=== block 1 ===
Block 1, cell sizes after repair:
The bar under the picture is 50 µm long.
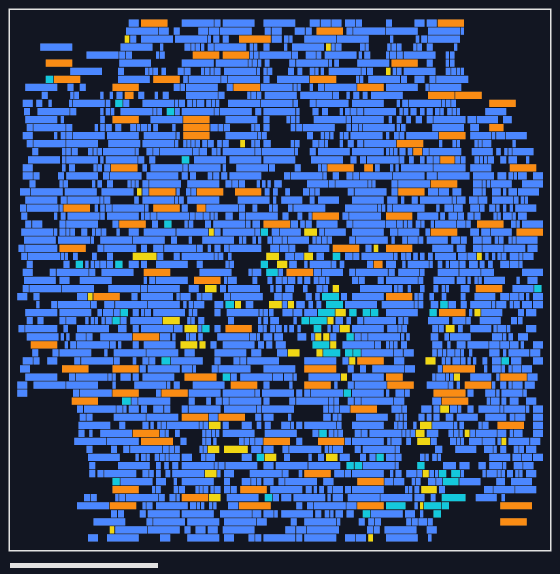

`config.mk`:
```
export PLATFORM = sky130hd
export DESIGN_NAME = pw_trigger_seq
export DESIGN_NICKNAME = d
export VERILOG_FILES = /design/src/rtl/pw_trigger_pkg.sv /design/src/rtl/pw_trigger_table.sv /design/src/rtl/pw_trigger_seq.sv
export SDC_FILE = /design/constraint.sdc
export NUM_CORES = 1
export LEC_CHECK = 0
export CORE_MARGIN = 2
export CORE_UTILIZATION = 56
export CTS_CLUSTER_DIAMETER = 30
export DETAILED_ROUTE_END_ITERATION = 10
export PLACE_DENSITY_LB_ADDON = 0.2
export SLEW_MARGIN = 20
export SYNTH_ARGS = -nofsm -noshare
export SYNTH_HDL_FRONTEND = slang
export SYNTH_SLANG_ARGS = --single-unit
```
`constraint.sdc`:
```
create_clock -name trigger_clk -period 12.3 [get_ports trigger_clk]
set_input_delay 2.46 -clock trigger_clk [delete_from_list [all_inputs] [get_ports trigger_clk]]
set_output_delay 2.46 -clock trigger_clk [all_outputs]
set_load 0.02 [all_outputs]
```
`src/rtl/pw_trigger_pkg.sv`:
```
// Shared definitions for the pulse-train trigger sequencer: FSM state
// encoding, default widths and the width-0-as-1 helper.
package pw_trigger_pkg;

    typedef enum logic [2:0] {
        ST_IDLE    = 3'd0,
        ST_ARMED   = 3'd1,
        ST_DELAY   = 3'd2,
        ST_PULSE   = 3'd3,
        ST_DONE    = 3'd4,
        ST_HOLDOFF = 3'd5
    } state_t;

    localparam int DEF_DELAY_WIDTH = 20;
    localparam int DEF_WIDTH_WIDTH = 17;
    localparam int DEF_NUM_PULSES  = 8;
    localparam int DEF_COUNT_WIDTH = 16;

    // A programmed width of 0 still produces a one-cycle pulse.
    function automatic logic [31:0] eff_width(input logic [31:0] w);
        return (w == 32'd0) ? 32'd1 : w;
    endfunction

endpackage

```
`src/rtl/pw_trigger_table.sv`:
```
// Per-pulse {delay, width} register file: synchronous write, combinational
// read, cleared by reset.
module pw_trigger_table #(
    parameter int pDELAY_WIDTH = 20,
    parameter int pWIDTH_WIDTH = 17,
    parameter int pNUM_PULSES  = 8,
    localparam int IW = (pNUM_PULSES > 1) ? $clog2(pNUM_PULSES) : 1
) (
    input  logic                    clk,
    input  logic                    reset_i,
    input  logic                    we,
    input  logic [IW-1:0]           waddr,
    input  logic [pDELAY_WIDTH-1:0] wdelay,
    input  logic [pWIDTH_WIDTH-1:0] wwidth,
    input  logic [IW-1:0]           raddr,
    output logic [pDELAY_WIDTH-1:0] rdelay,
    output logic [pWIDTH_WIDTH-1:0] rwidth
);

    logic [pDELAY_WIDTH-1:0] delay_mem [pNUM_PULSES];
    logic [pWIDTH_WIDTH-1:0] width_mem [pNUM_PULSES];

    // Table storage: clear on reset, otherwise write one entry per strobe.
    always_ff @(posedge clk) begin
        if (reset_i) begin
            for (int i = 0; i < pNUM_PULSES; i++) begin
                delay_mem[i] <= '0;
                width_mem[i] <= '0;
            end
        end else if (we) begin
            delay_mem[waddr] <= wdelay;
            width_mem[waddr] <= wwidth;
        end
    end

    assign rdelay = delay_mem[raddr];
    assign rwidth = width_mem[raddr];

endmodule

```
`src/rtl/pw_trigger_seq.sv`:
```
// Pulse-train trigger sequencer. A rising edge of I_match while armed
// plays back 1..pNUM_PULSES delay/width pairs from the table on O_trigger.
// Optional feature: define PW_TRIG_SEQ_HOLDOFF_EN to add I_holdoff and a
// HOLDOFF wait between DONE and re-arming.
//
// Handshake: there is no valid/ready flow here; I_arm, I_disarm and
// I_tbl_we are single-cycle strobes acted on at the edge that samples them,
// and I_match is a level whose rising edge is the only event.
module pw_trigger_seq
    import pw_trigger_pkg::*;
#(
    parameter int pDELAY_WIDTH = DEF_DELAY_WIDTH,
    parameter int pWIDTH_WIDTH = DEF_WIDTH_WIDTH,
    parameter int pNUM_PULSES  = DEF_NUM_PULSES,
    parameter int pCOUNT_WIDTH = DEF_COUNT_WIDTH,
    localparam int IW = (pNUM_PULSES > 1) ? $clog2(pNUM_PULSES) : 1
) (
    input  logic                    trigger_clk,
    input  logic                    reset_i,
    input  logic                    I_arm,
    input  logic                    I_disarm,
    input  logic                    I_auto_rearm,
    input  logic [IW-1:0]           I_num_pulses,
    input  logic                    I_match,
    input  logic                    I_tbl_we,
    input  logic [IW-1:0]           I_tbl_addr,
    input  logic [pDELAY_WIDTH-1:0] I_tbl_delay,
    input  logic [pWIDTH_WIDTH-1:0] I_tbl_width,
`ifdef PW_TRIG_SEQ_HOLDOFF_EN
    input  logic [pDELAY_WIDTH-1:0] I_holdoff,
`endif
    output logic                    O_trigger,
    output logic                    O_armed,
    output logic                    O_busy,
    output logic                    O_done,
    output logic                    O_overrun,
    output logic [pCOUNT_WIDTH-1:0] O_seq_count,
    output logic [2:0]              O_state
);

    // One counter serves delay, pulse width and holdoff; it compares
    // against a terminal value latched when the state is entered.
    localparam int CNT_W = (pDELAY_WIDTH > pWIDTH_WIDTH) ? pDELAY_WIDTH : pWIDTH_WIDTH;

    state_t                  state, state_nx;
    logic [CNT_W-1:0]        cnt, cnt_nx;
    logic [CNT_W-1:0]        lim, lim_nx;
    logic [IW-1:0]           idx, idx_nx;
    logic [IW-1:0]           rd_addr;
    logic [pDELAY_WIDTH-1:0] rd_delay;
    logic [pWIDTH_WIDTH-1:0] rd_width;
    logic                    match_q;
    logic                    match_event;
    logic                    busy_state;

    assign match_event = I_match & ~match_q;
    assign busy_state  = (state == ST_DELAY) || (state == ST_PULSE) ||
                         (state == ST_DONE)  || (state == ST_HOLDOFF);
    assign O_state     = state;

    // Address the entry about to be loaded: delay[0] from ARMED,
    // width[idx] from DELAY, delay[idx+1] from PULSE.
    always_comb begin
        rd_addr = idx;
        if (state == ST_ARMED)      rd_addr = '0;
        else if (state == ST_PULSE) rd_addr = idx + IW'(1);
    end

    pw_trigger_table #(
        .pDELAY_WIDTH(pDELAY_WIDTH),
        .pWIDTH_WIDTH(pWIDTH_WIDTH),
        .pNUM_PULSES (pNUM_PULSES)
    ) u_table (
        .clk    (trigger_clk),
        .reset_i(reset_i),
        .we     (I_tbl_we),
        .waddr  (I_tbl_addr),
        .wdelay (I_tbl_delay),
        .wwidth (I_tbl_width),
        .raddr  (rd_addr),
        .rdelay (rd_delay),
        .rwidth (rd_width)
    );

    // Next-state, counter and table-load decisions; disarm overrides all.
    always_comb begin
        state_nx = state;
        cnt_nx   = cnt + CNT_W'(1);
        lim_nx   = lim;
        idx_nx   = idx;
        case (state)
            ST_IDLE: begin
                cnt_nx = '0;
                if (I_arm) state_nx = ST_ARMED;
            end
            ST_ARMED: begin
                cnt_nx = '0;
                if (match_event) begin
                    state_nx = ST_DELAY;
                    idx_nx   = '0;
                    lim_nx   = CNT_W'(rd_delay);
                end
            end
            ST_DELAY: begin
                if (cnt == lim) begin
                    state_nx = ST_PULSE;
                    cnt_nx   = '0;
                    lim_nx   = CNT_W'(eff_width(32'(rd_width)) - 32'd1);
                end
            end
            ST_PULSE: begin
                if (cnt == lim) begin
                    cnt_nx = '0;
                    if (idx < I_num_pulses) begin
                        state_nx = ST_DELAY;
                        idx_nx   = idx + IW'(1);
                        lim_nx   = CNT_W'(rd_delay);
                    end else begin
                        state_nx = ST_DONE;
                    end
                end
            end
            ST_DONE: begin
                cnt_nx = '0;
`ifdef PW_TRIG_SEQ_HOLDOFF_EN
                if (I_auto_rearm) begin
                    state_nx = ST_HOLDOFF;
                    lim_nx   = CNT_W'(I_holdoff);
                end else begin
                    state_nx = ST_IDLE;
                end
`else
                state_nx = I_auto_rearm ? ST_ARMED : ST_IDLE;
`endif
            end
`ifdef PW_TRIG_SEQ_HOLDOFF_EN
            ST_HOLDOFF: begin
                if (cnt == lim) begin
                    state_nx = ST_ARMED;
                    cnt_nx   = '0;
                end
            end
`endif
            default: begin
                state_nx = ST_IDLE;
                cnt_nx   = '0;
            end
        endcase
        if (I_disarm) begin
            state_nx = ST_IDLE;
            cnt_nx   = '0;
        end
    end

    // State register, counters and registered outputs derived from next state.
    always_ff @(posedge trigger_clk) begin
        if (reset_i) begin
            state       <= ST_IDLE;
            cnt         <= '0;
            lim         <= '0;
            idx         <= '0;
            match_q     <= 1'b0;
            O_trigger   <= 1'b0;
            O_armed     <= 1'b0;
            O_busy      <= 1'b0;
            O_done      <= 1'b0;
            O_overrun   <= 1'b0;
            O_seq_count <= '0;
        end else begin
            state     <= state_nx;
            cnt       <= cnt_nx;
            lim       <= lim_nx;
            idx       <= idx_nx;
            match_q   <= I_match;
            O_trigger <= (state_nx == ST_PULSE);
            O_armed   <= (state_nx == ST_ARMED);
            O_busy    <= (state_nx == ST_DELAY) || (state_nx == ST_PULSE) ||
                         (state_nx == ST_DONE)  || (state_nx == ST_HOLDOFF);
            O_done    <= (state_nx == ST_DONE);
            if (match_event && busy_state)
                O_overrun <= 1'b1;
            else if ((state == ST_IDLE) && I_arm && !I_disarm)
                O_overrun <= 1'b0;
            if ((state == ST_DONE) && (O_seq_count != {pCOUNT_WIDTH{1'b1}}))
                O_seq_count <= O_seq_count + pCOUNT_WIDTH'(1);
        end
    end

endmodule

```
=== block 2 ===
### config.mk
export PLATFORM = sky130hd
export DESIGN_NAME = therm_bar_decoder
export DESIGN_NICKNAME = d
export VERILOG_FILES = /design/src/rtl/therm_dec_pkg.sv /design/src/rtl/therm_bar_decoder_sync.sv /design/src/rtl/therm_bar_decoder.sv
export SDC_FILE = /design/constraint.sdc
export NUM_CORES = 1
export LEC_CHECK = 0
export CELL_PAD_IN_SITES_DETAIL_PLACEMENT = 1
export CELL_PAD_IN_SITES_GLOBAL_PLACEMENT = 1
export CORE_MARGIN = 2
export CORE_UTILIZATION = 49
export DETAILED_ROUTE_END_ITERATION = 8
export PLACE_DENSITY_LB_ADDON = 0.1
export RECOVER_POWER = 100
export SYNTH_ARGS = -nofsm -noshare
export SYNTH_HDL_FRONTEND = slang
export SYNTH_SLANG_ARGS = --single-unit
### constraint.sdc
create_clock -name clk -period 8.02 [get_ports clk]
set_input_delay 0.802 -clock clk [delete_from_list [all_inputs] [get_ports clk]]
set_output_delay 0.802 -clock clk [all_outputs]
set_load 0.005 [all_outputs]
### src/rtl/therm_dec_pkg.sv
// Shared types and helpers for the thermometer-bar decoder: FSM states,
// popcount, and the width of the level-scaling product.
package therm_dec_pkg;

  typedef enum logic [1:0] {
    EMPTY,
    CONFIRM,
    PUBLISH
  } decState_e;

  // Counts set bits of a code zero-extended to 32 bits; result range 0..32.
  function automatic logic [5:0] popcount(input logic [31:0] code);
    logic [5:0] n;
    n = '0;
    for (int i = 0; i < 32; i++) begin
      n = n + 6'(code[i]);
    end
    return n;
  endfunction

  function automatic int prodWidth(input int thermW, input int dataW);
    return dataW + $clog2(thermW + 1);
  endfunction

endpackage

### src/rtl/therm_bar_decoder_sync.sv
// Parameterised-width two-flop synchroniser for the comparator bar.
// Deliberately unreset so it maps onto plain synchroniser flops.
module therm_sync #(
  parameter int WIDTH = 8
) (
  input  logic             clk,
  input  logic [WIDTH-1:0] async_i,
  output logic [WIDTH-1:0] sync_o
);

  logic [WIDTH-1:0] meta_q;
  logic [WIDTH-1:0] stable_q;

  always_ff @(posedge clk) begin
    meta_q   <= async_i;
    stable_q <= meta_q;
  end

  assign sync_o = stable_q;

endmodule

### src/rtl/therm_bar_decoder.sv
// Thermometer-bar decoder: synchronises the comparator bar, decodes it to a
// scaled level, debounces over FILT_LEN ticks and publishes with a strobe.
// Optional bubble detection is built when THERM_BAR_DECODER_BUBBLE_EN is defined.
module therm_bar_decoder
  import therm_dec_pkg::*;
#(
  parameter int THERM_W    = 8,
  parameter int DATA_W     = 4,
  parameter int SAMPLE_DIV = 1000,
  parameter int FILT_LEN   = 4
) (
  input  logic               clk,
  input  logic               rst_n,
  input  logic [THERM_W-1:0] therm_i,
  input  logic               clr_i,
  output logic [DATA_W-1:0]  dout_o,
  output logic               dout_update_o,
  output logic               bubble_err_o
);

  localparam int DIV_W  = $clog2(SAMPLE_DIV);
  localparam int CNT_W  = $clog2(FILT_LEN + 1);
  localparam int LVL_W  = $clog2(THERM_W + 1);
  localparam int PROD_W = prodWidth(THERM_W, DATA_W);

  logic [THERM_W-1:0] syncCode;
  logic               tick;
  logic [LVL_W-1:0]   level;
  logic [PROD_W-1:0]  product;
  logic [DATA_W-1:0]  scaled;

  decState_e         state_q,    state_d;
  logic [DIV_W-1:0]  tickCnt_q,  tickCnt_d;
  logic [DATA_W-1:0] cand_q,     cand_d;
  logic [CNT_W-1:0]  matchCnt_q, matchCnt_d;
  logic [DATA_W-1:0] dout_q,     dout_d;
  logic              doutUpd_q,  doutUpd_d;
  logic              firstPub_q, firstPub_d;
  logic              doPublish;
  logic [CNT_W-1:0]  nextMatch;

  therm_sync #(
    .WIDTH(THERM_W)
  ) u_sync (
    .clk    (clk),
    .async_i(therm_i),
    .sync_o (syncCode)
  );

  assign tick    = (tickCnt_q == DIV_W'(SAMPLE_DIV - 1));
  assign level   = LVL_W'(popcount(32'(syncCode)));
  assign product = PROD_W'(level) * PROD_W'({DATA_W{1'b1}});
  assign scaled  = DATA_W'(product / PROD_W'(THERM_W));

  // Outputs are registered at the completing tick so they are valid in PUBLISH.
  always_comb begin
    state_d    = state_q;
    tickCnt_d  = tick ? '0 : tickCnt_q + DIV_W'(1);
    cand_d     = cand_q;
    matchCnt_d = matchCnt_q;
    dout_d     = dout_q;
    doutUpd_d  = 1'b0;
    firstPub_d = firstPub_q;
    doPublish  = 1'b0;
    nextMatch  = (matchCnt_q < CNT_W'(FILT_LEN)) ? matchCnt_q + CNT_W'(1) : matchCnt_q;

    case (state_q)
      EMPTY: begin
        if (tick) begin
          cand_d     = scaled;
          matchCnt_d = CNT_W'(1);
          if (FILT_LEN == 1) doPublish = 1'b1;
          else               state_d   = CONFIRM;
        end
      end
      CONFIRM: begin
        if (tick) begin
          if (scaled == cand_q) begin
            matchCnt_d = nextMatch;
            if (nextMatch == CNT_W'(FILT_LEN)) doPublish = 1'b1;
          end else begin
            cand_d     = scaled;
            matchCnt_d = CNT_W'(1);
          end
        end
      end
      PUBLISH: begin
        state_d = EMPTY;
      end
      default: begin
        state_d = EMPTY;
      end
    endcase

    if (doPublish) begin
      state_d = PUBLISH;
      if ((scaled != dout_q) || firstPub_q) begin
        dout_d     = scaled;
        doutUpd_d  = 1'b1;
        firstPub_d = 1'b0;
      end
    end
  end

  always_ff @(posedge clk) begin
    if (!rst_n || clr_i) begin
      state_q    <= EMPTY;
      tickCnt_q  <= '0;
      cand_q     <= '0;
      matchCnt_q <= '0;
      dout_q     <= '0;
      doutUpd_q  <= 1'b0;
      firstPub_q <= 1'b1;
    end else begin
      state_q    <= state_d;
      tickCnt_q  <= tickCnt_d;
      cand_q     <= cand_d;
      matchCnt_q <= matchCnt_d;
      dout_q     <= dout_d;
      doutUpd_q  <= doutUpd_d;
      firstPub_q <= firstPub_d;
    end
  end

  assign dout_o        = dout_q;
  assign dout_update_o = doutUpd_q;

`ifdef THERM_BAR_DECODER_BUBBLE_EN
  logic [THERM_W-1:0] plusOne;
  logic               bubbleSeen;
  logic               bubble_q, bubble_d;

  // A clean thermometer code plus one is a power of two, so any overlap is a bubble.
  assign plusOne    = syncCode + THERM_W'(1);
  assign bubbleSeen = |(syncCode & plusOne);

  always_comb begin
    bubble_d = bubble_q;
    if (tick && bubbleSeen) bubble_d = 1'b1;
  end

  always_ff @(posedge clk) begin
    if (!rst_n || clr_i) bubble_q <= 1'b0;
    else                 bubble_q <= bubble_d;
  end

  assign bubble_err_o = bubble_q;
`else
  assign bubble_err_o = 1'b0;
`endif

endmodule

Block 2, ports around the boundary:
Pins as bars across the die edge, other pins in grey.
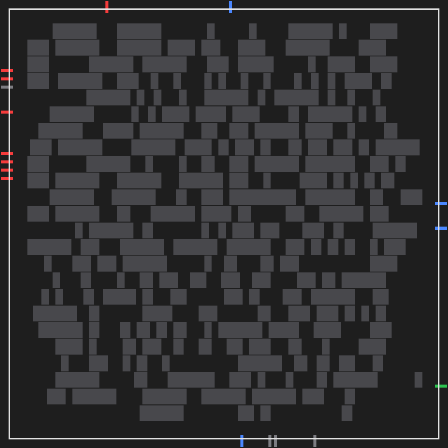
legend:
  blue:
    port: `dout_o`
    pins: 4
    direction: output
    edge: 2 right, 1 bottom, 1 top
  red:
    port: `therm_i`
    pins: 8
    direction: input
    edge: 7 left, 1 top
  green:
    port: `bubble_err_o`
    pins: 1
    direction: output
    edge: right
all pins by edge: 8 left, 4 bottom, 3 right, 2 top

==> metrics.yaml, block 2 <==
grt.total_usage: 0.1952
critPathMostFrequentCell: "fa_1"
synthArstFlopShare: 0
critPathTopFamily: "adder cells"
avgSynthCellArea_um2: 10.00
avgViaCountPerCell: 5.443
clkSinkCount: 41
yosysTopAreaCellShare: 0.3834
die_height_um: 70.10
flop_area_um2: 820.8
yosysMostFrequentCell: "dfxtp_1"
fin_hold_ws_ns: 0.3221
cp.required_ns: 8.20
yosys_most_used_dff: "dfxtp_1"
rows: 24
setup_viol: 0
grt_setup_unrepaired: "no"
place_inst: 274
crit_type: "reg2reg"
cts_buffer_depth: 2
drive_gt1_frac: 0.06522
clock_latency_ns: 0.31
ant_nets: 0
grt_max_degree: 15
wl_met2_um: 2359
fin_area_um2: 2409
area_leaders: "dfxtp_1 (38%), fa_1 (8.4%), ha_1 (8.2%), xor2_1 (4.1%), inv_1 (4.0%)"
min_period_ns: 5.871
num-multi-input-gates: 143
path_buffers: 3
place_ws_ns: 2.167
synth_nets: 248
status: "finished, final reports clean"
highest_layer: "met4"
switching_power_mw: 0.4213
grt_first_pass_wirelength_um: 7583
comb-power_mw: 0.586
critPathLaunchType: "flop"
drc: 0
largest_area_cell: "dfxtp_1"
multiInputGateArea_um2: 1171
numCtsBuffers: 5
crit_path_max_incr_delay_ns: 0.54
switching_share: 0.4350
top_cells_by_count: "dfxtp_1 (41), inv_1 (23), nor2_1 (17)"
worst_slew_pin_slew_ns: 0.6328
yosys_cells: 214
met3_length_um: 99
hpwl_um: 3419
==> block 2: cell families (layout without fill, tap and decap cells) <==
logic type               Yosys count  after routing  synth area share
flip-flops                        41             41            0.3834
adder cells (fa/ha/maj)           23             23            0.1660
XOR/XNOR                          22             22            0.1099
AND-OR/OR-AND                     29             29           0.09176
multiplexers                       2              2          0.009352
AND/OR/NAND/NOR                   66             66            0.1829
buffers and inverters             30             46           0.05494
other                              1              1          0.001752
==> block 2: layout by cell type, fill, tap and decap left out, drive strengths merged, types with 2 or more instances in the layout <==
cell,count
and3,3
clkbuf,5
nand4,4
or3,3
nand2,7
a21oi,10
a31oi,2
xnor2,10
xor2,10
a211oi,2
ha,14
dfxtp,41
fa,9
inv,23
nor3,6
nand2b,4
nor4b,2
nor4,2
xnor3,2
nor2,17
dlygate4sd3,14
mux2i,2
a21o,3
o21ai,6
nand3,10
==> block 2: path summary, 6_finish.rpt <==
path                                       start          endpoint  cells past startpoint
worst max-delay path            u_sync.sync_o[0]        state_q[0]                     17
worst min register to register  u_sync.meta_q[5]  u_sync.sync_o[5]                      0
worst min-delay path            u_sync.meta_q[5]  u_sync.sync_o[5]                      0
worst max register to register  u_sync.sync_o[0]        state_q[0]                     17
Block 1, M4 wires:
The bar under the picture is 50 µm long.
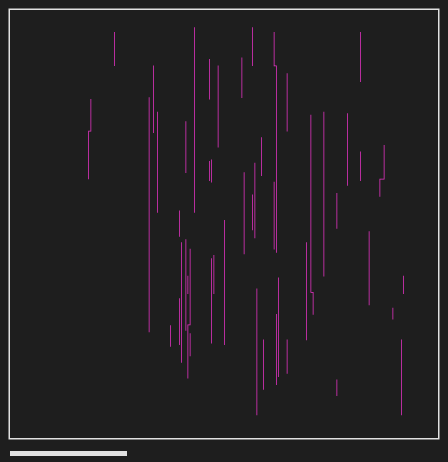
wire length on this layer: 1520 µm
longest straight run: 100 µm
nets with wire on the layer: 37
main direction: vertical

## Picture notes: 'cell sizes after repair' of block 1
legend:
  yellow:
    size: x2
    cells: 55
  blue:
    size: x1 and smaller
    cells: 1628
  orange:
    size: x6 and larger
    cells: 95
  cyan:
    size: x3 and x4
    cells: 54
Area Growth Syn to Fin: 20.67%
count of non-CTS buffers in the layout: 98

==> metrics.yaml, block 1 <==
status: "finished, final reports clean"
r2r-end: "lim[12]"
die_height_um: 182.6
mux_share: 0.04177
cts_buffer_depth: 3
warnings: 26
place_inst: 2094
xor_area_frac: 0.02992
numCtsBuffers: 77
drive_gt1_frac: 0.1114
post-route-util: 0.6846
place_area_um2: 18990
crit_path_end: "lim[12]"
fin_area_um2: 21550
grt_first_pass_wirelength_um: 75240
wl_per_cell_um: 21.58
cts-htree-levels: 3
io_buffers: 73
antenna_found_initial: 2
largest_area_cell: "edfxtp_1"
synthAoiAreaFrac: 0.05929
fill_cells: 2231
critPathLaunchType: "flop"
hpwl_um: 29210
fmax_ghz: 0.1726
crit_cells: 15
numSynthFlops: 364
simple_gate_share: 0.2638
setup_viol: 0
worstReg2RegStart: "O_state[0]"
slew_headroom: 0.2011
drt_iter0_drc: 1429
crit_path_end_kind: "flop"
clkSinkCount: 364
min_from: "lim[1]"
flop_area_um2: 10250
cp.required_ns: 12.75
diodes: 0
root_buffer: "clkbuf_16"
grt_pass1_vias: 13440
place_ws_ns: 6.121
reg2reg_depth: 15
post-cts-setup-buffers: 0
-- block 1: registers in the layout (all words and copies together), names as in the netlist --
signal,flops
O_armed,1
O_busy,1
O_done,1
O_overrun,1
O_seq_count,16
O_state,3
O_trigger,1
cnt,20
idx,3
lim,20
match_q,1
u_table.delay_mem,160
u_table.width_mem,136
-- block 1: cell type report --
class,count,share of cell area
sequential,364,0.4757
clock inverter,50,0.02410
tap,402,0.02334
timing repair buffer,98,0.04262
multi-input combinational,1216,0.3372
inverter,14,0.002439
clock buffer,90,0.09460
-- block 1: where the power goes --
| group | internal (mW) | switching (mW) |
|---|---|---|
| Clock | 1.32 | 0.679 |
| Sequential | 1.40 | 0.0277 |
| Combinational | 0.0586 | 0.108 |
| Total | 2.78 | 0.815 |
-- block 1: layer usage --
layer	vias to the layer above	global-route usage	wire length (µm)
met1	6608	0.3929	19570
met3	114	0.05049	3977
met2	636	0.4791	23140
li1	6158	-	-
met5	-	0	0
met4	0	0.1235	1520
-- block 1: cells by family after synthesis --
kind of cell | count (synthesis)
flip-flops | 364
adder cells (fa/ha/maj) | 7
AND/OR/NAND/NOR | 922
buffers and inverters | 114
AND-OR/OR-AND | 156
XOR/XNOR | 61
multiplexers | 70

=== block 3 ===
Block 3, clock nets:
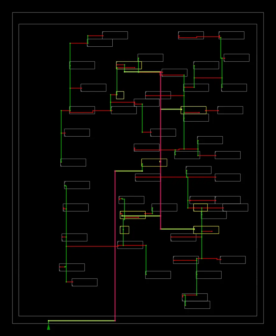

$ cat config.mk
export PLATFORM = sky130hd
export DESIGN_NAME = booth_seq_multiplier_flat
export DESIGN_NICKNAME = d
export VERILOG_FILES = /design/src/rtl/booth_seq_multiplier_if.sv /design/src/rtl/booth_seq_multiplier.sv /design/src/flat_wrapper.sv
export SDC_FILE = /design/constraint.sdc
export NUM_CORES = 1
export LEC_CHECK = 0
export ABC_CLOCK_PERIOD_IN_PS = 5430
export CORE_ASPECT_RATIO = 1.25
export CORE_MARGIN = 2
export CORE_UTILIZATION = 25
export DETAILED_ROUTE_END_ITERATION = 16
export PLACE_DENSITY = 0.4
export SLEW_MARGIN = 20
export SYNTH_ARGS = -nofsm -noshare
export SYNTH_HDL_FRONTEND = slang
export SYNTH_SLANG_ARGS = --single-unit
$ cat constraint.sdc
create_clock -name clk -period 5.43 [get_ports clk]
set_clock_uncertainty 0.1 [all_clocks]
set_input_delay 1.629 -clock clk [delete_from_list [all_inputs] [get_ports clk]]
set_output_delay 1.629 -clock clk [all_outputs]
set_load 0.005 [all_outputs]
$ cat src/rtl/booth_seq_multiplier_if.sv
// Start/busy/done handshake and operand/result bus for booth_seq_multiplier.
interface booth_seq_multiplier_if #(
  parameter int unsigned WIDTH = 8
) ();
  logic                   start;
  logic [WIDTH-1:0]       multiplicand;
  logic [WIDTH-1:0]       multiplier;
  logic                   busy;
  logic                   done;
  logic [2*WIDTH-1:0]     product;

  modport master (
    output start, multiplicand, multiplier,
    input  busy, done, product
  );

  modport slave (
    input  start, multiplicand, multiplier,
    output busy, done, product
  );
endinterface

$ cat src/rtl/booth_seq_multiplier.sv
// Sequential radix-2 Booth multiplier: one add/sub + arithmetic shift per clock,
// signed WIDTH x WIDTH -> 2*WIDTH product, start/busy/done handshake.
module booth_seq_multiplier #(
  parameter int unsigned WIDTH = 8
) (
  input  logic                  clk,
  input  logic                  rst,
  booth_seq_multiplier_if.slave bus
);
  localparam int unsigned CW = $clog2(WIDTH + 1);

  localparam logic [1:0] S_IDLE = 2'd0;
  localparam logic [1:0] S_CALC = 2'd1;
  localparam logic [1:0] S_DONE = 2'd2;

  logic [1:0]         state_q, state_d;
  logic [WIDTH:0]     a_q, a_d;
  logic [WIDTH:0]     mx_q, mx_d;
  logic [WIDTH-1:0]   q_q, q_d;
  logic               q1_q, q1_d;
  logic [CW-1:0]      cnt_q, cnt_d;
  logic [2*WIDTH-1:0] prod_q, prod_d;

  logic               sub, addsub;
  logic [WIDTH:0]     addend, sum, a_step, a_sh;
  logic [WIDTH-1:0]   q_sh;

  // Shared adder: subtraction is A + ~Mx + 1; A carries a guard bit so -2^(W-1) steps cannot overflow.
  always_comb begin
    sub    = q_q[0] & ~q1_q;
    addsub = q_q[0] ^ q1_q;
    addend = mx_q ^ {(WIDTH + 1){sub}};
    sum    = a_q + addend + {{WIDTH{1'b0}}, sub};
    a_step = addsub ? sum : a_q;
    a_sh   = {a_step[WIDTH], a_step[WIDTH:1]};
    q_sh   = {a_step[0], q_q[WIDTH-1:1]};
  end

  always_comb begin
    state_d = state_q;
    a_d     = a_q;
    mx_d    = mx_q;
    q_d     = q_q;
    q1_d    = q1_q;
    cnt_d   = cnt_q;
    prod_d  = prod_q;
    case (state_q)
      S_IDLE: begin
        if (bus.start) begin
          a_d     = '0;
          mx_d    = {bus.multiplicand[WIDTH-1], bus.multiplicand};
          q_d     = bus.multiplier;
          q1_d    = 1'b0;
          cnt_d   = CW'(WIDTH);
          state_d = S_CALC;
        end
      end
      S_CALC: begin
        a_d   = a_sh;
        q_d   = q_sh;
        q1_d  = q_q[0];
        cnt_d = cnt_q - CW'(1);
        if (cnt_q == CW'(1)) begin
          prod_d  = {a_sh[WIDTH-1:0], q_sh};
          state_d = S_DONE;
        end
      end
      S_DONE:  state_d = S_IDLE;
      default: state_d = S_IDLE;
    endcase
  end

  always_ff @(posedge clk or posedge rst) begin
    if (rst) begin
      state_q <= S_IDLE;
      a_q     <= '0;
      mx_q    <= '0;
      q_q     <= '0;
      q1_q    <= 1'b0;
      cnt_q   <= '0;
      prod_q  <= '0;
    end else begin
      state_q <= state_d;
      a_q     <= a_d;
      mx_q    <= mx_d;
      q_q     <= q_d;
      q1_q    <= q1_d;
      cnt_q   <= cnt_d;
      prod_q  <= prod_d;
    end
  end

  assign bus.busy    = (state_q == S_CALC);
  assign bus.done    = (state_q == S_DONE);
  assign bus.product = prod_q;
endmodule

$ cat src/flat_wrapper.sv
// flat-port wrapper written by rule: the top's interface ports become plain ports
module booth_seq_multiplier_flat 
#(
  parameter int unsigned WIDTH = 8
)
  (clk, rst, bus_start, bus_multiplicand, bus_multiplier, bus_busy, bus_done, bus_product);
  booth_seq_multiplier_if #(.WIDTH(WIDTH)) bus_i ();
  input  logic clk;
  input  logic rst;
  input wire logic [$bits(bus_i.start)-1:0] bus_start;
  input wire logic [$bits(bus_i.multiplicand)-1:0] bus_multiplicand;
  input wire logic [$bits(bus_i.multiplier)-1:0] bus_multiplier;
  output wire logic [$bits(bus_i.busy)-1:0] bus_busy;
  output wire logic [$bits(bus_i.done)-1:0] bus_done;
  output wire logic [$bits(bus_i.product)-1:0] bus_product;
  assign bus_i.start = bus_start;
  assign bus_i.multiplicand = bus_multiplicand;
  assign bus_i.multiplier = bus_multiplier;
  assign bus_busy = bus_i.busy;
  assign bus_done = bus_i.done;
  assign bus_product = bus_i.product;
  booth_seq_multiplier #(.WIDTH(WIDTH)) u_core (.clk(clk), .rst(rst), .bus(bus_i));
endmodule
=== block 4 ===
## src/rtl/mem_burst_arbiter_if.sv

```systemverilog
// Request/response and single-port cell-memory signals of mem_burst_arbiter.
// The master modport is the arbiter side; slave is the requester/memory side.
interface mem_burst_arbiter_if #(
    parameter int CELL_W = 2,
    parameter int BURST  = 7,
    parameter int ADDR_W = 6
);
    logic                    rden_vga;
    logic [ADDR_W-1:0]       addr_vga;
    logic                    ready_vga;
    logic                    rden_ctl;
    logic                    wren_ctl;
    logic [ADDR_W-1:0]       addr_ctl;
    logic [CELL_W*BURST-1:0] wdata_ctl;
    logic                    ready_ctl;
    logic [CELL_W*BURST-1:0] data_c_m;
    logic                    busy;
    logic [ADDR_W-1:0]       addr;
    logic                    r_en;
    logic                    w_en;
    logic                    clk_m;
    logic [CELL_W-1:0]       q;
    logic [CELL_W-1:0]       q_out;

    modport master (
        input  rden_vga, addr_vga, rden_ctl, wren_ctl, addr_ctl, wdata_ctl, q,
        output ready_vga, ready_ctl, data_c_m, busy, addr, r_en, w_en, clk_m, q_out
    );

    modport slave (
        output rden_vga, addr_vga, rden_ctl, wren_ctl, addr_ctl, wdata_ctl, q,
        input  ready_vga, ready_ctl, data_c_m, busy, addr, r_en, w_en, clk_m, q_out
    );
endinterface

```

## src/rtl/mem_burst_arbiter.sv

```systemverilog
// Burst arbiter between VGA reads and controller reads/writes, driving a
// single-port cell memory with a three-phase strobe per cell.
//
// state    | meaning
// ---------+-----------------------------------------------
// IDLE     | sample requests, grant and latch a burst
// R_SETUP  | read cell k: address and r_en set up
// R_STROBE | read cell k: clk_m high
// R_CAPT   | read cell k: q captured into cell k at cycle end
// W_SETUP  | write cell k: address, data and w_en set up
// W_STROBE | write cell k: clk_m high
// W_HOLD   | write cell k: data held after strobe
// DONE     | one-cycle ready pulse to the granted source
module mem_burst_arbiter #(
    parameter int CELL_W  = 2,
    parameter int BURST   = 7,
    parameter int ADDR_W  = 6,
    parameter int RR_MODE = 1
) (
    input logic                 clk,
    input logic                 reset,
    mem_burst_arbiter_if.master bus
);
    localparam int K_W = (BURST > 1) ? $clog2(BURST) : 1;
    localparam logic [K_W-1:0] K_LAST = K_W'(BURST - 1);

    typedef enum logic [2:0] {
        IDLE, R_SETUP, R_STROBE, R_CAPT, W_SETUP, W_STROBE, W_HOLD, DONE
    } state_t;

    state_t                  state, state_nxt;
    logic [K_W-1:0]          k;
    logic [ADDR_W-1:0]       base;
    logic                    src_vga;
    logic                    last_vga;
    logic [CELL_W*BURST-1:0] wdata_q;
    logic [CELL_W*BURST-1:0] data_q;
    logic [CELL_W-1:0]       wcell;
    logic                    ctl_req;
    logic                    grant_vga;
    logic                    grant_ctl;
    logic                    k_last;

    // On a tie, round-robin hands the grant to whichever side did not win last.
    always_comb begin
        ctl_req = bus.rden_ctl | bus.wren_ctl;
        if (bus.rden_vga && ctl_req)
            grant_vga = (RR_MODE == 0) ? 1'b1 : ~last_vga;
        else
            grant_vga = bus.rden_vga;
        grant_ctl = ctl_req & ~grant_vga;
        k_last    = (k == K_LAST);
    end

    always_ff @(posedge clk or negedge reset) begin
        if (!reset)
            state <= IDLE;
        else
            state <= state_nxt;
    end

    always_comb begin
        state_nxt = state;
        case (state)
            IDLE: begin
                if (grant_vga || (grant_ctl && bus.rden_ctl))
                    state_nxt = R_SETUP;
                else if (grant_ctl)
                    state_nxt = W_SETUP;
            end
            R_SETUP:  state_nxt = R_STROBE;
            R_STROBE: state_nxt = R_CAPT;
            R_CAPT:   state_nxt = k_last ? DONE : R_SETUP;
            W_SETUP:  state_nxt = W_STROBE;
            W_STROBE: state_nxt = W_HOLD;
            W_HOLD:   state_nxt = k_last ? DONE : W_SETUP;
            DONE:     state_nxt = IDLE;
            default:  state_nxt = IDLE;
        endcase
    end

    always_ff @(posedge clk or negedge reset) begin
        if (!reset) begin
            k        <= '0;
            base     <= '0;
            src_vga  <= 1'b0;
            last_vga <= 1'b0;
            wdata_q  <= '0;
            data_q   <= '0;
        end else begin
            case (state)
                IDLE: begin
                    if (grant_vga || grant_ctl) begin
                        k        <= '0;
                        base     <= grant_vga ? bus.addr_vga : bus.addr_ctl;
                        src_vga  <= grant_vga;
                        last_vga <= grant_vga;
                        if (grant_ctl && !bus.rden_ctl)
                            wdata_q <= bus.wdata_ctl;
                    end
                end
                R_CAPT: begin
                    for (int i = 0; i < BURST; i++)
                        if (k == K_W'(i))
                            data_q[i*CELL_W +: CELL_W] <= bus.q;
                    if (!k_last)
                        k <= k + K_W'(1);
                end
                W_HOLD: begin
                    if (!k_last)
                        k <= k + K_W'(1);
                end
                default: ;
            endcase
        end
    end

    always_comb begin
        wcell = '0;
        for (int i = 0; i < BURST; i++)
            if (k == K_W'(i))
                wcell = wdata_q[i*CELL_W +: CELL_W];
    end

    // Address wraps naturally at 2**ADDR_W through the truncating add.
    always_comb begin
        bus.ready_vga = 1'b0;
        bus.ready_ctl = 1'b0;
        bus.busy      = (state != IDLE);
        bus.addr      = '0;
        bus.r_en      = 1'b0;
        bus.w_en      = 1'b0;
        bus.clk_m     = 1'b0;
        bus.q_out     = '0;
        case (state)
            R_SETUP, R_CAPT: begin
                bus.r_en = 1'b1;
                bus.addr = base + ADDR_W'(k);
            end
            R_STROBE: begin
                bus.r_en  = 1'b1;
                bus.clk_m = 1'b1;
                bus.addr  = base + ADDR_W'(k);
            end
            W_SETUP, W_HOLD: begin
                bus.w_en  = 1'b1;
                bus.addr  = base + ADDR_W'(k);
                bus.q_out = wcell;
            end
            W_STROBE: begin
                bus.w_en  = 1'b1;
                bus.clk_m = 1'b1;
                bus.addr  = base + ADDR_W'(k);
                bus.q_out = wcell;
            end
            DONE: begin
                bus.ready_vga = src_vga;
                bus.ready_ctl = ~src_vga;
            end
            default: ;
        endcase
    end

    assign bus.data_c_m = data_q;
endmodule

```

## src/flat_wrapper.sv

```systemverilog
// flat-port wrapper written by rule: the top's interface ports become plain ports
module mem_burst_arbiter_flat 
#(
    parameter int CELL_W  = 2,
    parameter int BURST   = 7,
    parameter int ADDR_W  = 6,
    parameter int RR_MODE = 1
)
  (clk, reset, bus_rden_vga, bus_addr_vga, bus_rden_ctl, bus_wren_ctl, bus_addr_ctl, bus_wdata_ctl, bus_q, bus_ready_vga, bus_ready_ctl, bus_data_c_m, bus_busy, bus_addr, bus_r_en, bus_w_en, bus_clk_m, bus_q_out);
  mem_burst_arbiter_if #(.CELL_W(CELL_W), .BURST(BURST), .ADDR_W(ADDR_W)) bus_i ();
  input logic clk;
  input logic reset;
  input wire logic [$bits(bus_i.rden_vga)-1:0] bus_rden_vga;
  input wire logic [$bits(bus_i.addr_vga)-1:0] bus_addr_vga;
  input wire logic [$bits(bus_i.rden_ctl)-1:0] bus_rden_ctl;
  input wire logic [$bits(bus_i.wren_ctl)-1:0] bus_wren_ctl;
  input wire logic [$bits(bus_i.addr_ctl)-1:0] bus_addr_ctl;
  input wire logic [$bits(bus_i.wdata_ctl)-1:0] bus_wdata_ctl;
  input wire logic [$bits(bus_i.q)-1:0] bus_q;
  output wire logic [$bits(bus_i.ready_vga)-1:0] bus_ready_vga;
  output wire logic [$bits(bus_i.ready_ctl)-1:0] bus_ready_ctl;
  output wire logic [$bits(bus_i.data_c_m)-1:0] bus_data_c_m;
  output wire logic [$bits(bus_i.busy)-1:0] bus_busy;
  output wire logic [$bits(bus_i.addr)-1:0] bus_addr;
  output wire logic [$bits(bus_i.r_en)-1:0] bus_r_en;
  output wire logic [$bits(bus_i.w_en)-1:0] bus_w_en;
  output wire logic [$bits(bus_i.clk_m)-1:0] bus_clk_m;
  output wire logic [$bits(bus_i.q_out)-1:0] bus_q_out;
  assign bus_i.rden_vga = bus_rden_vga;
  assign bus_i.addr_vga = bus_addr_vga;
  assign bus_i.rden_ctl = bus_rden_ctl;
  assign bus_i.wren_ctl = bus_wren_ctl;
  assign bus_i.addr_ctl = bus_addr_ctl;
  assign bus_i.wdata_ctl = bus_wdata_ctl;
  assign bus_i.q = bus_q;
  assign bus_ready_vga = bus_i.ready_vga;
  assign bus_ready_ctl = bus_i.ready_ctl;
  assign bus_data_c_m = bus_i.data_c_m;
  assign bus_busy = bus_i.busy;
  assign bus_addr = bus_i.addr;
  assign bus_r_en = bus_i.r_en;
  assign bus_w_en = bus_i.w_en;
  assign bus_clk_m = bus_i.clk_m;
  assign bus_q_out = bus_i.q_out;
  mem_burst_arbiter #(.CELL_W(CELL_W), .BURST(BURST), .ADDR_W(ADDR_W), .RR_MODE(RR_MODE)) u_core (.clk(clk), .reset(reset), .bus(bus_i));
endmodule
```

## config.mk

```make
export PLATFORM = sky130hd
export DESIGN_NAME = mem_burst_arbiter_flat
export DESIGN_NICKNAME = d
export VERILOG_FILES = /design/src/rtl/mem_burst_arbiter_if.sv /design/src/rtl/mem_burst_arbiter.sv /design/src/flat_wrapper.sv
export SDC_FILE = /design/constraint.sdc
export NUM_CORES = 1
export LEC_CHECK = 0
export ABC_AREA = 0
export CELL_PAD_IN_SITES_DETAIL_PLACEMENT = 0
export CELL_PAD_IN_SITES_GLOBAL_PLACEMENT = 2
export CORE_MARGIN = 5
export CORE_UTILIZATION = 25
export CTS_CLUSTER_SIZE = 30
export DETAILED_ROUTE_END_ITERATION = 7
export HOLD_SLACK_MARGIN = 0.06
export PLACE_DENSITY = 0.77
export SYNTH_ARGS = -nofsm -noshare
export SYNTH_HDL_FRONTEND = slang
export SYNTH_SLANG_ARGS = --single-unit
```

## constraint.sdc

```tcl
create_clock -name clk -period 2.6 [get_ports clk]
set_input_delay 0.52 -clock clk [delete_from_list [all_inputs] [get_ports clk]]
set_output_delay 0.52 -clock clk [all_outputs]
set_load 0.01 [all_outputs]
```

Block 3, ports around the boundary:
Pins as bars across the die edge, other pins in grey.
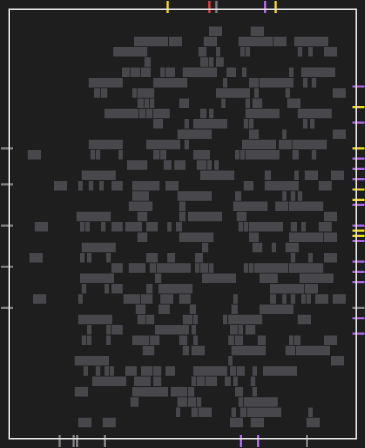
legend:
  yellow:
    port: `bus_multiplier`
    pins: 8
    direction: input
    edge: 6 right, 2 top
  purple:
    port: `bus_product`
    pins: 16
    direction: output
    edge: 13 right, 2 bottom, 1 top
  red:
    port: `bus_start`
    pins: 1
    direction: input
    edge: top
die width: 91.22 µm
count of input and output buffers: 36
vertical die size: 113.0 µm

Notes on 'clock nets' of block 3 above:
CTS buffer count: 5
clk ins delay skew pair: 0.29 ns

==> metrics.yaml, block 3 <==
drt_iter0_drc: 85
power.share.clock: 0.150
cts_tree: "built"
fin_cells: 413
slew_headroom: 0.5036
switching_power_mw: 0.8962
synthDistinctLibCells: 37
final_cell_mix: "nand2_1 (74), dfrtp_1 (47), clkdlybuf4s50_1 (36), o21ai_0 (13), nor2_1 (12)"
edf_count: 0
seq_power_share: 0.299
initial_utilization: 0.2591
largest_reg_flops: 16
cp.required_ns: 3.70
xor_area_frac: 0.04053
total_leakage_power_nw: 1.413
yosys_cells: 256
grt.total_usage: 0.1190
synth_warnings: 0
post-cts-setup-buffers: 0
status: "finished, final reports clean"
final.setup.tns_ns: 0
block 3: worst paths after layout:
| path | from | to | slack, ns | cells past startpoint |
|---|---|---|---|---|
| setup / recovery | u_core.state_q[1] | bus_busy | 1.84 | 3 |
| hold / removal | u_core.bus.product[6] | u_core.bus.product[6] | 0.37 | 2 |
| setup reg to reg | u_core.q1_q | u_core.bus.product[13] | 2.74 | 9 |
| hold reg to reg | u_core.bus.product[6] | u_core.bus.product[6] | 0.37 | 2 |
| max in group asynchronous | rst | u_core.state_q[0] | 2.97 | 3 |
| min in group asynchronous | rst | u_core.bus.product[14] | 1.49 | 2 |
block 3: layout make-up:
class / instances / area [µm²] / area share
tap: 123 / 153.9 / 0.05108
timing repair buffer: 40 / 390.4 / 0.1296
inverter: 7 / 26.28 / 0.008721
sequential: 47 / 1176 / 0.3904
multi-input combinational: 188 / 1111 / 0.3688
clock inverter: 2 / 16.27 / 0.005399
clock buffer: 6 / 138.9 / 0.04610
block 3: worst max-delay path: stages, from the launching register on:
cell,delay [ns]
dfrtp_1,0.38
nand2b_1,0.45
inv_1,0.20
clkdlybuf4s50_1,0.53
Block 4, ports around the boundary:
Pins as bars across the die edge, other pins in grey.
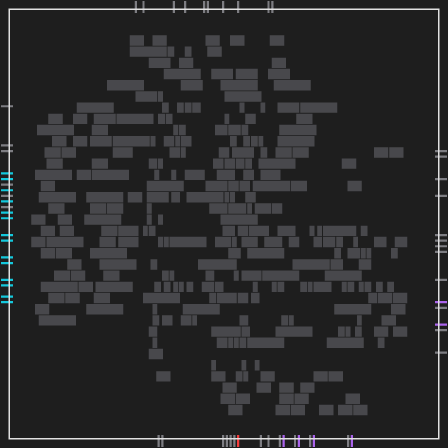
legend:
  purple:
    port: `bus_addr_ctl`
    pins: 6
    direction: input
    edge: 4 bottom, 2 right
  red:
    port: `bus_wren_ctl`
    pins: 1
    direction: input
    edge: bottom
  cyan:
    port: `bus_data_c_m`
    pins: 14
    direction: output
    edge: left
count of input and output buffers: 60
die width: 104.0 µm
vertical die size: 104.0 µm

==> metrics.yaml, block 4 <==
seq_cells: 41
p_int_mw: 2.240
busiest_layer: "met2"
power.density_nw_per_um2: 1158
worstReg2RegStart: "u_core.state[2]"
yosysTopAreaCellShare: 0.4649
yosys_most_used_dff: "dfrtp_1"
power.share.clock: 0.129
area_leaders: "dfrtp_1 (46%), mux2_2 (9.7%), mux2_4 (6.8%), ha_1 (4.5%), nand2_1 (3.2%)"
min_period_ns: 2.486
clock_latency_ns: 0.29
cts_buffer_depth: 2
drive_gt1_frac: 0.2464
synth_warnings: 0
skew_ns: 0.01005
seq_power_share: 0.330
inv_count: 12
root_buffer: "clkbuf_8"
warnings: 29
numSynthFlops: 41
tap_cells: 108
status: "finished, final reports clean"
place_area_um2: 2969
cts.repair.resized: 22
clk_share: 0.03281
critPathLaunchType: "flop"
fin_area_um2: 3089
met3_length_um: 330
dr.pass1.iters: 4
antenna_found_initial: 0
p_comb_frac: 0.541
clock_buffers: 7
syn_area_um2: 2207
p_total_mw: 3.576
final_cell_mix: "clkdlybuf4s50_1 (52), dfrtp_1 (40), nand2_1 (19), mux2_2 (19), nor2_1 (17)"
slowest_stage: "dfrtp_1"
rows: 34
crit_path_max_incr_delay_ns: 0.42
grt_first_pass_wirelength_um: 9252
==> block 4: cell usage after synthesis (2+ instances only) <==
cell / count
inv_1: 12
dfrtp_1: 41
nor3_1: 5
mux2i_1: 6
a22o_1: 2
o21ai_0: 11
buf_6: 3
ha_1: 8
clkbuf_1: 4
nor2b_1: 3
a211oi_1: 2
mux2_2: 19
nand2_1: 19
mux2_4: 10
a21oi_1: 14
and3_1: 3
nand3_1: 2
nor2_1: 17
xor2_1: 3
buf_2: 2
or3_1: 3
nand3b_1: 2
==> block 4: power by group through the flow <==
stage          registers [mW]  clock network (mW)  logic (mW)
3_5_place_dp             1.18                   0        1.98
5_1_grt                  1.22               0.505        2.15
6_report                 1.18               0.462        1.93
3_3_place_gp             1.18                   0        1.97
4_1_cts                  1.18               0.478        1.97
2_1_floorplan            1.13                   0        1.14
==> block 4: logic make-up (layout without fill, tap and decap cells) <==
family | after synthesis | after routing | share of synthesized area
buf+inv | 21 | 93 | 0.04705
fa+ha+maj | 9 | 9 | 0.05442
simple gates | 58 | 58 | 0.1242
xor+xnor | 3 | 3 | 0.01191
mux | 35 | 35 | 0.1922
compound gates | 37 | 37 | 0.1054
flops | 41 | 41 | 0.4649

==> screenshots <==
Cells coloured by class.
The bar under the picture is 20 µm long.
(a)
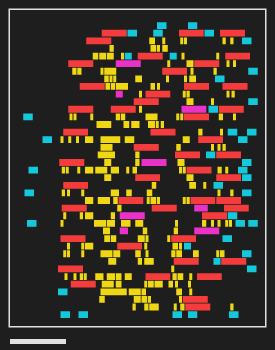
(b)
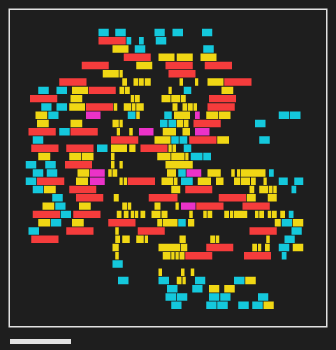
For block 4, see (b).
For block 3, see (a).


=== block 5 ===
Block 5, clock nets:
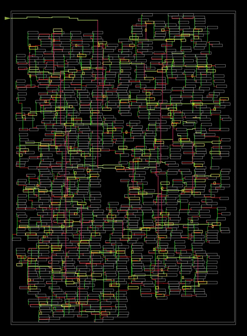

==> src/rtl/dcache_pkg.sv <==
// Shared types for the direct-mapped write-through data cache.
// Latency: n/a (types, constants and helpers only).
// Backpressure: n/a.
//
// Contents: FSM state enum, tag width derivation, line record, byte-merge helper.
package dcache_pkg;

    localparam int ADDR_W    = 32;
    localparam int WORD_W    = 32;
    localparam int STRB_W    = WORD_W / 8;
    // Widest tag the record must hold; narrower tags sit zero-extended in it.
    localparam int TAG_MAX_W = ADDR_W - 2;

    typedef enum logic [1:0] {
        IDLE,
        MISS,
        STORE,
        RESP
    } state_t;

    // Tag bits left above the line index and the byte offset.
    function automatic int tag_w(input int index_bits);
        return ADDR_W - index_bits - 2;
    endfunction

    typedef struct packed {
        logic                 valid;
        logic [TAG_MAX_W-1:0] tag;
        logic [WORD_W-1:0]    data;
    } line_t;

    // Replace the byte lanes selected by strb, keep the rest.
    function automatic logic [WORD_W-1:0] byte_merge(
        input logic [WORD_W-1:0] old_word,
        input logic [WORD_W-1:0] new_word,
        input logic [STRB_W-1:0] strb
    );
        logic [WORD_W-1:0] res;
        res = old_word;
        for (int b = 0; b < STRB_W; b++) begin
            if (strb[b]) begin
                res[b*8 +: 8] = new_word[b*8 +: 8];
            end
        end
        return res;
    endfunction

endpackage

==> src/rtl/dcache_array.sv <==
// Line storage for data_cache: valid bits, tags and one data word per line.
// Latency: combinational read by index; writes land on the next rising clk.
// Backpressure: none, a write is taken every cycle wr_en is high.
//
// Ports:
//   clk, rst            clock, async active-high reset (clears valid bits only)
//   rd_idx / rd_line    lookup index and the line record stored there
//   wr_en               write strobe
//   wr_fill             1 = install whole line (set valid, replace tag),
//                       0 = merge bytes into existing data, tag/valid untouched
//   wr_idx, wr_tag      target line and tag (tag used only on fill)
//   wr_data, wr_strb    write data and byte lanes
module dcache_array
    import dcache_pkg::*;
#(
    parameter int INDEX_BITS = 4
) (
    input  logic                  clk,
    input  logic                  rst,
    input  logic [INDEX_BITS-1:0] rd_idx,
    output line_t                 rd_line,
    input  logic                  wr_en,
    input  logic                  wr_fill,
    input  logic [INDEX_BITS-1:0] wr_idx,
    input  logic [TAG_MAX_W-1:0]  wr_tag,
    input  logic [WORD_W-1:0]     wr_data,
    input  logic [STRB_W-1:0]     wr_strb
);

    localparam int LINES = 2 ** INDEX_BITS;

    logic [LINES-1:0]     valid_q;
    logic [TAG_MAX_W-1:0] tag_q  [LINES];
    logic [WORD_W-1:0]    data_q [LINES];

    // Only the valid bits need reset; tag/data are don't-care while invalid.
    always_ff @(posedge clk or posedge rst) begin
        if (rst) begin
            valid_q <= '0;
        end else if (wr_en && wr_fill) begin
            valid_q[wr_idx] <= 1'b1;
        end
    end

    always_ff @(posedge clk) begin
        if (wr_en) begin
            if (wr_fill) begin
                tag_q[wr_idx] <= wr_tag;
            end
            data_q[wr_idx] <= byte_merge(data_q[wr_idx], wr_data, wr_strb);
        end
    end

    always_comb begin
        rd_line       = '0;
        rd_line.valid = valid_q[rd_idx];
        rd_line.tag   = tag_q[rd_idx];
        rd_line.data  = data_q[rd_idx];
    end

endmodule

==> src/rtl/data_cache.sv <==
// Direct-mapped write-through, no-write-allocate data cache between CPU and memory.
// Latency: read hit -> data_ready next cycle; miss/store -> one cycle after mem_ready.
// Backpressure: one request at a time; CPU holds read/write until data_ready pulses.
//
// Ports:
//   clk, rst                 clock, async active-high reset
//   read, write, addr, wdata CPU request (write = byte strobes, nonzero = store)
//   rdata, data_ready        load word and one-cycle completion pulse
//   mem_read, mem_write      memory request (read / byte-strobed write)
//   mem_addr, mem_wdata      word-aligned memory address and store data
//   mem_rdata, mem_ready     memory response
//   hit_cnt, miss_cnt        read hit/miss counters, only with DCACHE_STATS_EN defined
module data_cache
    import dcache_pkg::*;
#(
    parameter int INDEX_BITS = 4
) (
    input  logic              clk,
    input  logic              rst,
    input  logic              read,
    input  logic [STRB_W-1:0] write,
    input  logic [ADDR_W-1:0] addr,
    input  logic [WORD_W-1:0] wdata,
    output logic [WORD_W-1:0] rdata,
    output logic              data_ready,
    output logic              mem_read,
    output logic [STRB_W-1:0] mem_write,
    output logic [ADDR_W-1:0] mem_addr,
    output logic [WORD_W-1:0] mem_wdata,
    input  logic [WORD_W-1:0] mem_rdata,
    input  logic              mem_ready
`ifdef DCACHE_STATS_EN
    ,
    output logic [31:0]       hit_cnt,
    output logic [31:0]       miss_cnt
`endif
);

    localparam int TAG_W = tag_w(INDEX_BITS);

    state_t                state;
    line_t                 line;
    logic [ADDR_W-1:0]     look_addr;
    logic [INDEX_BITS-1:0] look_idx;
    logic [TAG_MAX_W-1:0]  look_tag;
    logic                  hit;
    logic                  arr_wr_en;
    logic                  arr_fill;
    logic [WORD_W-1:0]     arr_wr_data;
    logic [STRB_W-1:0]     arr_wr_strb;
    logic                  unused_addr_bits;

    // While busy the registered mem_addr/mem_write/mem_wdata hold the captured
    // request, so they double as the request registers. In IDLE the live CPU
    // address drives the lookup so a hit can complete next cycle.
    assign look_addr = (state == IDLE) ? addr : mem_addr;
    assign look_idx  = look_addr[INDEX_BITS+1:2];
    assign look_tag  = TAG_MAX_W'(look_addr[ADDR_W-1:INDEX_BITS+2]);
    assign hit       = line.valid && (line.tag == look_tag);

    assign unused_addr_bits = ^look_addr[1:0];

    // Fill on a completed miss; on a completed store, merge only if the line
    // already holds this address (no allocate on write miss).
    always_comb begin
        arr_wr_en   = 1'b0;
        arr_fill    = 1'b0;
        arr_wr_data = mem_wdata;
        arr_wr_strb = mem_write;
        if (state == MISS && mem_ready) begin
            arr_wr_en   = 1'b1;
            arr_fill    = 1'b1;
            arr_wr_data = mem_rdata;
            arr_wr_strb = '1;
        end else if (state == STORE && mem_ready && hit) begin
            arr_wr_en   = 1'b1;
        end
    end

    dcache_array #(
        .INDEX_BITS(INDEX_BITS)
    ) u_array (
        .clk     (clk),
        .rst     (rst),
        .rd_idx  (look_idx),
        .rd_line (line),
        .wr_en   (arr_wr_en),
        .wr_fill (arr_fill),
        .wr_idx  (look_idx),
        .wr_tag  (look_tag),
        .wr_data (arr_wr_data),
        .wr_strb (arr_wr_strb)
    );

    always_ff @(posedge clk or posedge rst) begin
        if (rst) begin
            state      <= IDLE;
            rdata      <= '0;
            data_ready <= 1'b0;
            mem_read   <= 1'b0;
            mem_write  <= '0;
            mem_addr   <= '0;
            mem_wdata  <= '0;
        end else begin
            data_ready <= 1'b0;
            case (state)
                IDLE: begin
                    // Store wins when read and write are both presented.
                    if (write != '0) begin
                        mem_write <= write;
                        mem_addr  <= {addr[ADDR_W-1:2], 2'b00};
                        mem_wdata <= wdata;
                        state     <= STORE;
                    end else if (read) begin
                        if (hit) begin
                            rdata      <= line.data;
                            data_ready <= 1'b1;
                            state      <= RESP;
                        end else begin
                            mem_read <= 1'b1;
                            mem_addr <= {addr[ADDR_W-1:2], 2'b00};
                            state    <= MISS;
                        end
                    end
                end
                MISS: begin
                    if (mem_ready) begin
                        mem_read   <= 1'b0;
                        mem_addr   <= '0;
                        rdata      <= mem_rdata;
                        data_ready <= 1'b1;
                        state      <= RESP;
                    end
                end
                STORE: begin
                    if (mem_ready) begin
                        mem_write  <= '0;
                        mem_addr   <= '0;
                        mem_wdata  <= '0;
                        data_ready <= 1'b1;
                        state      <= RESP;
                    end
                end
                RESP: begin
                    // data_ready was raised on entry; this cycle drops it.
                    state <= IDLE;
                end
                default: begin
                    state <= IDLE;
                end
            endcase
        end
    end

`ifdef DCACHE_STATS_EN
    // Counts reads accepted in IDLE; a read masked by a simultaneous store is a store.
    always_ff @(posedge clk or posedge rst) begin
        if (rst) begin
            hit_cnt  <= '0;
            miss_cnt <= '0;
        end else if (state == IDLE && write == '0 && read) begin
            if (hit) begin
                hit_cnt <= hit_cnt + 32'd1;
            end else begin
                miss_cnt <= miss_cnt + 32'd1;
            end
        end
    end
`endif

endmodule

==> config.mk <==
export PLATFORM = sky130hd
export DESIGN_NAME = data_cache
export DESIGN_NICKNAME = d
export VERILOG_FILES = /design/src/rtl/dcache_pkg.sv /design/src/rtl/dcache_array.sv /design/src/rtl/data_cache.sv
export SDC_FILE = /design/constraint.sdc
export NUM_CORES = 1
export LEC_CHECK = 0
export ABC_AREA = 1
export CAP_MARGIN = 5
export CORE_ASPECT_RATIO = 1.4
export CORE_UTILIZATION = 56
export DETAILED_ROUTE_END_ITERATION = 16
export HOLD_SLACK_MARGIN = 0.08
export PLACE_DENSITY = 0.73
export SLEW_MARGIN = 10
export SYNTH_ARGS = -nofsm -noshare
export SYNTH_HDL_FRONTEND = slang
export SYNTH_SLANG_ARGS = --single-unit
==> constraint.sdc <==
create_clock -name clk -period 6.27 [get_ports clk]
set_clock_uncertainty 0.1 [all_clocks]
set_input_delay 1.254 -clock clk [delete_from_list [all_inputs] [get_ports clk]]
set_output_delay 1.254 -clock clk [all_outputs]
set_load 0.02 [all_outputs]
=== block 6 ===
`src/rtl/led_zone_strip_tx.sv`:
```
// Zone-to-strip LED frame transmitter: snapshots per-zone mean colours, expands each
// zone into LEDS_PER_ZONE identical LEDs and serialises the frame on cko_o/sdo_o.
// Optional 32-bit zero start-of-frame word: define LED_ZONE_STRIP_SOF_EN.
module led_zone_strip_tx #(
  parameter int unsigned NUM_ZONES     = 8,
  parameter int unsigned COLOR_W       = 4,
  parameter int unsigned LEDS_PER_ZONE = 6,
  parameter int unsigned DIV_CNT       = 5,
  parameter int unsigned WAIT_CNT      = 5
) (
  input  logic                         clk,
  input  logic                         rstn,
  input  logic                         en,
  input  logic                         start,
  input  logic [NUM_ZONES*COLOR_W-1:0] mean_r,
  input  logic [NUM_ZONES*COLOR_W-1:0] mean_g,
  input  logic [NUM_ZONES*COLOR_W-1:0] mean_b,
  input  logic                         reverse,
  output logic                         busy,
  output logic                         done,
  output logic                         frame_drop,
  output logic                         cko_o,
  output logic                         sdo_o
);

  localparam int unsigned LED_NUM = NUM_ZONES * LEDS_PER_ZONE;
  localparam int unsigned PH_W    = $clog2(DIV_CNT);
  localparam int unsigned GAP_W   = (WAIT_CNT > 1) ? $clog2(WAIT_CNT) : 1;
  localparam int unsigned LED_W   = (LED_NUM > 1) ? $clog2(LED_NUM) : 1;
  localparam int unsigned ZN_W    = (NUM_ZONES > 1) ? $clog2(NUM_ZONES) : 1;
  localparam int unsigned REP_W   = (LEDS_PER_ZONE > 1) ? $clog2(LEDS_PER_ZONE) : 1;
  localparam int unsigned BIT_W   = 5;
  localparam int unsigned CKO_HI  = (DIV_CNT + 1) / 2;

  typedef enum logic [2:0] {S_IDLE, S_ARMED, S_LEAD, S_DATA, S_TRAIL} state_t;

  state_t           state, state_d;
  logic [PH_W-1:0]  phase, phase_d;
  logic [GAP_W-1:0] gap, gap_d;
  logic [BIT_W-1:0] bit_cnt, bit_cnt_d;
  logic [LED_W-1:0] led_cnt, led_cnt_d;
  logic [ZN_W-1:0]  zone_cnt, zone_cnt_d;
  logic [REP_W-1:0] rep_cnt, rep_cnt_d;
  logic             arm_pend, arm_pend_d;
  logic             sof_act, sof_act_d;
  logic             snap_load;
  logic             busy_d, done_d, drop_d, cko_d, sdo_d;
  logic             phase_end, in_frame;
  logic [ZN_W-1:0]  zone_sel;
  logic [23:0]      word_c, word_sh;

  logic [NUM_ZONES-1:0][COLOR_W-1:0] snap_r, snap_g, snap_b;
  logic                              snap_rev;

  // Channel byte: colour in the MSBs, remaining low bits padded with ones.
  function automatic logic [7:0] chan_byte(input logic [COLOR_W-1:0] c);
    logic [7:0] b;
    b = 8'hFF;
    b[7 -: COLOR_W] = c;
    return b;
  endfunction

  assign phase_end = (phase == PH_W'(DIV_CNT - 1));
  assign in_frame  = (state == S_LEAD) || (state == S_DATA) || (state == S_TRAIL);

  always_ff @(posedge clk or negedge rstn) begin
    if (!rstn) state <= S_IDLE;
    else       state <= state_d;
  end

  // Next-state, counter updates and next values of the registered outputs.
  always_comb begin
    state_d    = state;
    phase_d    = phase;
    gap_d      = gap;
    bit_cnt_d  = bit_cnt;
    led_cnt_d  = led_cnt;
    zone_cnt_d = zone_cnt;
    rep_cnt_d  = rep_cnt;
    sof_act_d  = sof_act;
    arm_pend_d = arm_pend | (en & in_frame);
    snap_load  = 1'b0;
    done_d     = 1'b0;
    drop_d     = start & (state != S_ARMED);
    busy_d     = 1'b0;
    cko_d      = 1'b0;
    sdo_d      = 1'b0;
    zone_sel   = '0;
    word_c     = '0;
    word_sh    = '0;

    if (in_frame) phase_d = phase_end ? '0 : phase + 1'b1;

    case (state)
      S_IDLE: begin
        if (en) state_d = S_ARMED;
      end
      S_ARMED: begin
        if (start) begin
          state_d   = S_LEAD;
          snap_load = 1'b1;
          phase_d   = '0;
          gap_d     = '0;
        end
      end
      S_LEAD: begin
        if (phase_end) begin
          if (gap == GAP_W'(WAIT_CNT - 1)) begin
            state_d    = S_DATA;
            gap_d      = '0;
            bit_cnt_d  = '0;
            led_cnt_d  = '0;
            zone_cnt_d = '0;
            rep_cnt_d  = '0;
`ifdef LED_ZONE_STRIP_SOF_EN
            sof_act_d  = 1'b1;
`else
            sof_act_d  = 1'b0;
`endif
          end else begin
            gap_d = gap + 1'b1;
          end
        end
      end
      S_DATA: begin
        if (phase_end) begin
          if (sof_act) begin
            if (bit_cnt == BIT_W'(31)) begin
              sof_act_d = 1'b0;
              bit_cnt_d = '0;
            end else begin
              bit_cnt_d = bit_cnt + 1'b1;
            end
          end else if (bit_cnt == BIT_W'(23)) begin
            bit_cnt_d = '0;
            if (led_cnt == LED_W'(LED_NUM - 1)) begin
              state_d = S_TRAIL;
              gap_d   = '0;
            end else begin
              led_cnt_d = led_cnt + 1'b1;
              // Zone advances after LEDS_PER_ZONE repeats of the same colour.
              if (rep_cnt == REP_W'(LEDS_PER_ZONE - 1)) begin
                rep_cnt_d  = '0;
                zone_cnt_d = zone_cnt + 1'b1;
              end else begin
                rep_cnt_d = rep_cnt + 1'b1;
              end
            end
          end else begin
            bit_cnt_d = bit_cnt + 1'b1;
          end
        end
      end
      S_TRAIL: begin
        if (phase_end) begin
          if (gap == GAP_W'(WAIT_CNT - 1)) begin
            state_d    = arm_pend_d ? S_ARMED : S_IDLE;
            arm_pend_d = 1'b0;
            done_d     = 1'b1;
          end else begin
            gap_d = gap + 1'b1;
          end
        end
      end
      default: state_d = S_IDLE;
    endcase

    // Outputs are derived from next-cycle state so they land registered on time.
    busy_d   = (state_d == S_LEAD) || (state_d == S_DATA) || (state_d == S_TRAIL);
    zone_sel = snap_rev ? ZN_W'(NUM_ZONES - 1) - zone_cnt_d : zone_cnt_d;
    word_c   = {chan_byte(snap_r[zone_sel]), chan_byte(snap_g[zone_sel]),
                chan_byte(snap_b[zone_sel])};
    word_sh  = word_c << bit_cnt_d;
    cko_d    = (state_d == S_DATA) && (phase_d >= PH_W'(CKO_HI));
    sdo_d    = (state_d == S_DATA) && !sof_act_d && word_sh[23];
  end

  always_ff @(posedge clk or negedge rstn) begin
    if (!rstn) begin
      phase    <= '0;
      gap      <= '0;
      bit_cnt  <= '0;
      led_cnt  <= '0;
      zone_cnt <= '0;
      rep_cnt  <= '0;
      arm_pend <= 1'b0;
      sof_act  <= 1'b0;
    end else begin
      phase    <= phase_d;
      gap      <= gap_d;
      bit_cnt  <= bit_cnt_d;
      led_cnt  <= led_cnt_d;
      zone_cnt <= zone_cnt_d;
      rep_cnt  <= rep_cnt_d;
      arm_pend <= arm_pend_d;
      sof_act  <= sof_act_d;
    end
  end

  // Frame snapshot; later input changes cannot disturb a frame in flight.
  always_ff @(posedge clk or negedge rstn) begin
    if (!rstn) begin
      snap_r   <= '0;
      snap_g   <= '0;
      snap_b   <= '0;
      snap_rev <= 1'b0;
    end else if (snap_load) begin
      snap_r   <= mean_r;
      snap_g   <= mean_g;
      snap_b   <= mean_b;
      snap_rev <= reverse;
    end
  end

  always_ff @(posedge clk or negedge rstn) begin
    if (!rstn) begin
      busy       <= 1'b0;
      done       <= 1'b0;
      frame_drop <= 1'b0;
      cko_o      <= 1'b0;
      sdo_o      <= 1'b0;
    end else begin
      busy       <= busy_d;
      done       <= done_d;
      frame_drop <= drop_d;
      cko_o      <= cko_d;
      sdo_o      <= sdo_d;
    end
  end

endmodule
```
`config.mk`:
```
export PLATFORM = sky130hd
export DESIGN_NAME = led_zone_strip_tx
export DESIGN_NICKNAME = d
export VERILOG_FILES = /design/src/rtl/led_zone_strip_tx.sv
export SDC_FILE = /design/constraint.sdc
export NUM_CORES = 1
export LEC_CHECK = 0
export CAP_MARGIN = 20
export CORE_UTILIZATION = 42
export CTS_CLUSTER_SIZE = 28
export DETAILED_ROUTE_END_ITERATION = 12
export PLACE_DENSITY_LB_ADDON = 0.3
export SLEW_MARGIN = 20
export SYNTH_ARGS = -nofsm -noshare
export SYNTH_HDL_FRONTEND = slang
export SYNTH_SLANG_ARGS = --single-unit
```
`constraint.sdc`:
```
create_clock -name clk -period 4.57 [get_ports clk]
set_clock_uncertainty 0.05 [all_clocks]
set_input_delay 0.914 -clock clk [delete_from_list [all_inputs] [get_ports clk]]
set_output_delay 0.914 -clock clk [all_outputs]
set_load 0.1 [all_outputs]
```
=== block 7 ===
[config.mk]
export PLATFORM = sky130hd
export DESIGN_NAME = result_tx_scheduler
export DESIGN_NICKNAME = d
export VERILOG_FILES = /design/src/rtl/result_tx_scheduler.sv
export SDC_FILE = /design/constraint.sdc
export NUM_CORES = 1
export LEC_CHECK = 0
export ABC_AREA = 1
export ABC_CLOCK_PERIOD_IN_PS = 9500
export CORE_ASPECT_RATIO = 0.7
export CORE_UTILIZATION = 38
export DETAILED_ROUTE_END_ITERATION = 8
export HOLD_SLACK_MARGIN = 0.03
export MAX_ROUTING_LAYER = met4
export PLACE_DENSITY = 0.58
export SETUP_SLACK_MARGIN = 0.3
export SLEW_MARGIN = 25
export SYNTH_ARGS = -nofsm -noshare
export SYNTH_HDL_FRONTEND = slang
export SYNTH_SLANG_ARGS = --single-unit
[constraint.sdc]
create_clock -name clk -period 9.5 [get_ports clk]
set_clock_uncertainty 0.1 [all_clocks]
set_input_delay 2.375 -clock clk [delete_from_list [all_inputs] [get_ports clk]]
set_output_delay 2.375 -clock clk [all_outputs]
set_load 0.05 [all_outputs]
[src/rtl/result_tx_scheduler.sv]
`default_nettype none
// ============================================================================
// Module   : result_tx_scheduler
// Brief    : Per-channel result queue with round-robin grant, sequential
//            double-dabble to ASCII decimal, and byte streaming to SPI master.
// Revision : 1.0 - initial release
// ============================================================================
module result_tx_scheduler #(
  parameter int         CHANNEL_COUNT  = 3,
  parameter int         RESULT_WIDTH   = 32,
  parameter int         SLAVE_COUNT    = 3,
  parameter bit         SUPPRESS_ZEROS = 1'b1,
  parameter logic [7:0] TERMINATOR     = 8'h0A
) (
  input  logic                                  clk,
  input  logic                                  reset,
  input  logic [CHANNEL_COUNT*RESULT_WIDTH-1:0] result_in,
  input  logic [CHANNEL_COUNT-1:0]              result_valid,
  input  logic                                  spi_ready,
  output logic [7:0]                            tx_byte,
  output logic                                  tx_byte_valid,
  output logic [SLAVE_COUNT-1:0]                ss_out,
  output logic [CHANNEL_COUNT-1:0]              pending,
  output logic                                  busy
);

  localparam int c_digits = (RESULT_WIDTH * 301) / 1000 + 1;
  localparam int c_bcd_w  = c_digits * 4;
  localparam int c_ch_w   = (CHANNEL_COUNT > 1) ? $clog2(CHANNEL_COUNT) : 1;
  localparam int c_idx_w  = (c_digits > 1) ? $clog2(c_digits) : 1;
  localparam int c_cnt_w  = $clog2(RESULT_WIDTH + 1);
  localparam logic [c_cnt_w-1:0] c_cnt_last = c_cnt_w'(RESULT_WIDTH - 1);
  localparam logic [c_idx_w-1:0] c_idx_top  = c_idx_w'(c_digits - 1);
  localparam logic [c_ch_w-1:0]  c_ch_last  = c_ch_w'(CHANNEL_COUNT - 1);

  typedef enum logic [2:0] {
    ST_IDLE    = 3'd0,
    ST_CONVERT = 3'd1,
    ST_SKIP    = 3'd2,
    ST_WAIT    = 3'd3,
    ST_HOLD    = 3'd4
  } state_t;

  state_t                     r_state, w_state_next;
  logic [RESULT_WIDTH-1:0]    r_hold [CHANNEL_COUNT];
  logic [CHANNEL_COUNT-1:0]   r_pending;
  logic [c_ch_w-1:0]          r_ptr;
  logic [RESULT_WIDTH-1:0]    r_bin;
  logic [c_bcd_w-1:0]         r_bcd;
  logic [c_cnt_w-1:0]         r_cnt;
  logic [c_idx_w-1:0]         r_idx;
  logic                       r_term;
  logic                       r_fin;
  logic [7:0]                 r_tx_byte;
  logic                       r_tx_valid;
  logic [SLAVE_COUNT-1:0]     r_ss;

  logic                       w_grant, w_send, w_found;
  logic [c_ch_w-1:0]          w_gidx, w_scan;
  logic [CHANNEL_COUNT-1:0]   w_clr;
  logic [c_idx_w-1:0]         w_msd;
  logic [c_bcd_w-1:0]         w_adj;
  logic [3:0]                 w_nib;

  function automatic logic [c_bcd_w-1:0] f_add3(input logic [c_bcd_w-1:0] bcd);
    logic [c_bcd_w-1:0] v;
    v = bcd;
    for (int d = 0; d < c_digits; d++)
      if (v[d*4 +: 4] >= 4'd5) v[d*4 +: 4] = v[d*4 +: 4] + 4'd3;
    return v;
  endfunction

  assign w_adj = f_add3(r_bcd);
  assign w_nib = r_bcd[{r_idx, 2'b00} +: 4];
  assign w_clr = w_grant ? (CHANNEL_COUNT'(1) << w_gidx) : '0;

  // First pending channel at or after the pointer, wrapping.
  always_comb begin
    w_found = 1'b0;
    w_gidx  = '0;
    w_scan  = '0;
    for (int k = 0; k < CHANNEL_COUNT; k++) begin
      w_scan = c_ch_w'((int'(r_ptr) + k) % CHANNEL_COUNT);
      if (!w_found && r_pending[w_scan]) begin
        w_found = 1'b1;
        w_gidx  = w_scan;
      end
    end
  end

  // Highest non-zero nibble; an all-zero value still sends digit 0.
  always_comb begin
    w_msd = '0;
    for (int d = 0; d < c_digits; d++)
      if (r_bcd[d*4 +: 4] != 4'd0) w_msd = c_idx_w'(d);
    if (!SUPPRESS_ZEROS) w_msd = c_idx_top;
  end

  always_comb begin
    w_state_next = r_state;
    w_grant      = 1'b0;
    w_send       = 1'b0;
    case (r_state)
      ST_IDLE:
        if (w_found) begin
          w_grant      = 1'b1;
          w_state_next = ST_CONVERT;
        end
      ST_CONVERT: if (r_cnt == c_cnt_last) w_state_next = ST_SKIP;
      ST_SKIP:    w_state_next = ST_WAIT;
      ST_WAIT:
        if (spi_ready) begin
          w_send       = 1'b1;
          w_state_next = ST_HOLD;
        end
      ST_HOLD:    w_state_next = r_fin ? ST_IDLE : ST_WAIT;
      default:    w_state_next = ST_IDLE;
    endcase
  end

  always_ff @(posedge clk or posedge reset) begin
    if (reset) r_state <= ST_IDLE;
    else       r_state <= w_state_next;
  end

  always_ff @(posedge clk or posedge reset) begin
    if (reset) begin
      for (int i = 0; i < CHANNEL_COUNT; i++) r_hold[i] <= '0;
    end else begin
      for (int i = 0; i < CHANNEL_COUNT; i++)
        if (result_valid[i]) r_hold[i] <= result_in[i*RESULT_WIDTH +: RESULT_WIDTH];
    end
  end

  always_ff @(posedge clk or posedge reset) begin
    if (reset) begin
      r_pending  <= '0;
      r_ptr      <= '0;
      r_bin      <= '0;
      r_bcd      <= '0;
      r_cnt      <= '0;
      r_idx      <= '0;
      r_term     <= 1'b0;
      r_fin      <= 1'b0;
      r_tx_byte  <= 8'h00;
      r_tx_valid <= 1'b0;
      r_ss       <= '0;
    end else begin
      // A strobe coinciding with the grant keeps the channel pending.
      r_pending <= (r_pending & ~w_clr) | result_valid;
      case (r_state)
        ST_IDLE:
          if (w_grant) begin
            r_bin  <= r_hold[w_gidx];
            r_bcd  <= '0;
            r_cnt  <= '0;
            r_term <= 1'b0;
            r_fin  <= 1'b0;
            r_ptr  <= (w_gidx == c_ch_last) ? '0 : w_gidx + 1'b1;
            r_ss   <= SLAVE_COUNT'(1) << w_gidx;
          end
        ST_CONVERT: begin
          r_bcd <= {w_adj[c_bcd_w-2:0], r_bin[RESULT_WIDTH-1]};
          r_bin <= r_bin << 1;
          r_cnt <= r_cnt + 1'b1;
        end
        ST_SKIP: r_idx <= w_msd;
        ST_WAIT:
          if (w_send) begin
            r_tx_valid <= 1'b1;
            r_tx_byte  <= r_term ? TERMINATOR : {4'h3, w_nib};
            if (r_term)             r_fin  <= 1'b1;
            else if (r_idx == '0)   r_term <= 1'b1;
            else                    r_idx  <= r_idx - 1'b1;
          end
        ST_HOLD: begin
          r_tx_valid <= 1'b0;
          if (r_fin) r_ss <= '0;
        end
        default: ;
      endcase
    end
  end

  assign tx_byte       = r_tx_byte;
  assign tx_byte_valid = r_tx_valid;
  assign ss_out        = r_ss;
  assign pending       = r_pending;
  assign busy          = (r_state != ST_IDLE);

endmodule
`default_nettype wire

=== block 8 ===
--- src/rtl/mips_instr_encoder.sv ---
// mips_instr_encoder
//   Builds 32-bit MIPS-I instruction words from a mnemonic code plus operand
//   fields. Each word gets a sequential imem word address. Word and address
//   are streamed to the imem write port through one output register stage
//   with a valid/ready handshake.
//
// Ports:
//   clk, rst_n        clock (rising edge); asynchronous active-low reset
//   clear             synchronous re-init. It flushes the output stage, resets
//                     the address, and clears the flags and the count.
//   in_valid/in_ready operand-set handshake
//   in_mnem           mnemonic code (0..30 legal, 31 illegal)
//   in_rs/rt/rd/shamt register and shift fields
//   in_imm            16-bit immediate or branch offset
//   in_target         26-bit jump target
//   out_valid/ready   imem write handshake
//   out_instr/addr    encoded word and its word address
//   count             words transferred out, saturating
//   err_illegal       sticky: an illegal mnemonic was consumed
//   wrapped           sticky: the address counter wrapped back to BASE_ADDR
module mips_instr_encoder #(
   parameter int ADDR_W    = 8,
   parameter int BASE_ADDR = 0
) (
   input  logic              clk,
   input  logic              rst_n,
   input  logic              clear,
   input  logic              in_valid,
   output logic              in_ready,
   input  logic [4:0]        in_mnem,
   input  logic [4:0]        in_rs,
   input  logic [4:0]        in_rt,
   input  logic [4:0]        in_rd,
   input  logic [4:0]        in_shamt,
   input  logic [15:0]       in_imm,
   input  logic [25:0]       in_target,
   output logic              out_valid,
   input  logic              out_ready,
   output logic [31:0]       out_instr,
   output logic [ADDR_W-1:0] out_addr,
   output logic [ADDR_W:0]   count,
   output logic              err_illegal,
   output logic              wrapped
);

   localparam logic [ADDR_W-1:0] BASE     = ADDR_W'(BASE_ADDR);
   localparam logic [ADDR_W-1:0] MAX_ADDR = '1;
   localparam logic [ADDR_W:0]   MAX_CNT  = '1;

   typedef enum logic {EMPTY, FULL} state_t;

   state_t              state_q, state_d;
   logic [31:0]         out_instr_q, out_instr_d;
   logic [ADDR_W-1:0]   out_addr_q, out_addr_d;
   logic [ADDR_W-1:0]   next_addr_q, next_addr_d;
   logic [ADDR_W:0]     count_q, count_d;
   logic                err_illegal_q, err_illegal_d;
   logic                wrapped_q, wrapped_d;

   // ---------------- encoder ----------------
   logic [5:0]  op, funct;
   logic [4:0]  rs_f, rt_f, rd_f, shamt_f;
   logic        is_i, is_j, legal;
   logic [31:0] word;

   always_comb begin
      op      = 6'h00;
      funct   = 6'h00;
      rs_f    = in_rs;
      rt_f    = in_rt;
      rd_f    = in_rd;
      shamt_f = 5'd0;
      is_i    = 1'b0;
      is_j    = 1'b0;
      legal   = 1'b1;
      case (in_mnem)
         5'd0:  funct = 6'h20;
         5'd1:  funct = 6'h21;
         5'd2:  funct = 6'h22;
         5'd3:  funct = 6'h23;
         5'd4:  funct = 6'h24;
         5'd5:  funct = 6'h25;
         5'd6:  funct = 6'h26;
         5'd7:  funct = 6'h27;
         5'd8:  funct = 6'h2A;
         5'd9:  funct = 6'h2B;
         // Constant shifts carry shamt and have no rs operand.
         5'd10: begin funct = 6'h00; shamt_f = in_shamt; rs_f = 5'd0; end
         5'd11: begin funct = 6'h02; shamt_f = in_shamt; rs_f = 5'd0; end
         5'd12: begin funct = 6'h03; shamt_f = in_shamt; rs_f = 5'd0; end
         5'd13: funct = 6'h04;
         5'd14: funct = 6'h06;
         5'd15: funct = 6'h07;
         5'd16: begin funct = 6'h08; rt_f = 5'd0; rd_f = 5'd0; end
         5'd17: begin op = 6'h23; is_i = 1'b1; end
         5'd18: begin op = 6'h2B; is_i = 1'b1; end
         5'd19: begin op = 6'h04; is_i = 1'b1; end
         5'd20: begin op = 6'h05; is_i = 1'b1; end
         5'd21: begin op = 6'h08; is_i = 1'b1; end
         5'd22: begin op = 6'h09; is_i = 1'b1; end
         5'd23: begin op = 6'h0C; is_i = 1'b1; end
         5'd24: begin op = 6'h0D; is_i = 1'b1; end
         5'd25: begin op = 6'h0E; is_i = 1'b1; end
         5'd26: begin op = 6'h0A; is_i = 1'b1; end
         5'd27: begin op = 6'h0B; is_i = 1'b1; end
         5'd28: begin op = 6'h02; is_j = 1'b1; end
         5'd29: begin op = 6'h03; is_j = 1'b1; end
         5'd30: begin op = 6'h0F; is_i = 1'b1; rs_f = 5'd0; end
         default: legal = 1'b0;
      endcase

      if (is_j)
         word = {op, in_target};
      else if (is_i)
         word = {op, rs_f, rt_f, in_imm};
      else
         word = {6'h00, rs_f, rt_f, rd_f, shamt_f, funct};
   end

   // ---------------- handshake / state ----------------
   logic accept, xfer, legal_acc, illegal_acc;

   assign in_ready    = !clear && (state_q == EMPTY || out_ready);
   assign accept      = in_valid && in_ready;
   assign xfer        = (state_q == FULL) && out_ready;
   assign legal_acc   = accept && legal;
   assign illegal_acc = accept && !legal;

   always_comb begin
      state_d       = state_q;
      out_instr_d   = out_instr_q;
      out_addr_d    = out_addr_q;
      next_addr_d   = next_addr_q;
      count_d       = count_q;
      err_illegal_d = err_illegal_q || illegal_acc;
      wrapped_d     = wrapped_q;

      if (xfer && count_q != MAX_CNT)
         count_d = count_q + 1'b1;

      // A legal accept refills the stage even if it is draining this cycle.
      // An illegal accept emits nothing, so a draining stage empties.
      if (legal_acc) begin
         state_d     = FULL;
         out_instr_d = word;
         out_addr_d  = next_addr_q;
         if (next_addr_q == MAX_ADDR) begin
            next_addr_d = BASE;
            wrapped_d   = 1'b1;
         end else begin
            next_addr_d = next_addr_q + 1'b1;
         end
      end else if (xfer) begin
         state_d = EMPTY;
      end

      // clear wins over everything. A pending word is dropped untransferred.
      if (clear) begin
         state_d       = EMPTY;
         out_addr_d    = BASE;
         next_addr_d   = BASE;
         count_d       = '0;
         err_illegal_d = 1'b0;
         wrapped_d     = 1'b0;
      end
   end

   always_ff @(posedge clk or negedge rst_n) begin
      if (!rst_n) begin
         state_q       <= EMPTY;
         out_instr_q   <= '0;
         out_addr_q    <= BASE;
         next_addr_q   <= BASE;
         count_q       <= '0;
         err_illegal_q <= 1'b0;
         wrapped_q     <= 1'b0;
      end else begin
         state_q       <= state_d;
         out_instr_q   <= out_instr_d;
         out_addr_q    <= out_addr_d;
         next_addr_q   <= next_addr_d;
         count_q       <= count_d;
         err_illegal_q <= err_illegal_d;
         wrapped_q     <= wrapped_d;
      end
   end

   assign out_valid   = (state_q == FULL);
   assign out_instr   = out_instr_q;
   assign out_addr    = out_addr_q;
   assign count       = count_q;
   assign err_illegal = err_illegal_q;
   assign wrapped     = wrapped_q;

endmodule

--- config.mk ---
export PLATFORM = sky130hd
export DESIGN_NAME = mips_instr_encoder
export DESIGN_NICKNAME = d
export VERILOG_FILES = /design/src/rtl/mips_instr_encoder.sv
export SDC_FILE = /design/constraint.sdc
export NUM_CORES = 1
export LEC_CHECK = 0
export CORE_MARGIN = 2
export CORE_UTILIZATION = 30
export DETAILED_ROUTE_END_ITERATION = 6
export PLACE_DENSITY_LB_ADDON = 0.25
export SKIP_CTS_REPAIR_TIMING = 1
export SYNTH_ARGS = -nofsm -noshare
export SYNTH_HDL_FRONTEND = slang
export SYNTH_SLANG_ARGS = --single-unit
--- constraint.sdc ---
create_clock -name clk -period 2.03 [get_ports clk]
set_clock_uncertainty 0.05 [all_clocks]
set_input_delay 0.3045 -clock clk [delete_from_list [all_inputs] [get_ports clk]]
set_output_delay 0.3045 -clock clk [all_outputs]
set_load 0.05 [all_outputs]
Block 5, M4 wires:
The bar under the picture is 50 µm long.
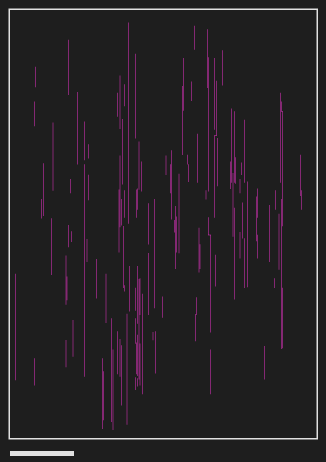
share of all routed wire: 4.0%
nets with wire on the layer: 76
longest straight run: 166 µm
wire length on this layer: 4710 µm

Notes on 'clock nets' of block 5 above:
num sequential: 1046
# clk buffers: 115
CTS sink cnt: 1046
CTS buffer count: 95

==> metrics.yaml, block 5 <==
status: "finished, final reports clean"
nNonClkBuffers: 321
final.setup.tns_ns: 0
regMostFlops: "u_array.data_q"
antenna_found_initial: 1
fin_ws_ns: 1.192
wl_met1_um: 43290
post-route-util: 0.6607
critPathLaunchType: "input port"
avgSynthCellArea_um2: 10.98
drc: 0
yosys_area_um2: 44230
seq_share: 0.5983
drt_iter0_drc: 3732
slowest_stage: "inv_4"
clock_net_power_mw: 6.10
die_x_um: 239.5
slew_violations: 0
highest_layer: "met4"
buffer_area_frac: 0.06431
## block 5: tightest hold or removal path, stage by stage, from the launching register on
cell and delay (ns):
dfrtp_1 0.32, inv_1 0.04, o21ai_0 0.06
## block 5: worst min path at each step
stage / from / slack (ns) / to / depth (start not counted)
4_1_cts: u_array.valid_q[14] / 0.37 / u_array.valid_q[14] / 2
2_1_floorplan: u_array.valid_q[14] / 0.32 / u_array.valid_q[14] / 2
5_1_grt: u_array.valid_q[14] / 0.38 / u_array.valid_q[14] / 2
6_report: u_array.valid_q[2] / 0.36 / u_array.valid_q[2] / 2
3_3_place_gp: u_array.valid_q[6] / 0.34 / u_array.valid_q[6] / 2
3_5_place_dp: u_array.valid_q[14] / 0.35 / u_array.valid_q[14] / 2
## block 5: cells by family after synthesis
logic type	count (synthesis)	synth area share
adder cells (fa/ha/maj)	5	0.001414
flip-flops	1046	0.6968
buffers and inverters	607	0.05604
other	1	0.00008478
AND-OR/OR-AND	557	0.08073
AND/OR/NAND/NOR	1812	0.1650
## block 5: layer usage
layer  up-vias  GRT usage
li1      14090          -
met1     14670     0.3695
met2      1556     0.5047
met3       277    0.04429
met4         0     0.1294
met5         -          0
Block 8, cell sizes after repair:
The bar under the picture is 20 µm long.
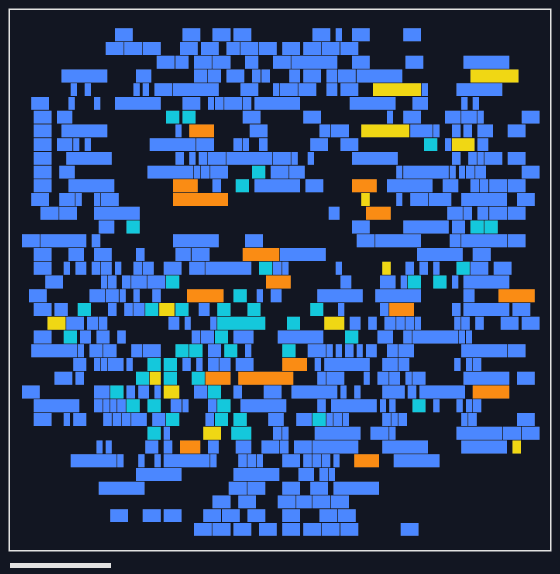
legend:
  cyan:
    size: x3 and x4
    cells: 46
  yellow:
    size: x2
    cells: 13
  blue:
    size: x1 and smaller
    cells: 439
  orange:
    size: x6 and larger
    cells: 16

Block 8, routed clock nets over the placement:
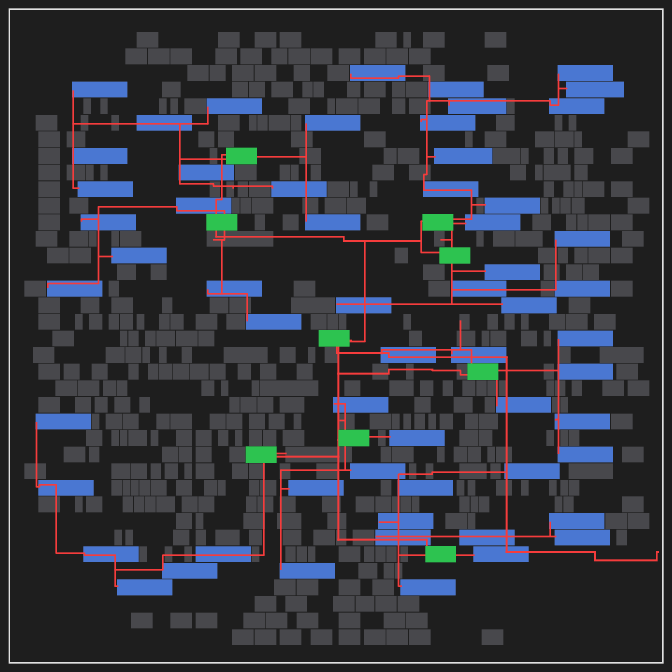
legend:
  green:
    item: clock-net drivers
    count: 9
  red:
    item: clock wires
    length: 891 µm
  blue:
    item: flip-flops
    count: 59
flops lie: all over the die
routed clock nets: 10

==> metrics.yaml, block 8 <==
synth_warnings: 0
hpwl_um: 7518
yosys_most_used_dff: "dfrtp_1"
maxCapViolCount: 0
crit_type: "in2reg"
p_comb_frac: 0.323
fin_nets: 584
comb-power_mw: 1.20
clk_pin_slew_worst_paths_ns: 0.07
clkSinkCount: 59
status: "finished, final reports clean"
grt_setup_unrepaired: "no"
largest_area_cell: "dfrtp_1"
rows: 37
top_level_ports: 125
synth_seq_share: 0.4649
cp.required_ns: 2.19
fin_area_um2: 5085
netlist_instances: 354
finalClockPeriodUsage: 0.9655
fill_cells: 1000
seq_cells: 59
numCtsBuffers: 9
cts-htree-levels: 3
crit_fanout: 16
reg2reg_depth: 8
gp_congestion: 0.8203
core-area_um2: 10320
yosys_cells: 354
switching_power_mw: 1.249
grt.total_usage: 0.1810
setup_viol: 0
die_x_um: 106.9
chipArea_um2: 11420
place_area_um2: 4848
-- block 8: cells by family after synthesis --
group / Yosys count / synth area share
flip-flops: 59 / 0.4649
multiplexers: 7 / 0.02246
AND-OR/OR-AND: 104 / 0.2195
adder cells (fa/ha/maj): 3 / 0.01182
buffers and inverters: 33 / 0.04846
AND/OR/NAND/NOR: 139 / 0.2096
other: 1 / 0.001181
XOR/XNOR: 8 / 0.02207
-- block 8: per-layer routing --
layer | track usage | up-vias | part of all wire | routed length, µm
met3 | 0.04255 | 17 | 0.045 | 444
li1 | - | 1588 | - | -
met5 | 0 | - | 0 | 0
met1 | 0.2295 | 1563 | 0.44 | 4305
met4 | 0.06865 | 0 | 0.020 | 193
met2 | 0.2994 | 93 | 0.50 | 4927
-- block 8: worst min path at each step --
stage / start / to / depth (start not counted)
5_1_grt: rst_n / out_addr[3] / 2
4_1_cts: rst_n / out_addr[3] / 1
6_report: rst_n / out_addr[3] / 2
2_1_floorplan: rst_n / count[0] / 0
3_3_place_gp: rst_n / out_addr[3] / 1
3_5_place_dp: rst_n / next_addr_q[3] / 1
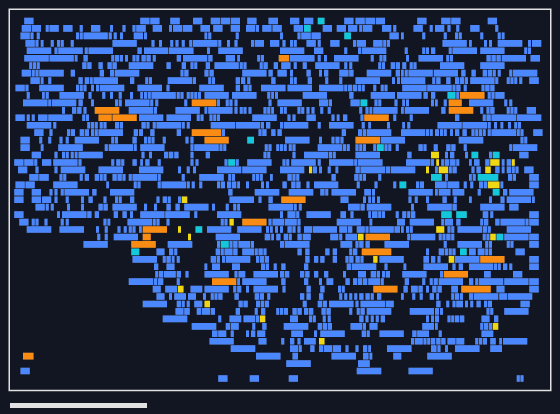
Block 7: cell sizes after repair
The bar under the picture is 50 µm long.
legend:
  orange:
    size: x6 and larger
    cells: 25
  cyan:
    size: x3 and x4
    cells: 21
  yellow:
    size: x2
    cells: 23
  blue:
    size: x1 and smaller
    cells: 1337
design area: 12120 µm²
fin worst setup slack: 5.099 ns
count of non-CTS buffers in the layout: 128
Area Growth Syn to Fin: 19.59%

Block 7, M4 wires:
The bar under the picture is 50 µm long.
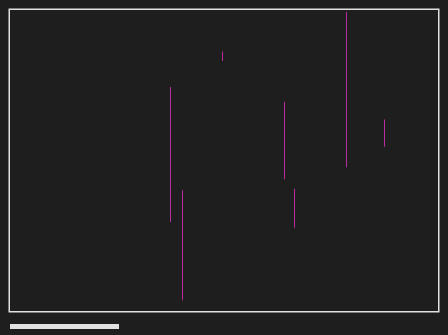
wire length on this layer: 253 µm
longest straight run: 71.4 µm
main direction: vertical

==> metrics.yaml, block 7 <==
area_leaders: "dfrtp_1 (49%), nand2_1 (17%), nand3_1 (6.3%), nor2_1 (4.0%), o21ai_0 (3.8%)"
hold_buffers: 0
min_from: "r_hold[94]"
numCtsBuffers: 17
crit_path_end: "busy"
chipArea_um2: 27340
yosys_cells: 1314
wl_per_cell_um: 15.62
clock_latency_ns: 0.45
grt_max_degree: 125
ant_nets: 0
critPathLaunchType: "flop"
yosysTopAreaCellShare: 0.4864
yosys_area_um2: 10140
avgSynthCellArea_um2: 7.714
status: "finished, final reports clean"
root_buffer: "clkbuf_16"
dr.pass1.iters: 6
globalRouteOverflowTotal: 0
slew_headroom: 0.3674
busiest_layer: "met1"
mux_share: 0
crit_type: "reg2out"
fin_hold_ws_ns: 0.3722
total_leakage_power_nw: 5.974
xor_area_frac: 0.01296
top_level_ports: 118
top_cells_by_count: "nand2_1 (453), dfrtp_1 (197), nand3_1 (127)"
whs_endpoint: "r_hold[94]"
core-area_um2: 25930
use_met3: 0.03356
vias: 8852
wl_met2_um: 11660
block 7: state kept, by name, indices dropped and copies added, names as in the netlist, 2 cells and up:
register / cells
r_ptr: 2
r_bcd: 40
r_state: 3
tx_byte: 5
pending: 3
r_cnt: 6
r_hold: 96
r_bin: 32
ss_out: 3
r_idx: 4
block 7: stage by stage:
step	worst slack, ns	std cells	power [mW]	utilization
after detailed placement	4.777	1732	3.105	0.4439
after global routing	4.996	1763	4.178	0.4674
after floorplan	1.656	1315	2.612	-
after global placement	4.732	1732	3.076	0.4439
final	5.099	1763	3.860	0.4674
after CTS	5.088	1763	3.875	0.4673
block 7: power by group:
| part | leakage [nW] | internal [mW] | switching (mW) |
|---|---|---|---|
| registers | 2.46 | 1.03 | 0.149 |
| clock network | 0.292 | 0.429 | 0.328 |
| logic | 3.22 | 0.596 | 1.32 |
| total | 5.97 | 2.06 | 1.80 |
block 7: layout make-up:
class,count,area share
clock buffers,20,0.03768
multi-input cells,948,0.3709
inverters,102,0.03220
flip-flops and latches,197,0.4067
clock inverters,11,0.01239
well taps,357,0.03685
repair buffers,128,0.1033
Block 6, routed clock nets over the placement:
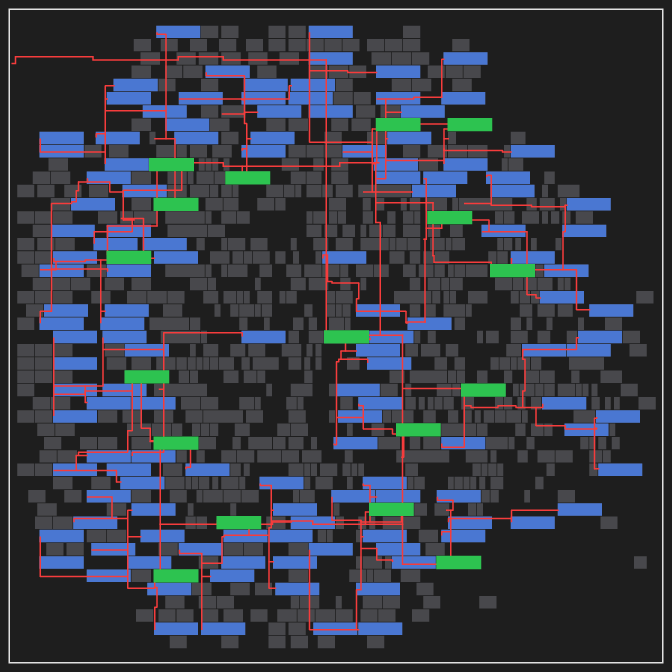
legend:
  green:
    item: clock-net drivers
    count: 17
  blue:
    item: flip-flops
    count: 130
  red:
    item: clock wires
    length: 1800 µm
flops lie: all over the die
routed clock nets: 18
clock network power share: 0.273
Clk power: 1.46 mW
clk ins delay skew pair: 0.42 ns

==> metrics.yaml, block 6 <==
synthDistinctLibCells: 77
synth_seq_share: 0.4467
simple_gate_share: 0.1297
min_period_ns: 4.204
routed_wl_um: 18910
crit_type: "reg2reg"
tap_cells: 220
syn_area_um2: 7283
hpwl_um: 13580
clk_pin_slew_worst_paths_ns: 0.06
crit_path_end_kind: "flop"
critPathLaunchType: "flop"
min_path_type: "reg2reg"
seq_power_share: 0.391
vias: 5816
switching_power_mw: 1.831
fin_ws_ns: 0.3663
maxCapViolCount: 0
clkSinkCount: 130
initial_utilization: 0.4346
multiInputGateArea_um2: 3781
seq_share: 0.3539
hold_viol: 0
fin_nets: 875
diodes: 0
status: "finished, final reports clean"
final.setup.tns_ns: 0
peakVddDrop_mv: 0.3376
avgSynthCellArea_um2: 10.97
p_int_mw: 3.499
wl_per_cell_um: 18.95
fill_cells: 1417
edf_count: 0
buffer_area_frac: 0.1266
area_leaders: "dfrtp_1 (45%), mux2_2 (16%), mux2i_1 (5.5%), nand2_1 (3.1%), o21ai_0 (1.9%)"
avgViaCountPerCell: 5.828
fin_area_um2: 9191
drc: 0
drt_iter0_drc: 371
total_leakage_power_nw: 3.853
clk_share: 0.06834
rows: 47
grt_pass1_vias: 6098
grt.total_usage: 0.2238
globalRouteOverflowTotal: 0
place_area_um2: 8563
seq_cell_power_mw: 2.08
==> block 6: flip-flops by register name, summed over array words and instances, names as in the netlist, 5 cells and up <==
register	flops
snap_b	32
snap_r	32
bit_cnt	5
snap_g	32
led_cnt	6
==> block 6: layer usage <==
| layer | track usage | part of all wire | vias up | wire, µm |
|---|---|---|---|---|
| met1 | 0.2849 | 0.43 | 2899 | 8208 |
| met5 | 0 | 0 | - | 0 |
| met2 | 0.3663 | 0.50 | 176 | 9403 |
| met4 | 0.08838 | 0.021 | 0 | 403 |
| li1 | - | - | 2704 | - |
| met3 | 0.05403 | 0.047 | 37 | 892 |
==> block 6: path summary, 6_finish.rpt <==
kind / startpoint / endpoint / slack (ns) / cells after the start
setup / recovery: phase[0] / sdo_o / 0.37 / 13
hold / removal: arm_pend / arm_pend / 0.46 / 2
setup reg to reg: phase[0] / sdo_o / 0.37 / 13
hold reg to reg: arm_pend / arm_pend / 0.46 / 2
max in group asynchronous: rstn / snap_b[7] / 3.08 / 2
min in group asynchronous: rstn / gap[1] / 0.53 / 1

==> layout pictures side by side <==
Clock nets.
image #1
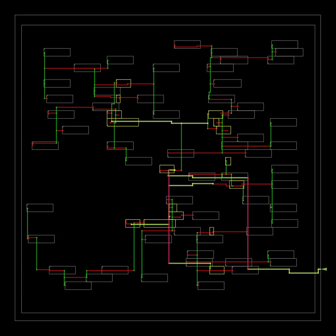
image #2
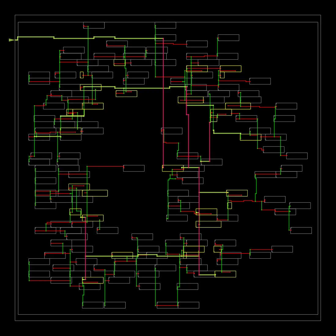
image #3
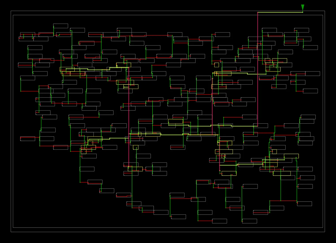
block 7: image #3
block 6: image #2
block 8: image #1
- fewest sequential cells: image #1



==> notes/layouts.md <==
Pictures saved along the way, in no particular order.

Clock nets.
shot_01.png
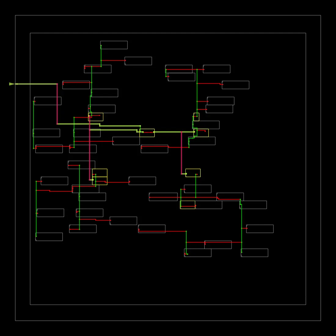
shot_02.png
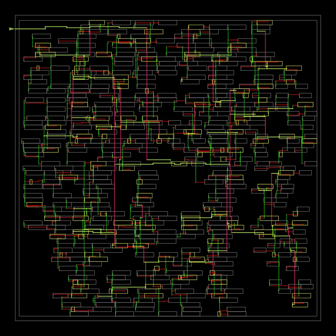
shot_03.png
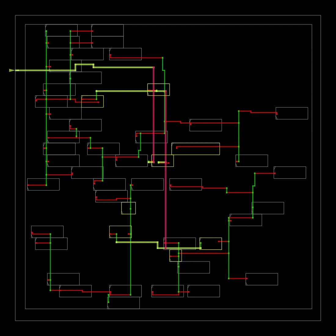
shot_02.png comes from block 1.
shot_03.png comes from block 2.
shot_01.png comes from block 4.
- most sequential cells: shot_02.png
- most clock buffers: shot_02.png


==> screenshots <==
Routed clock nets over the placement.
Plate I
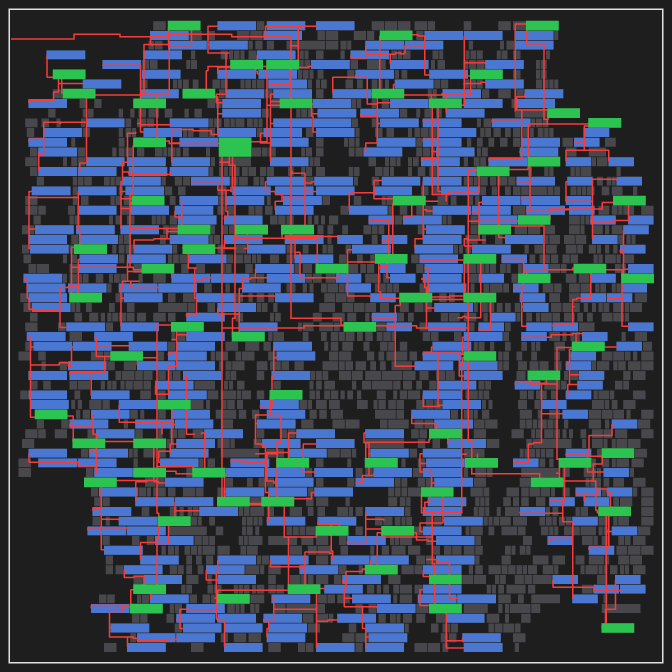
Plate II
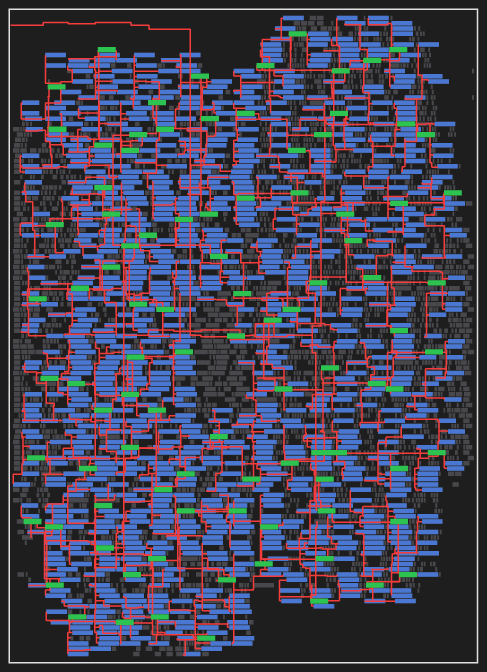
Plate III
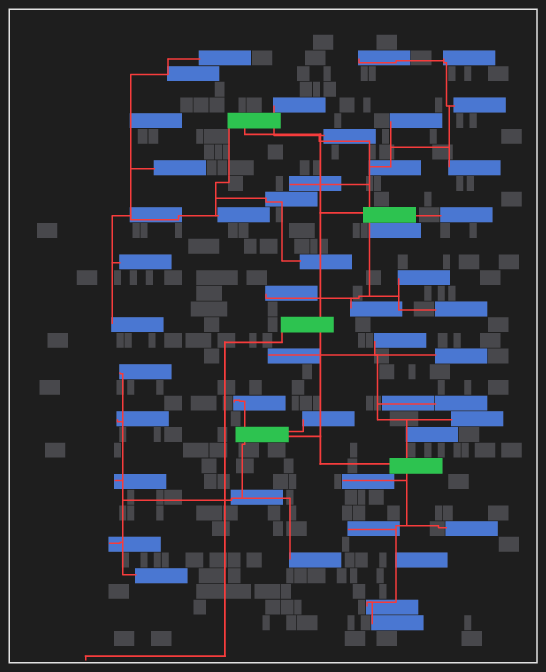
Plate IV
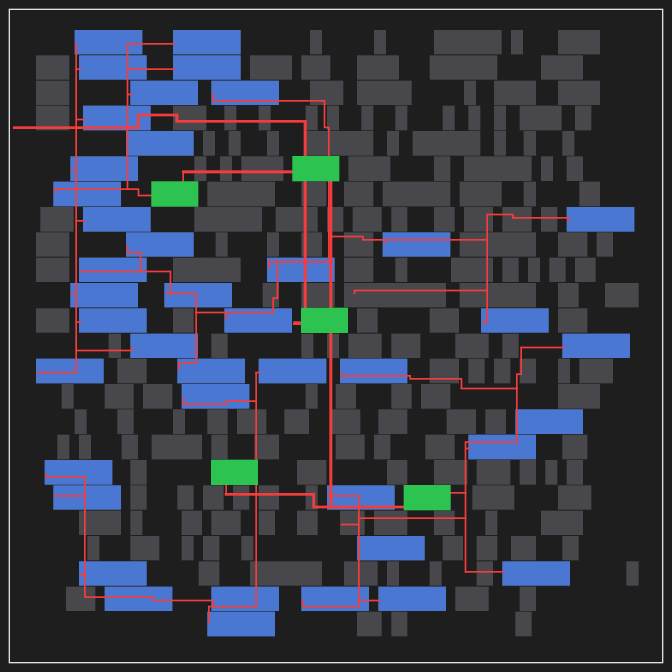
Plate V
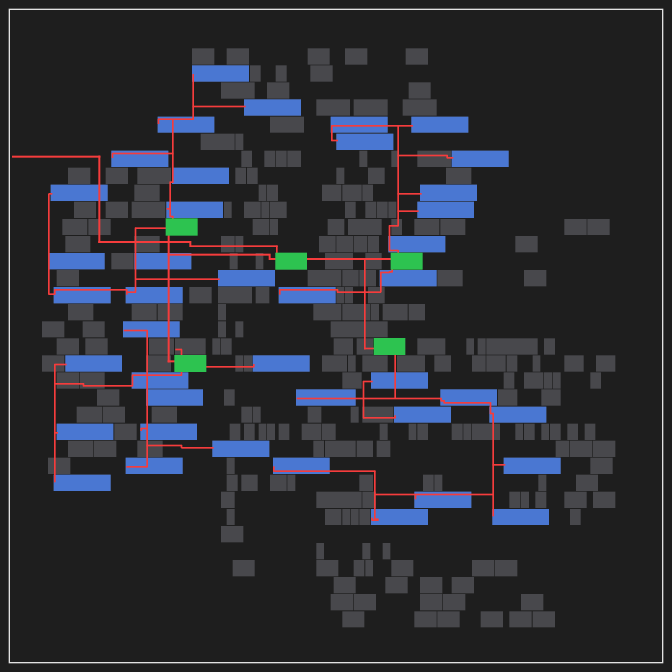
Plate VI
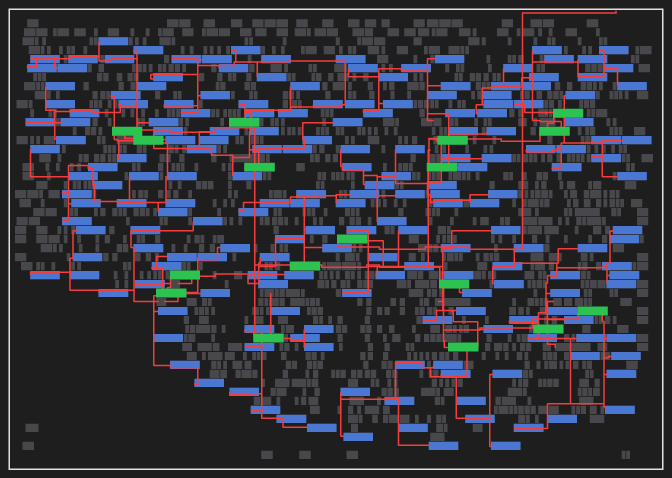
The one with the most sequential cells is Plate II.
Plate III comes from block 3.
Plate II comes from block 5.
Plate IV comes from block 2.
Plate VI comes from block 7.
Plate V comes from block 4.
Plate I comes from block 1.

Key to Plate III:
legend:
  blue:
    item: flip-flops
    count: 47
  green:
    item: clock-net drivers
    count: 5
  red:
    item: clock wires
    length: 758 µm
flops lie: all over the die

Power figures rest on the tool's default switching activity, not on a simulated workload.
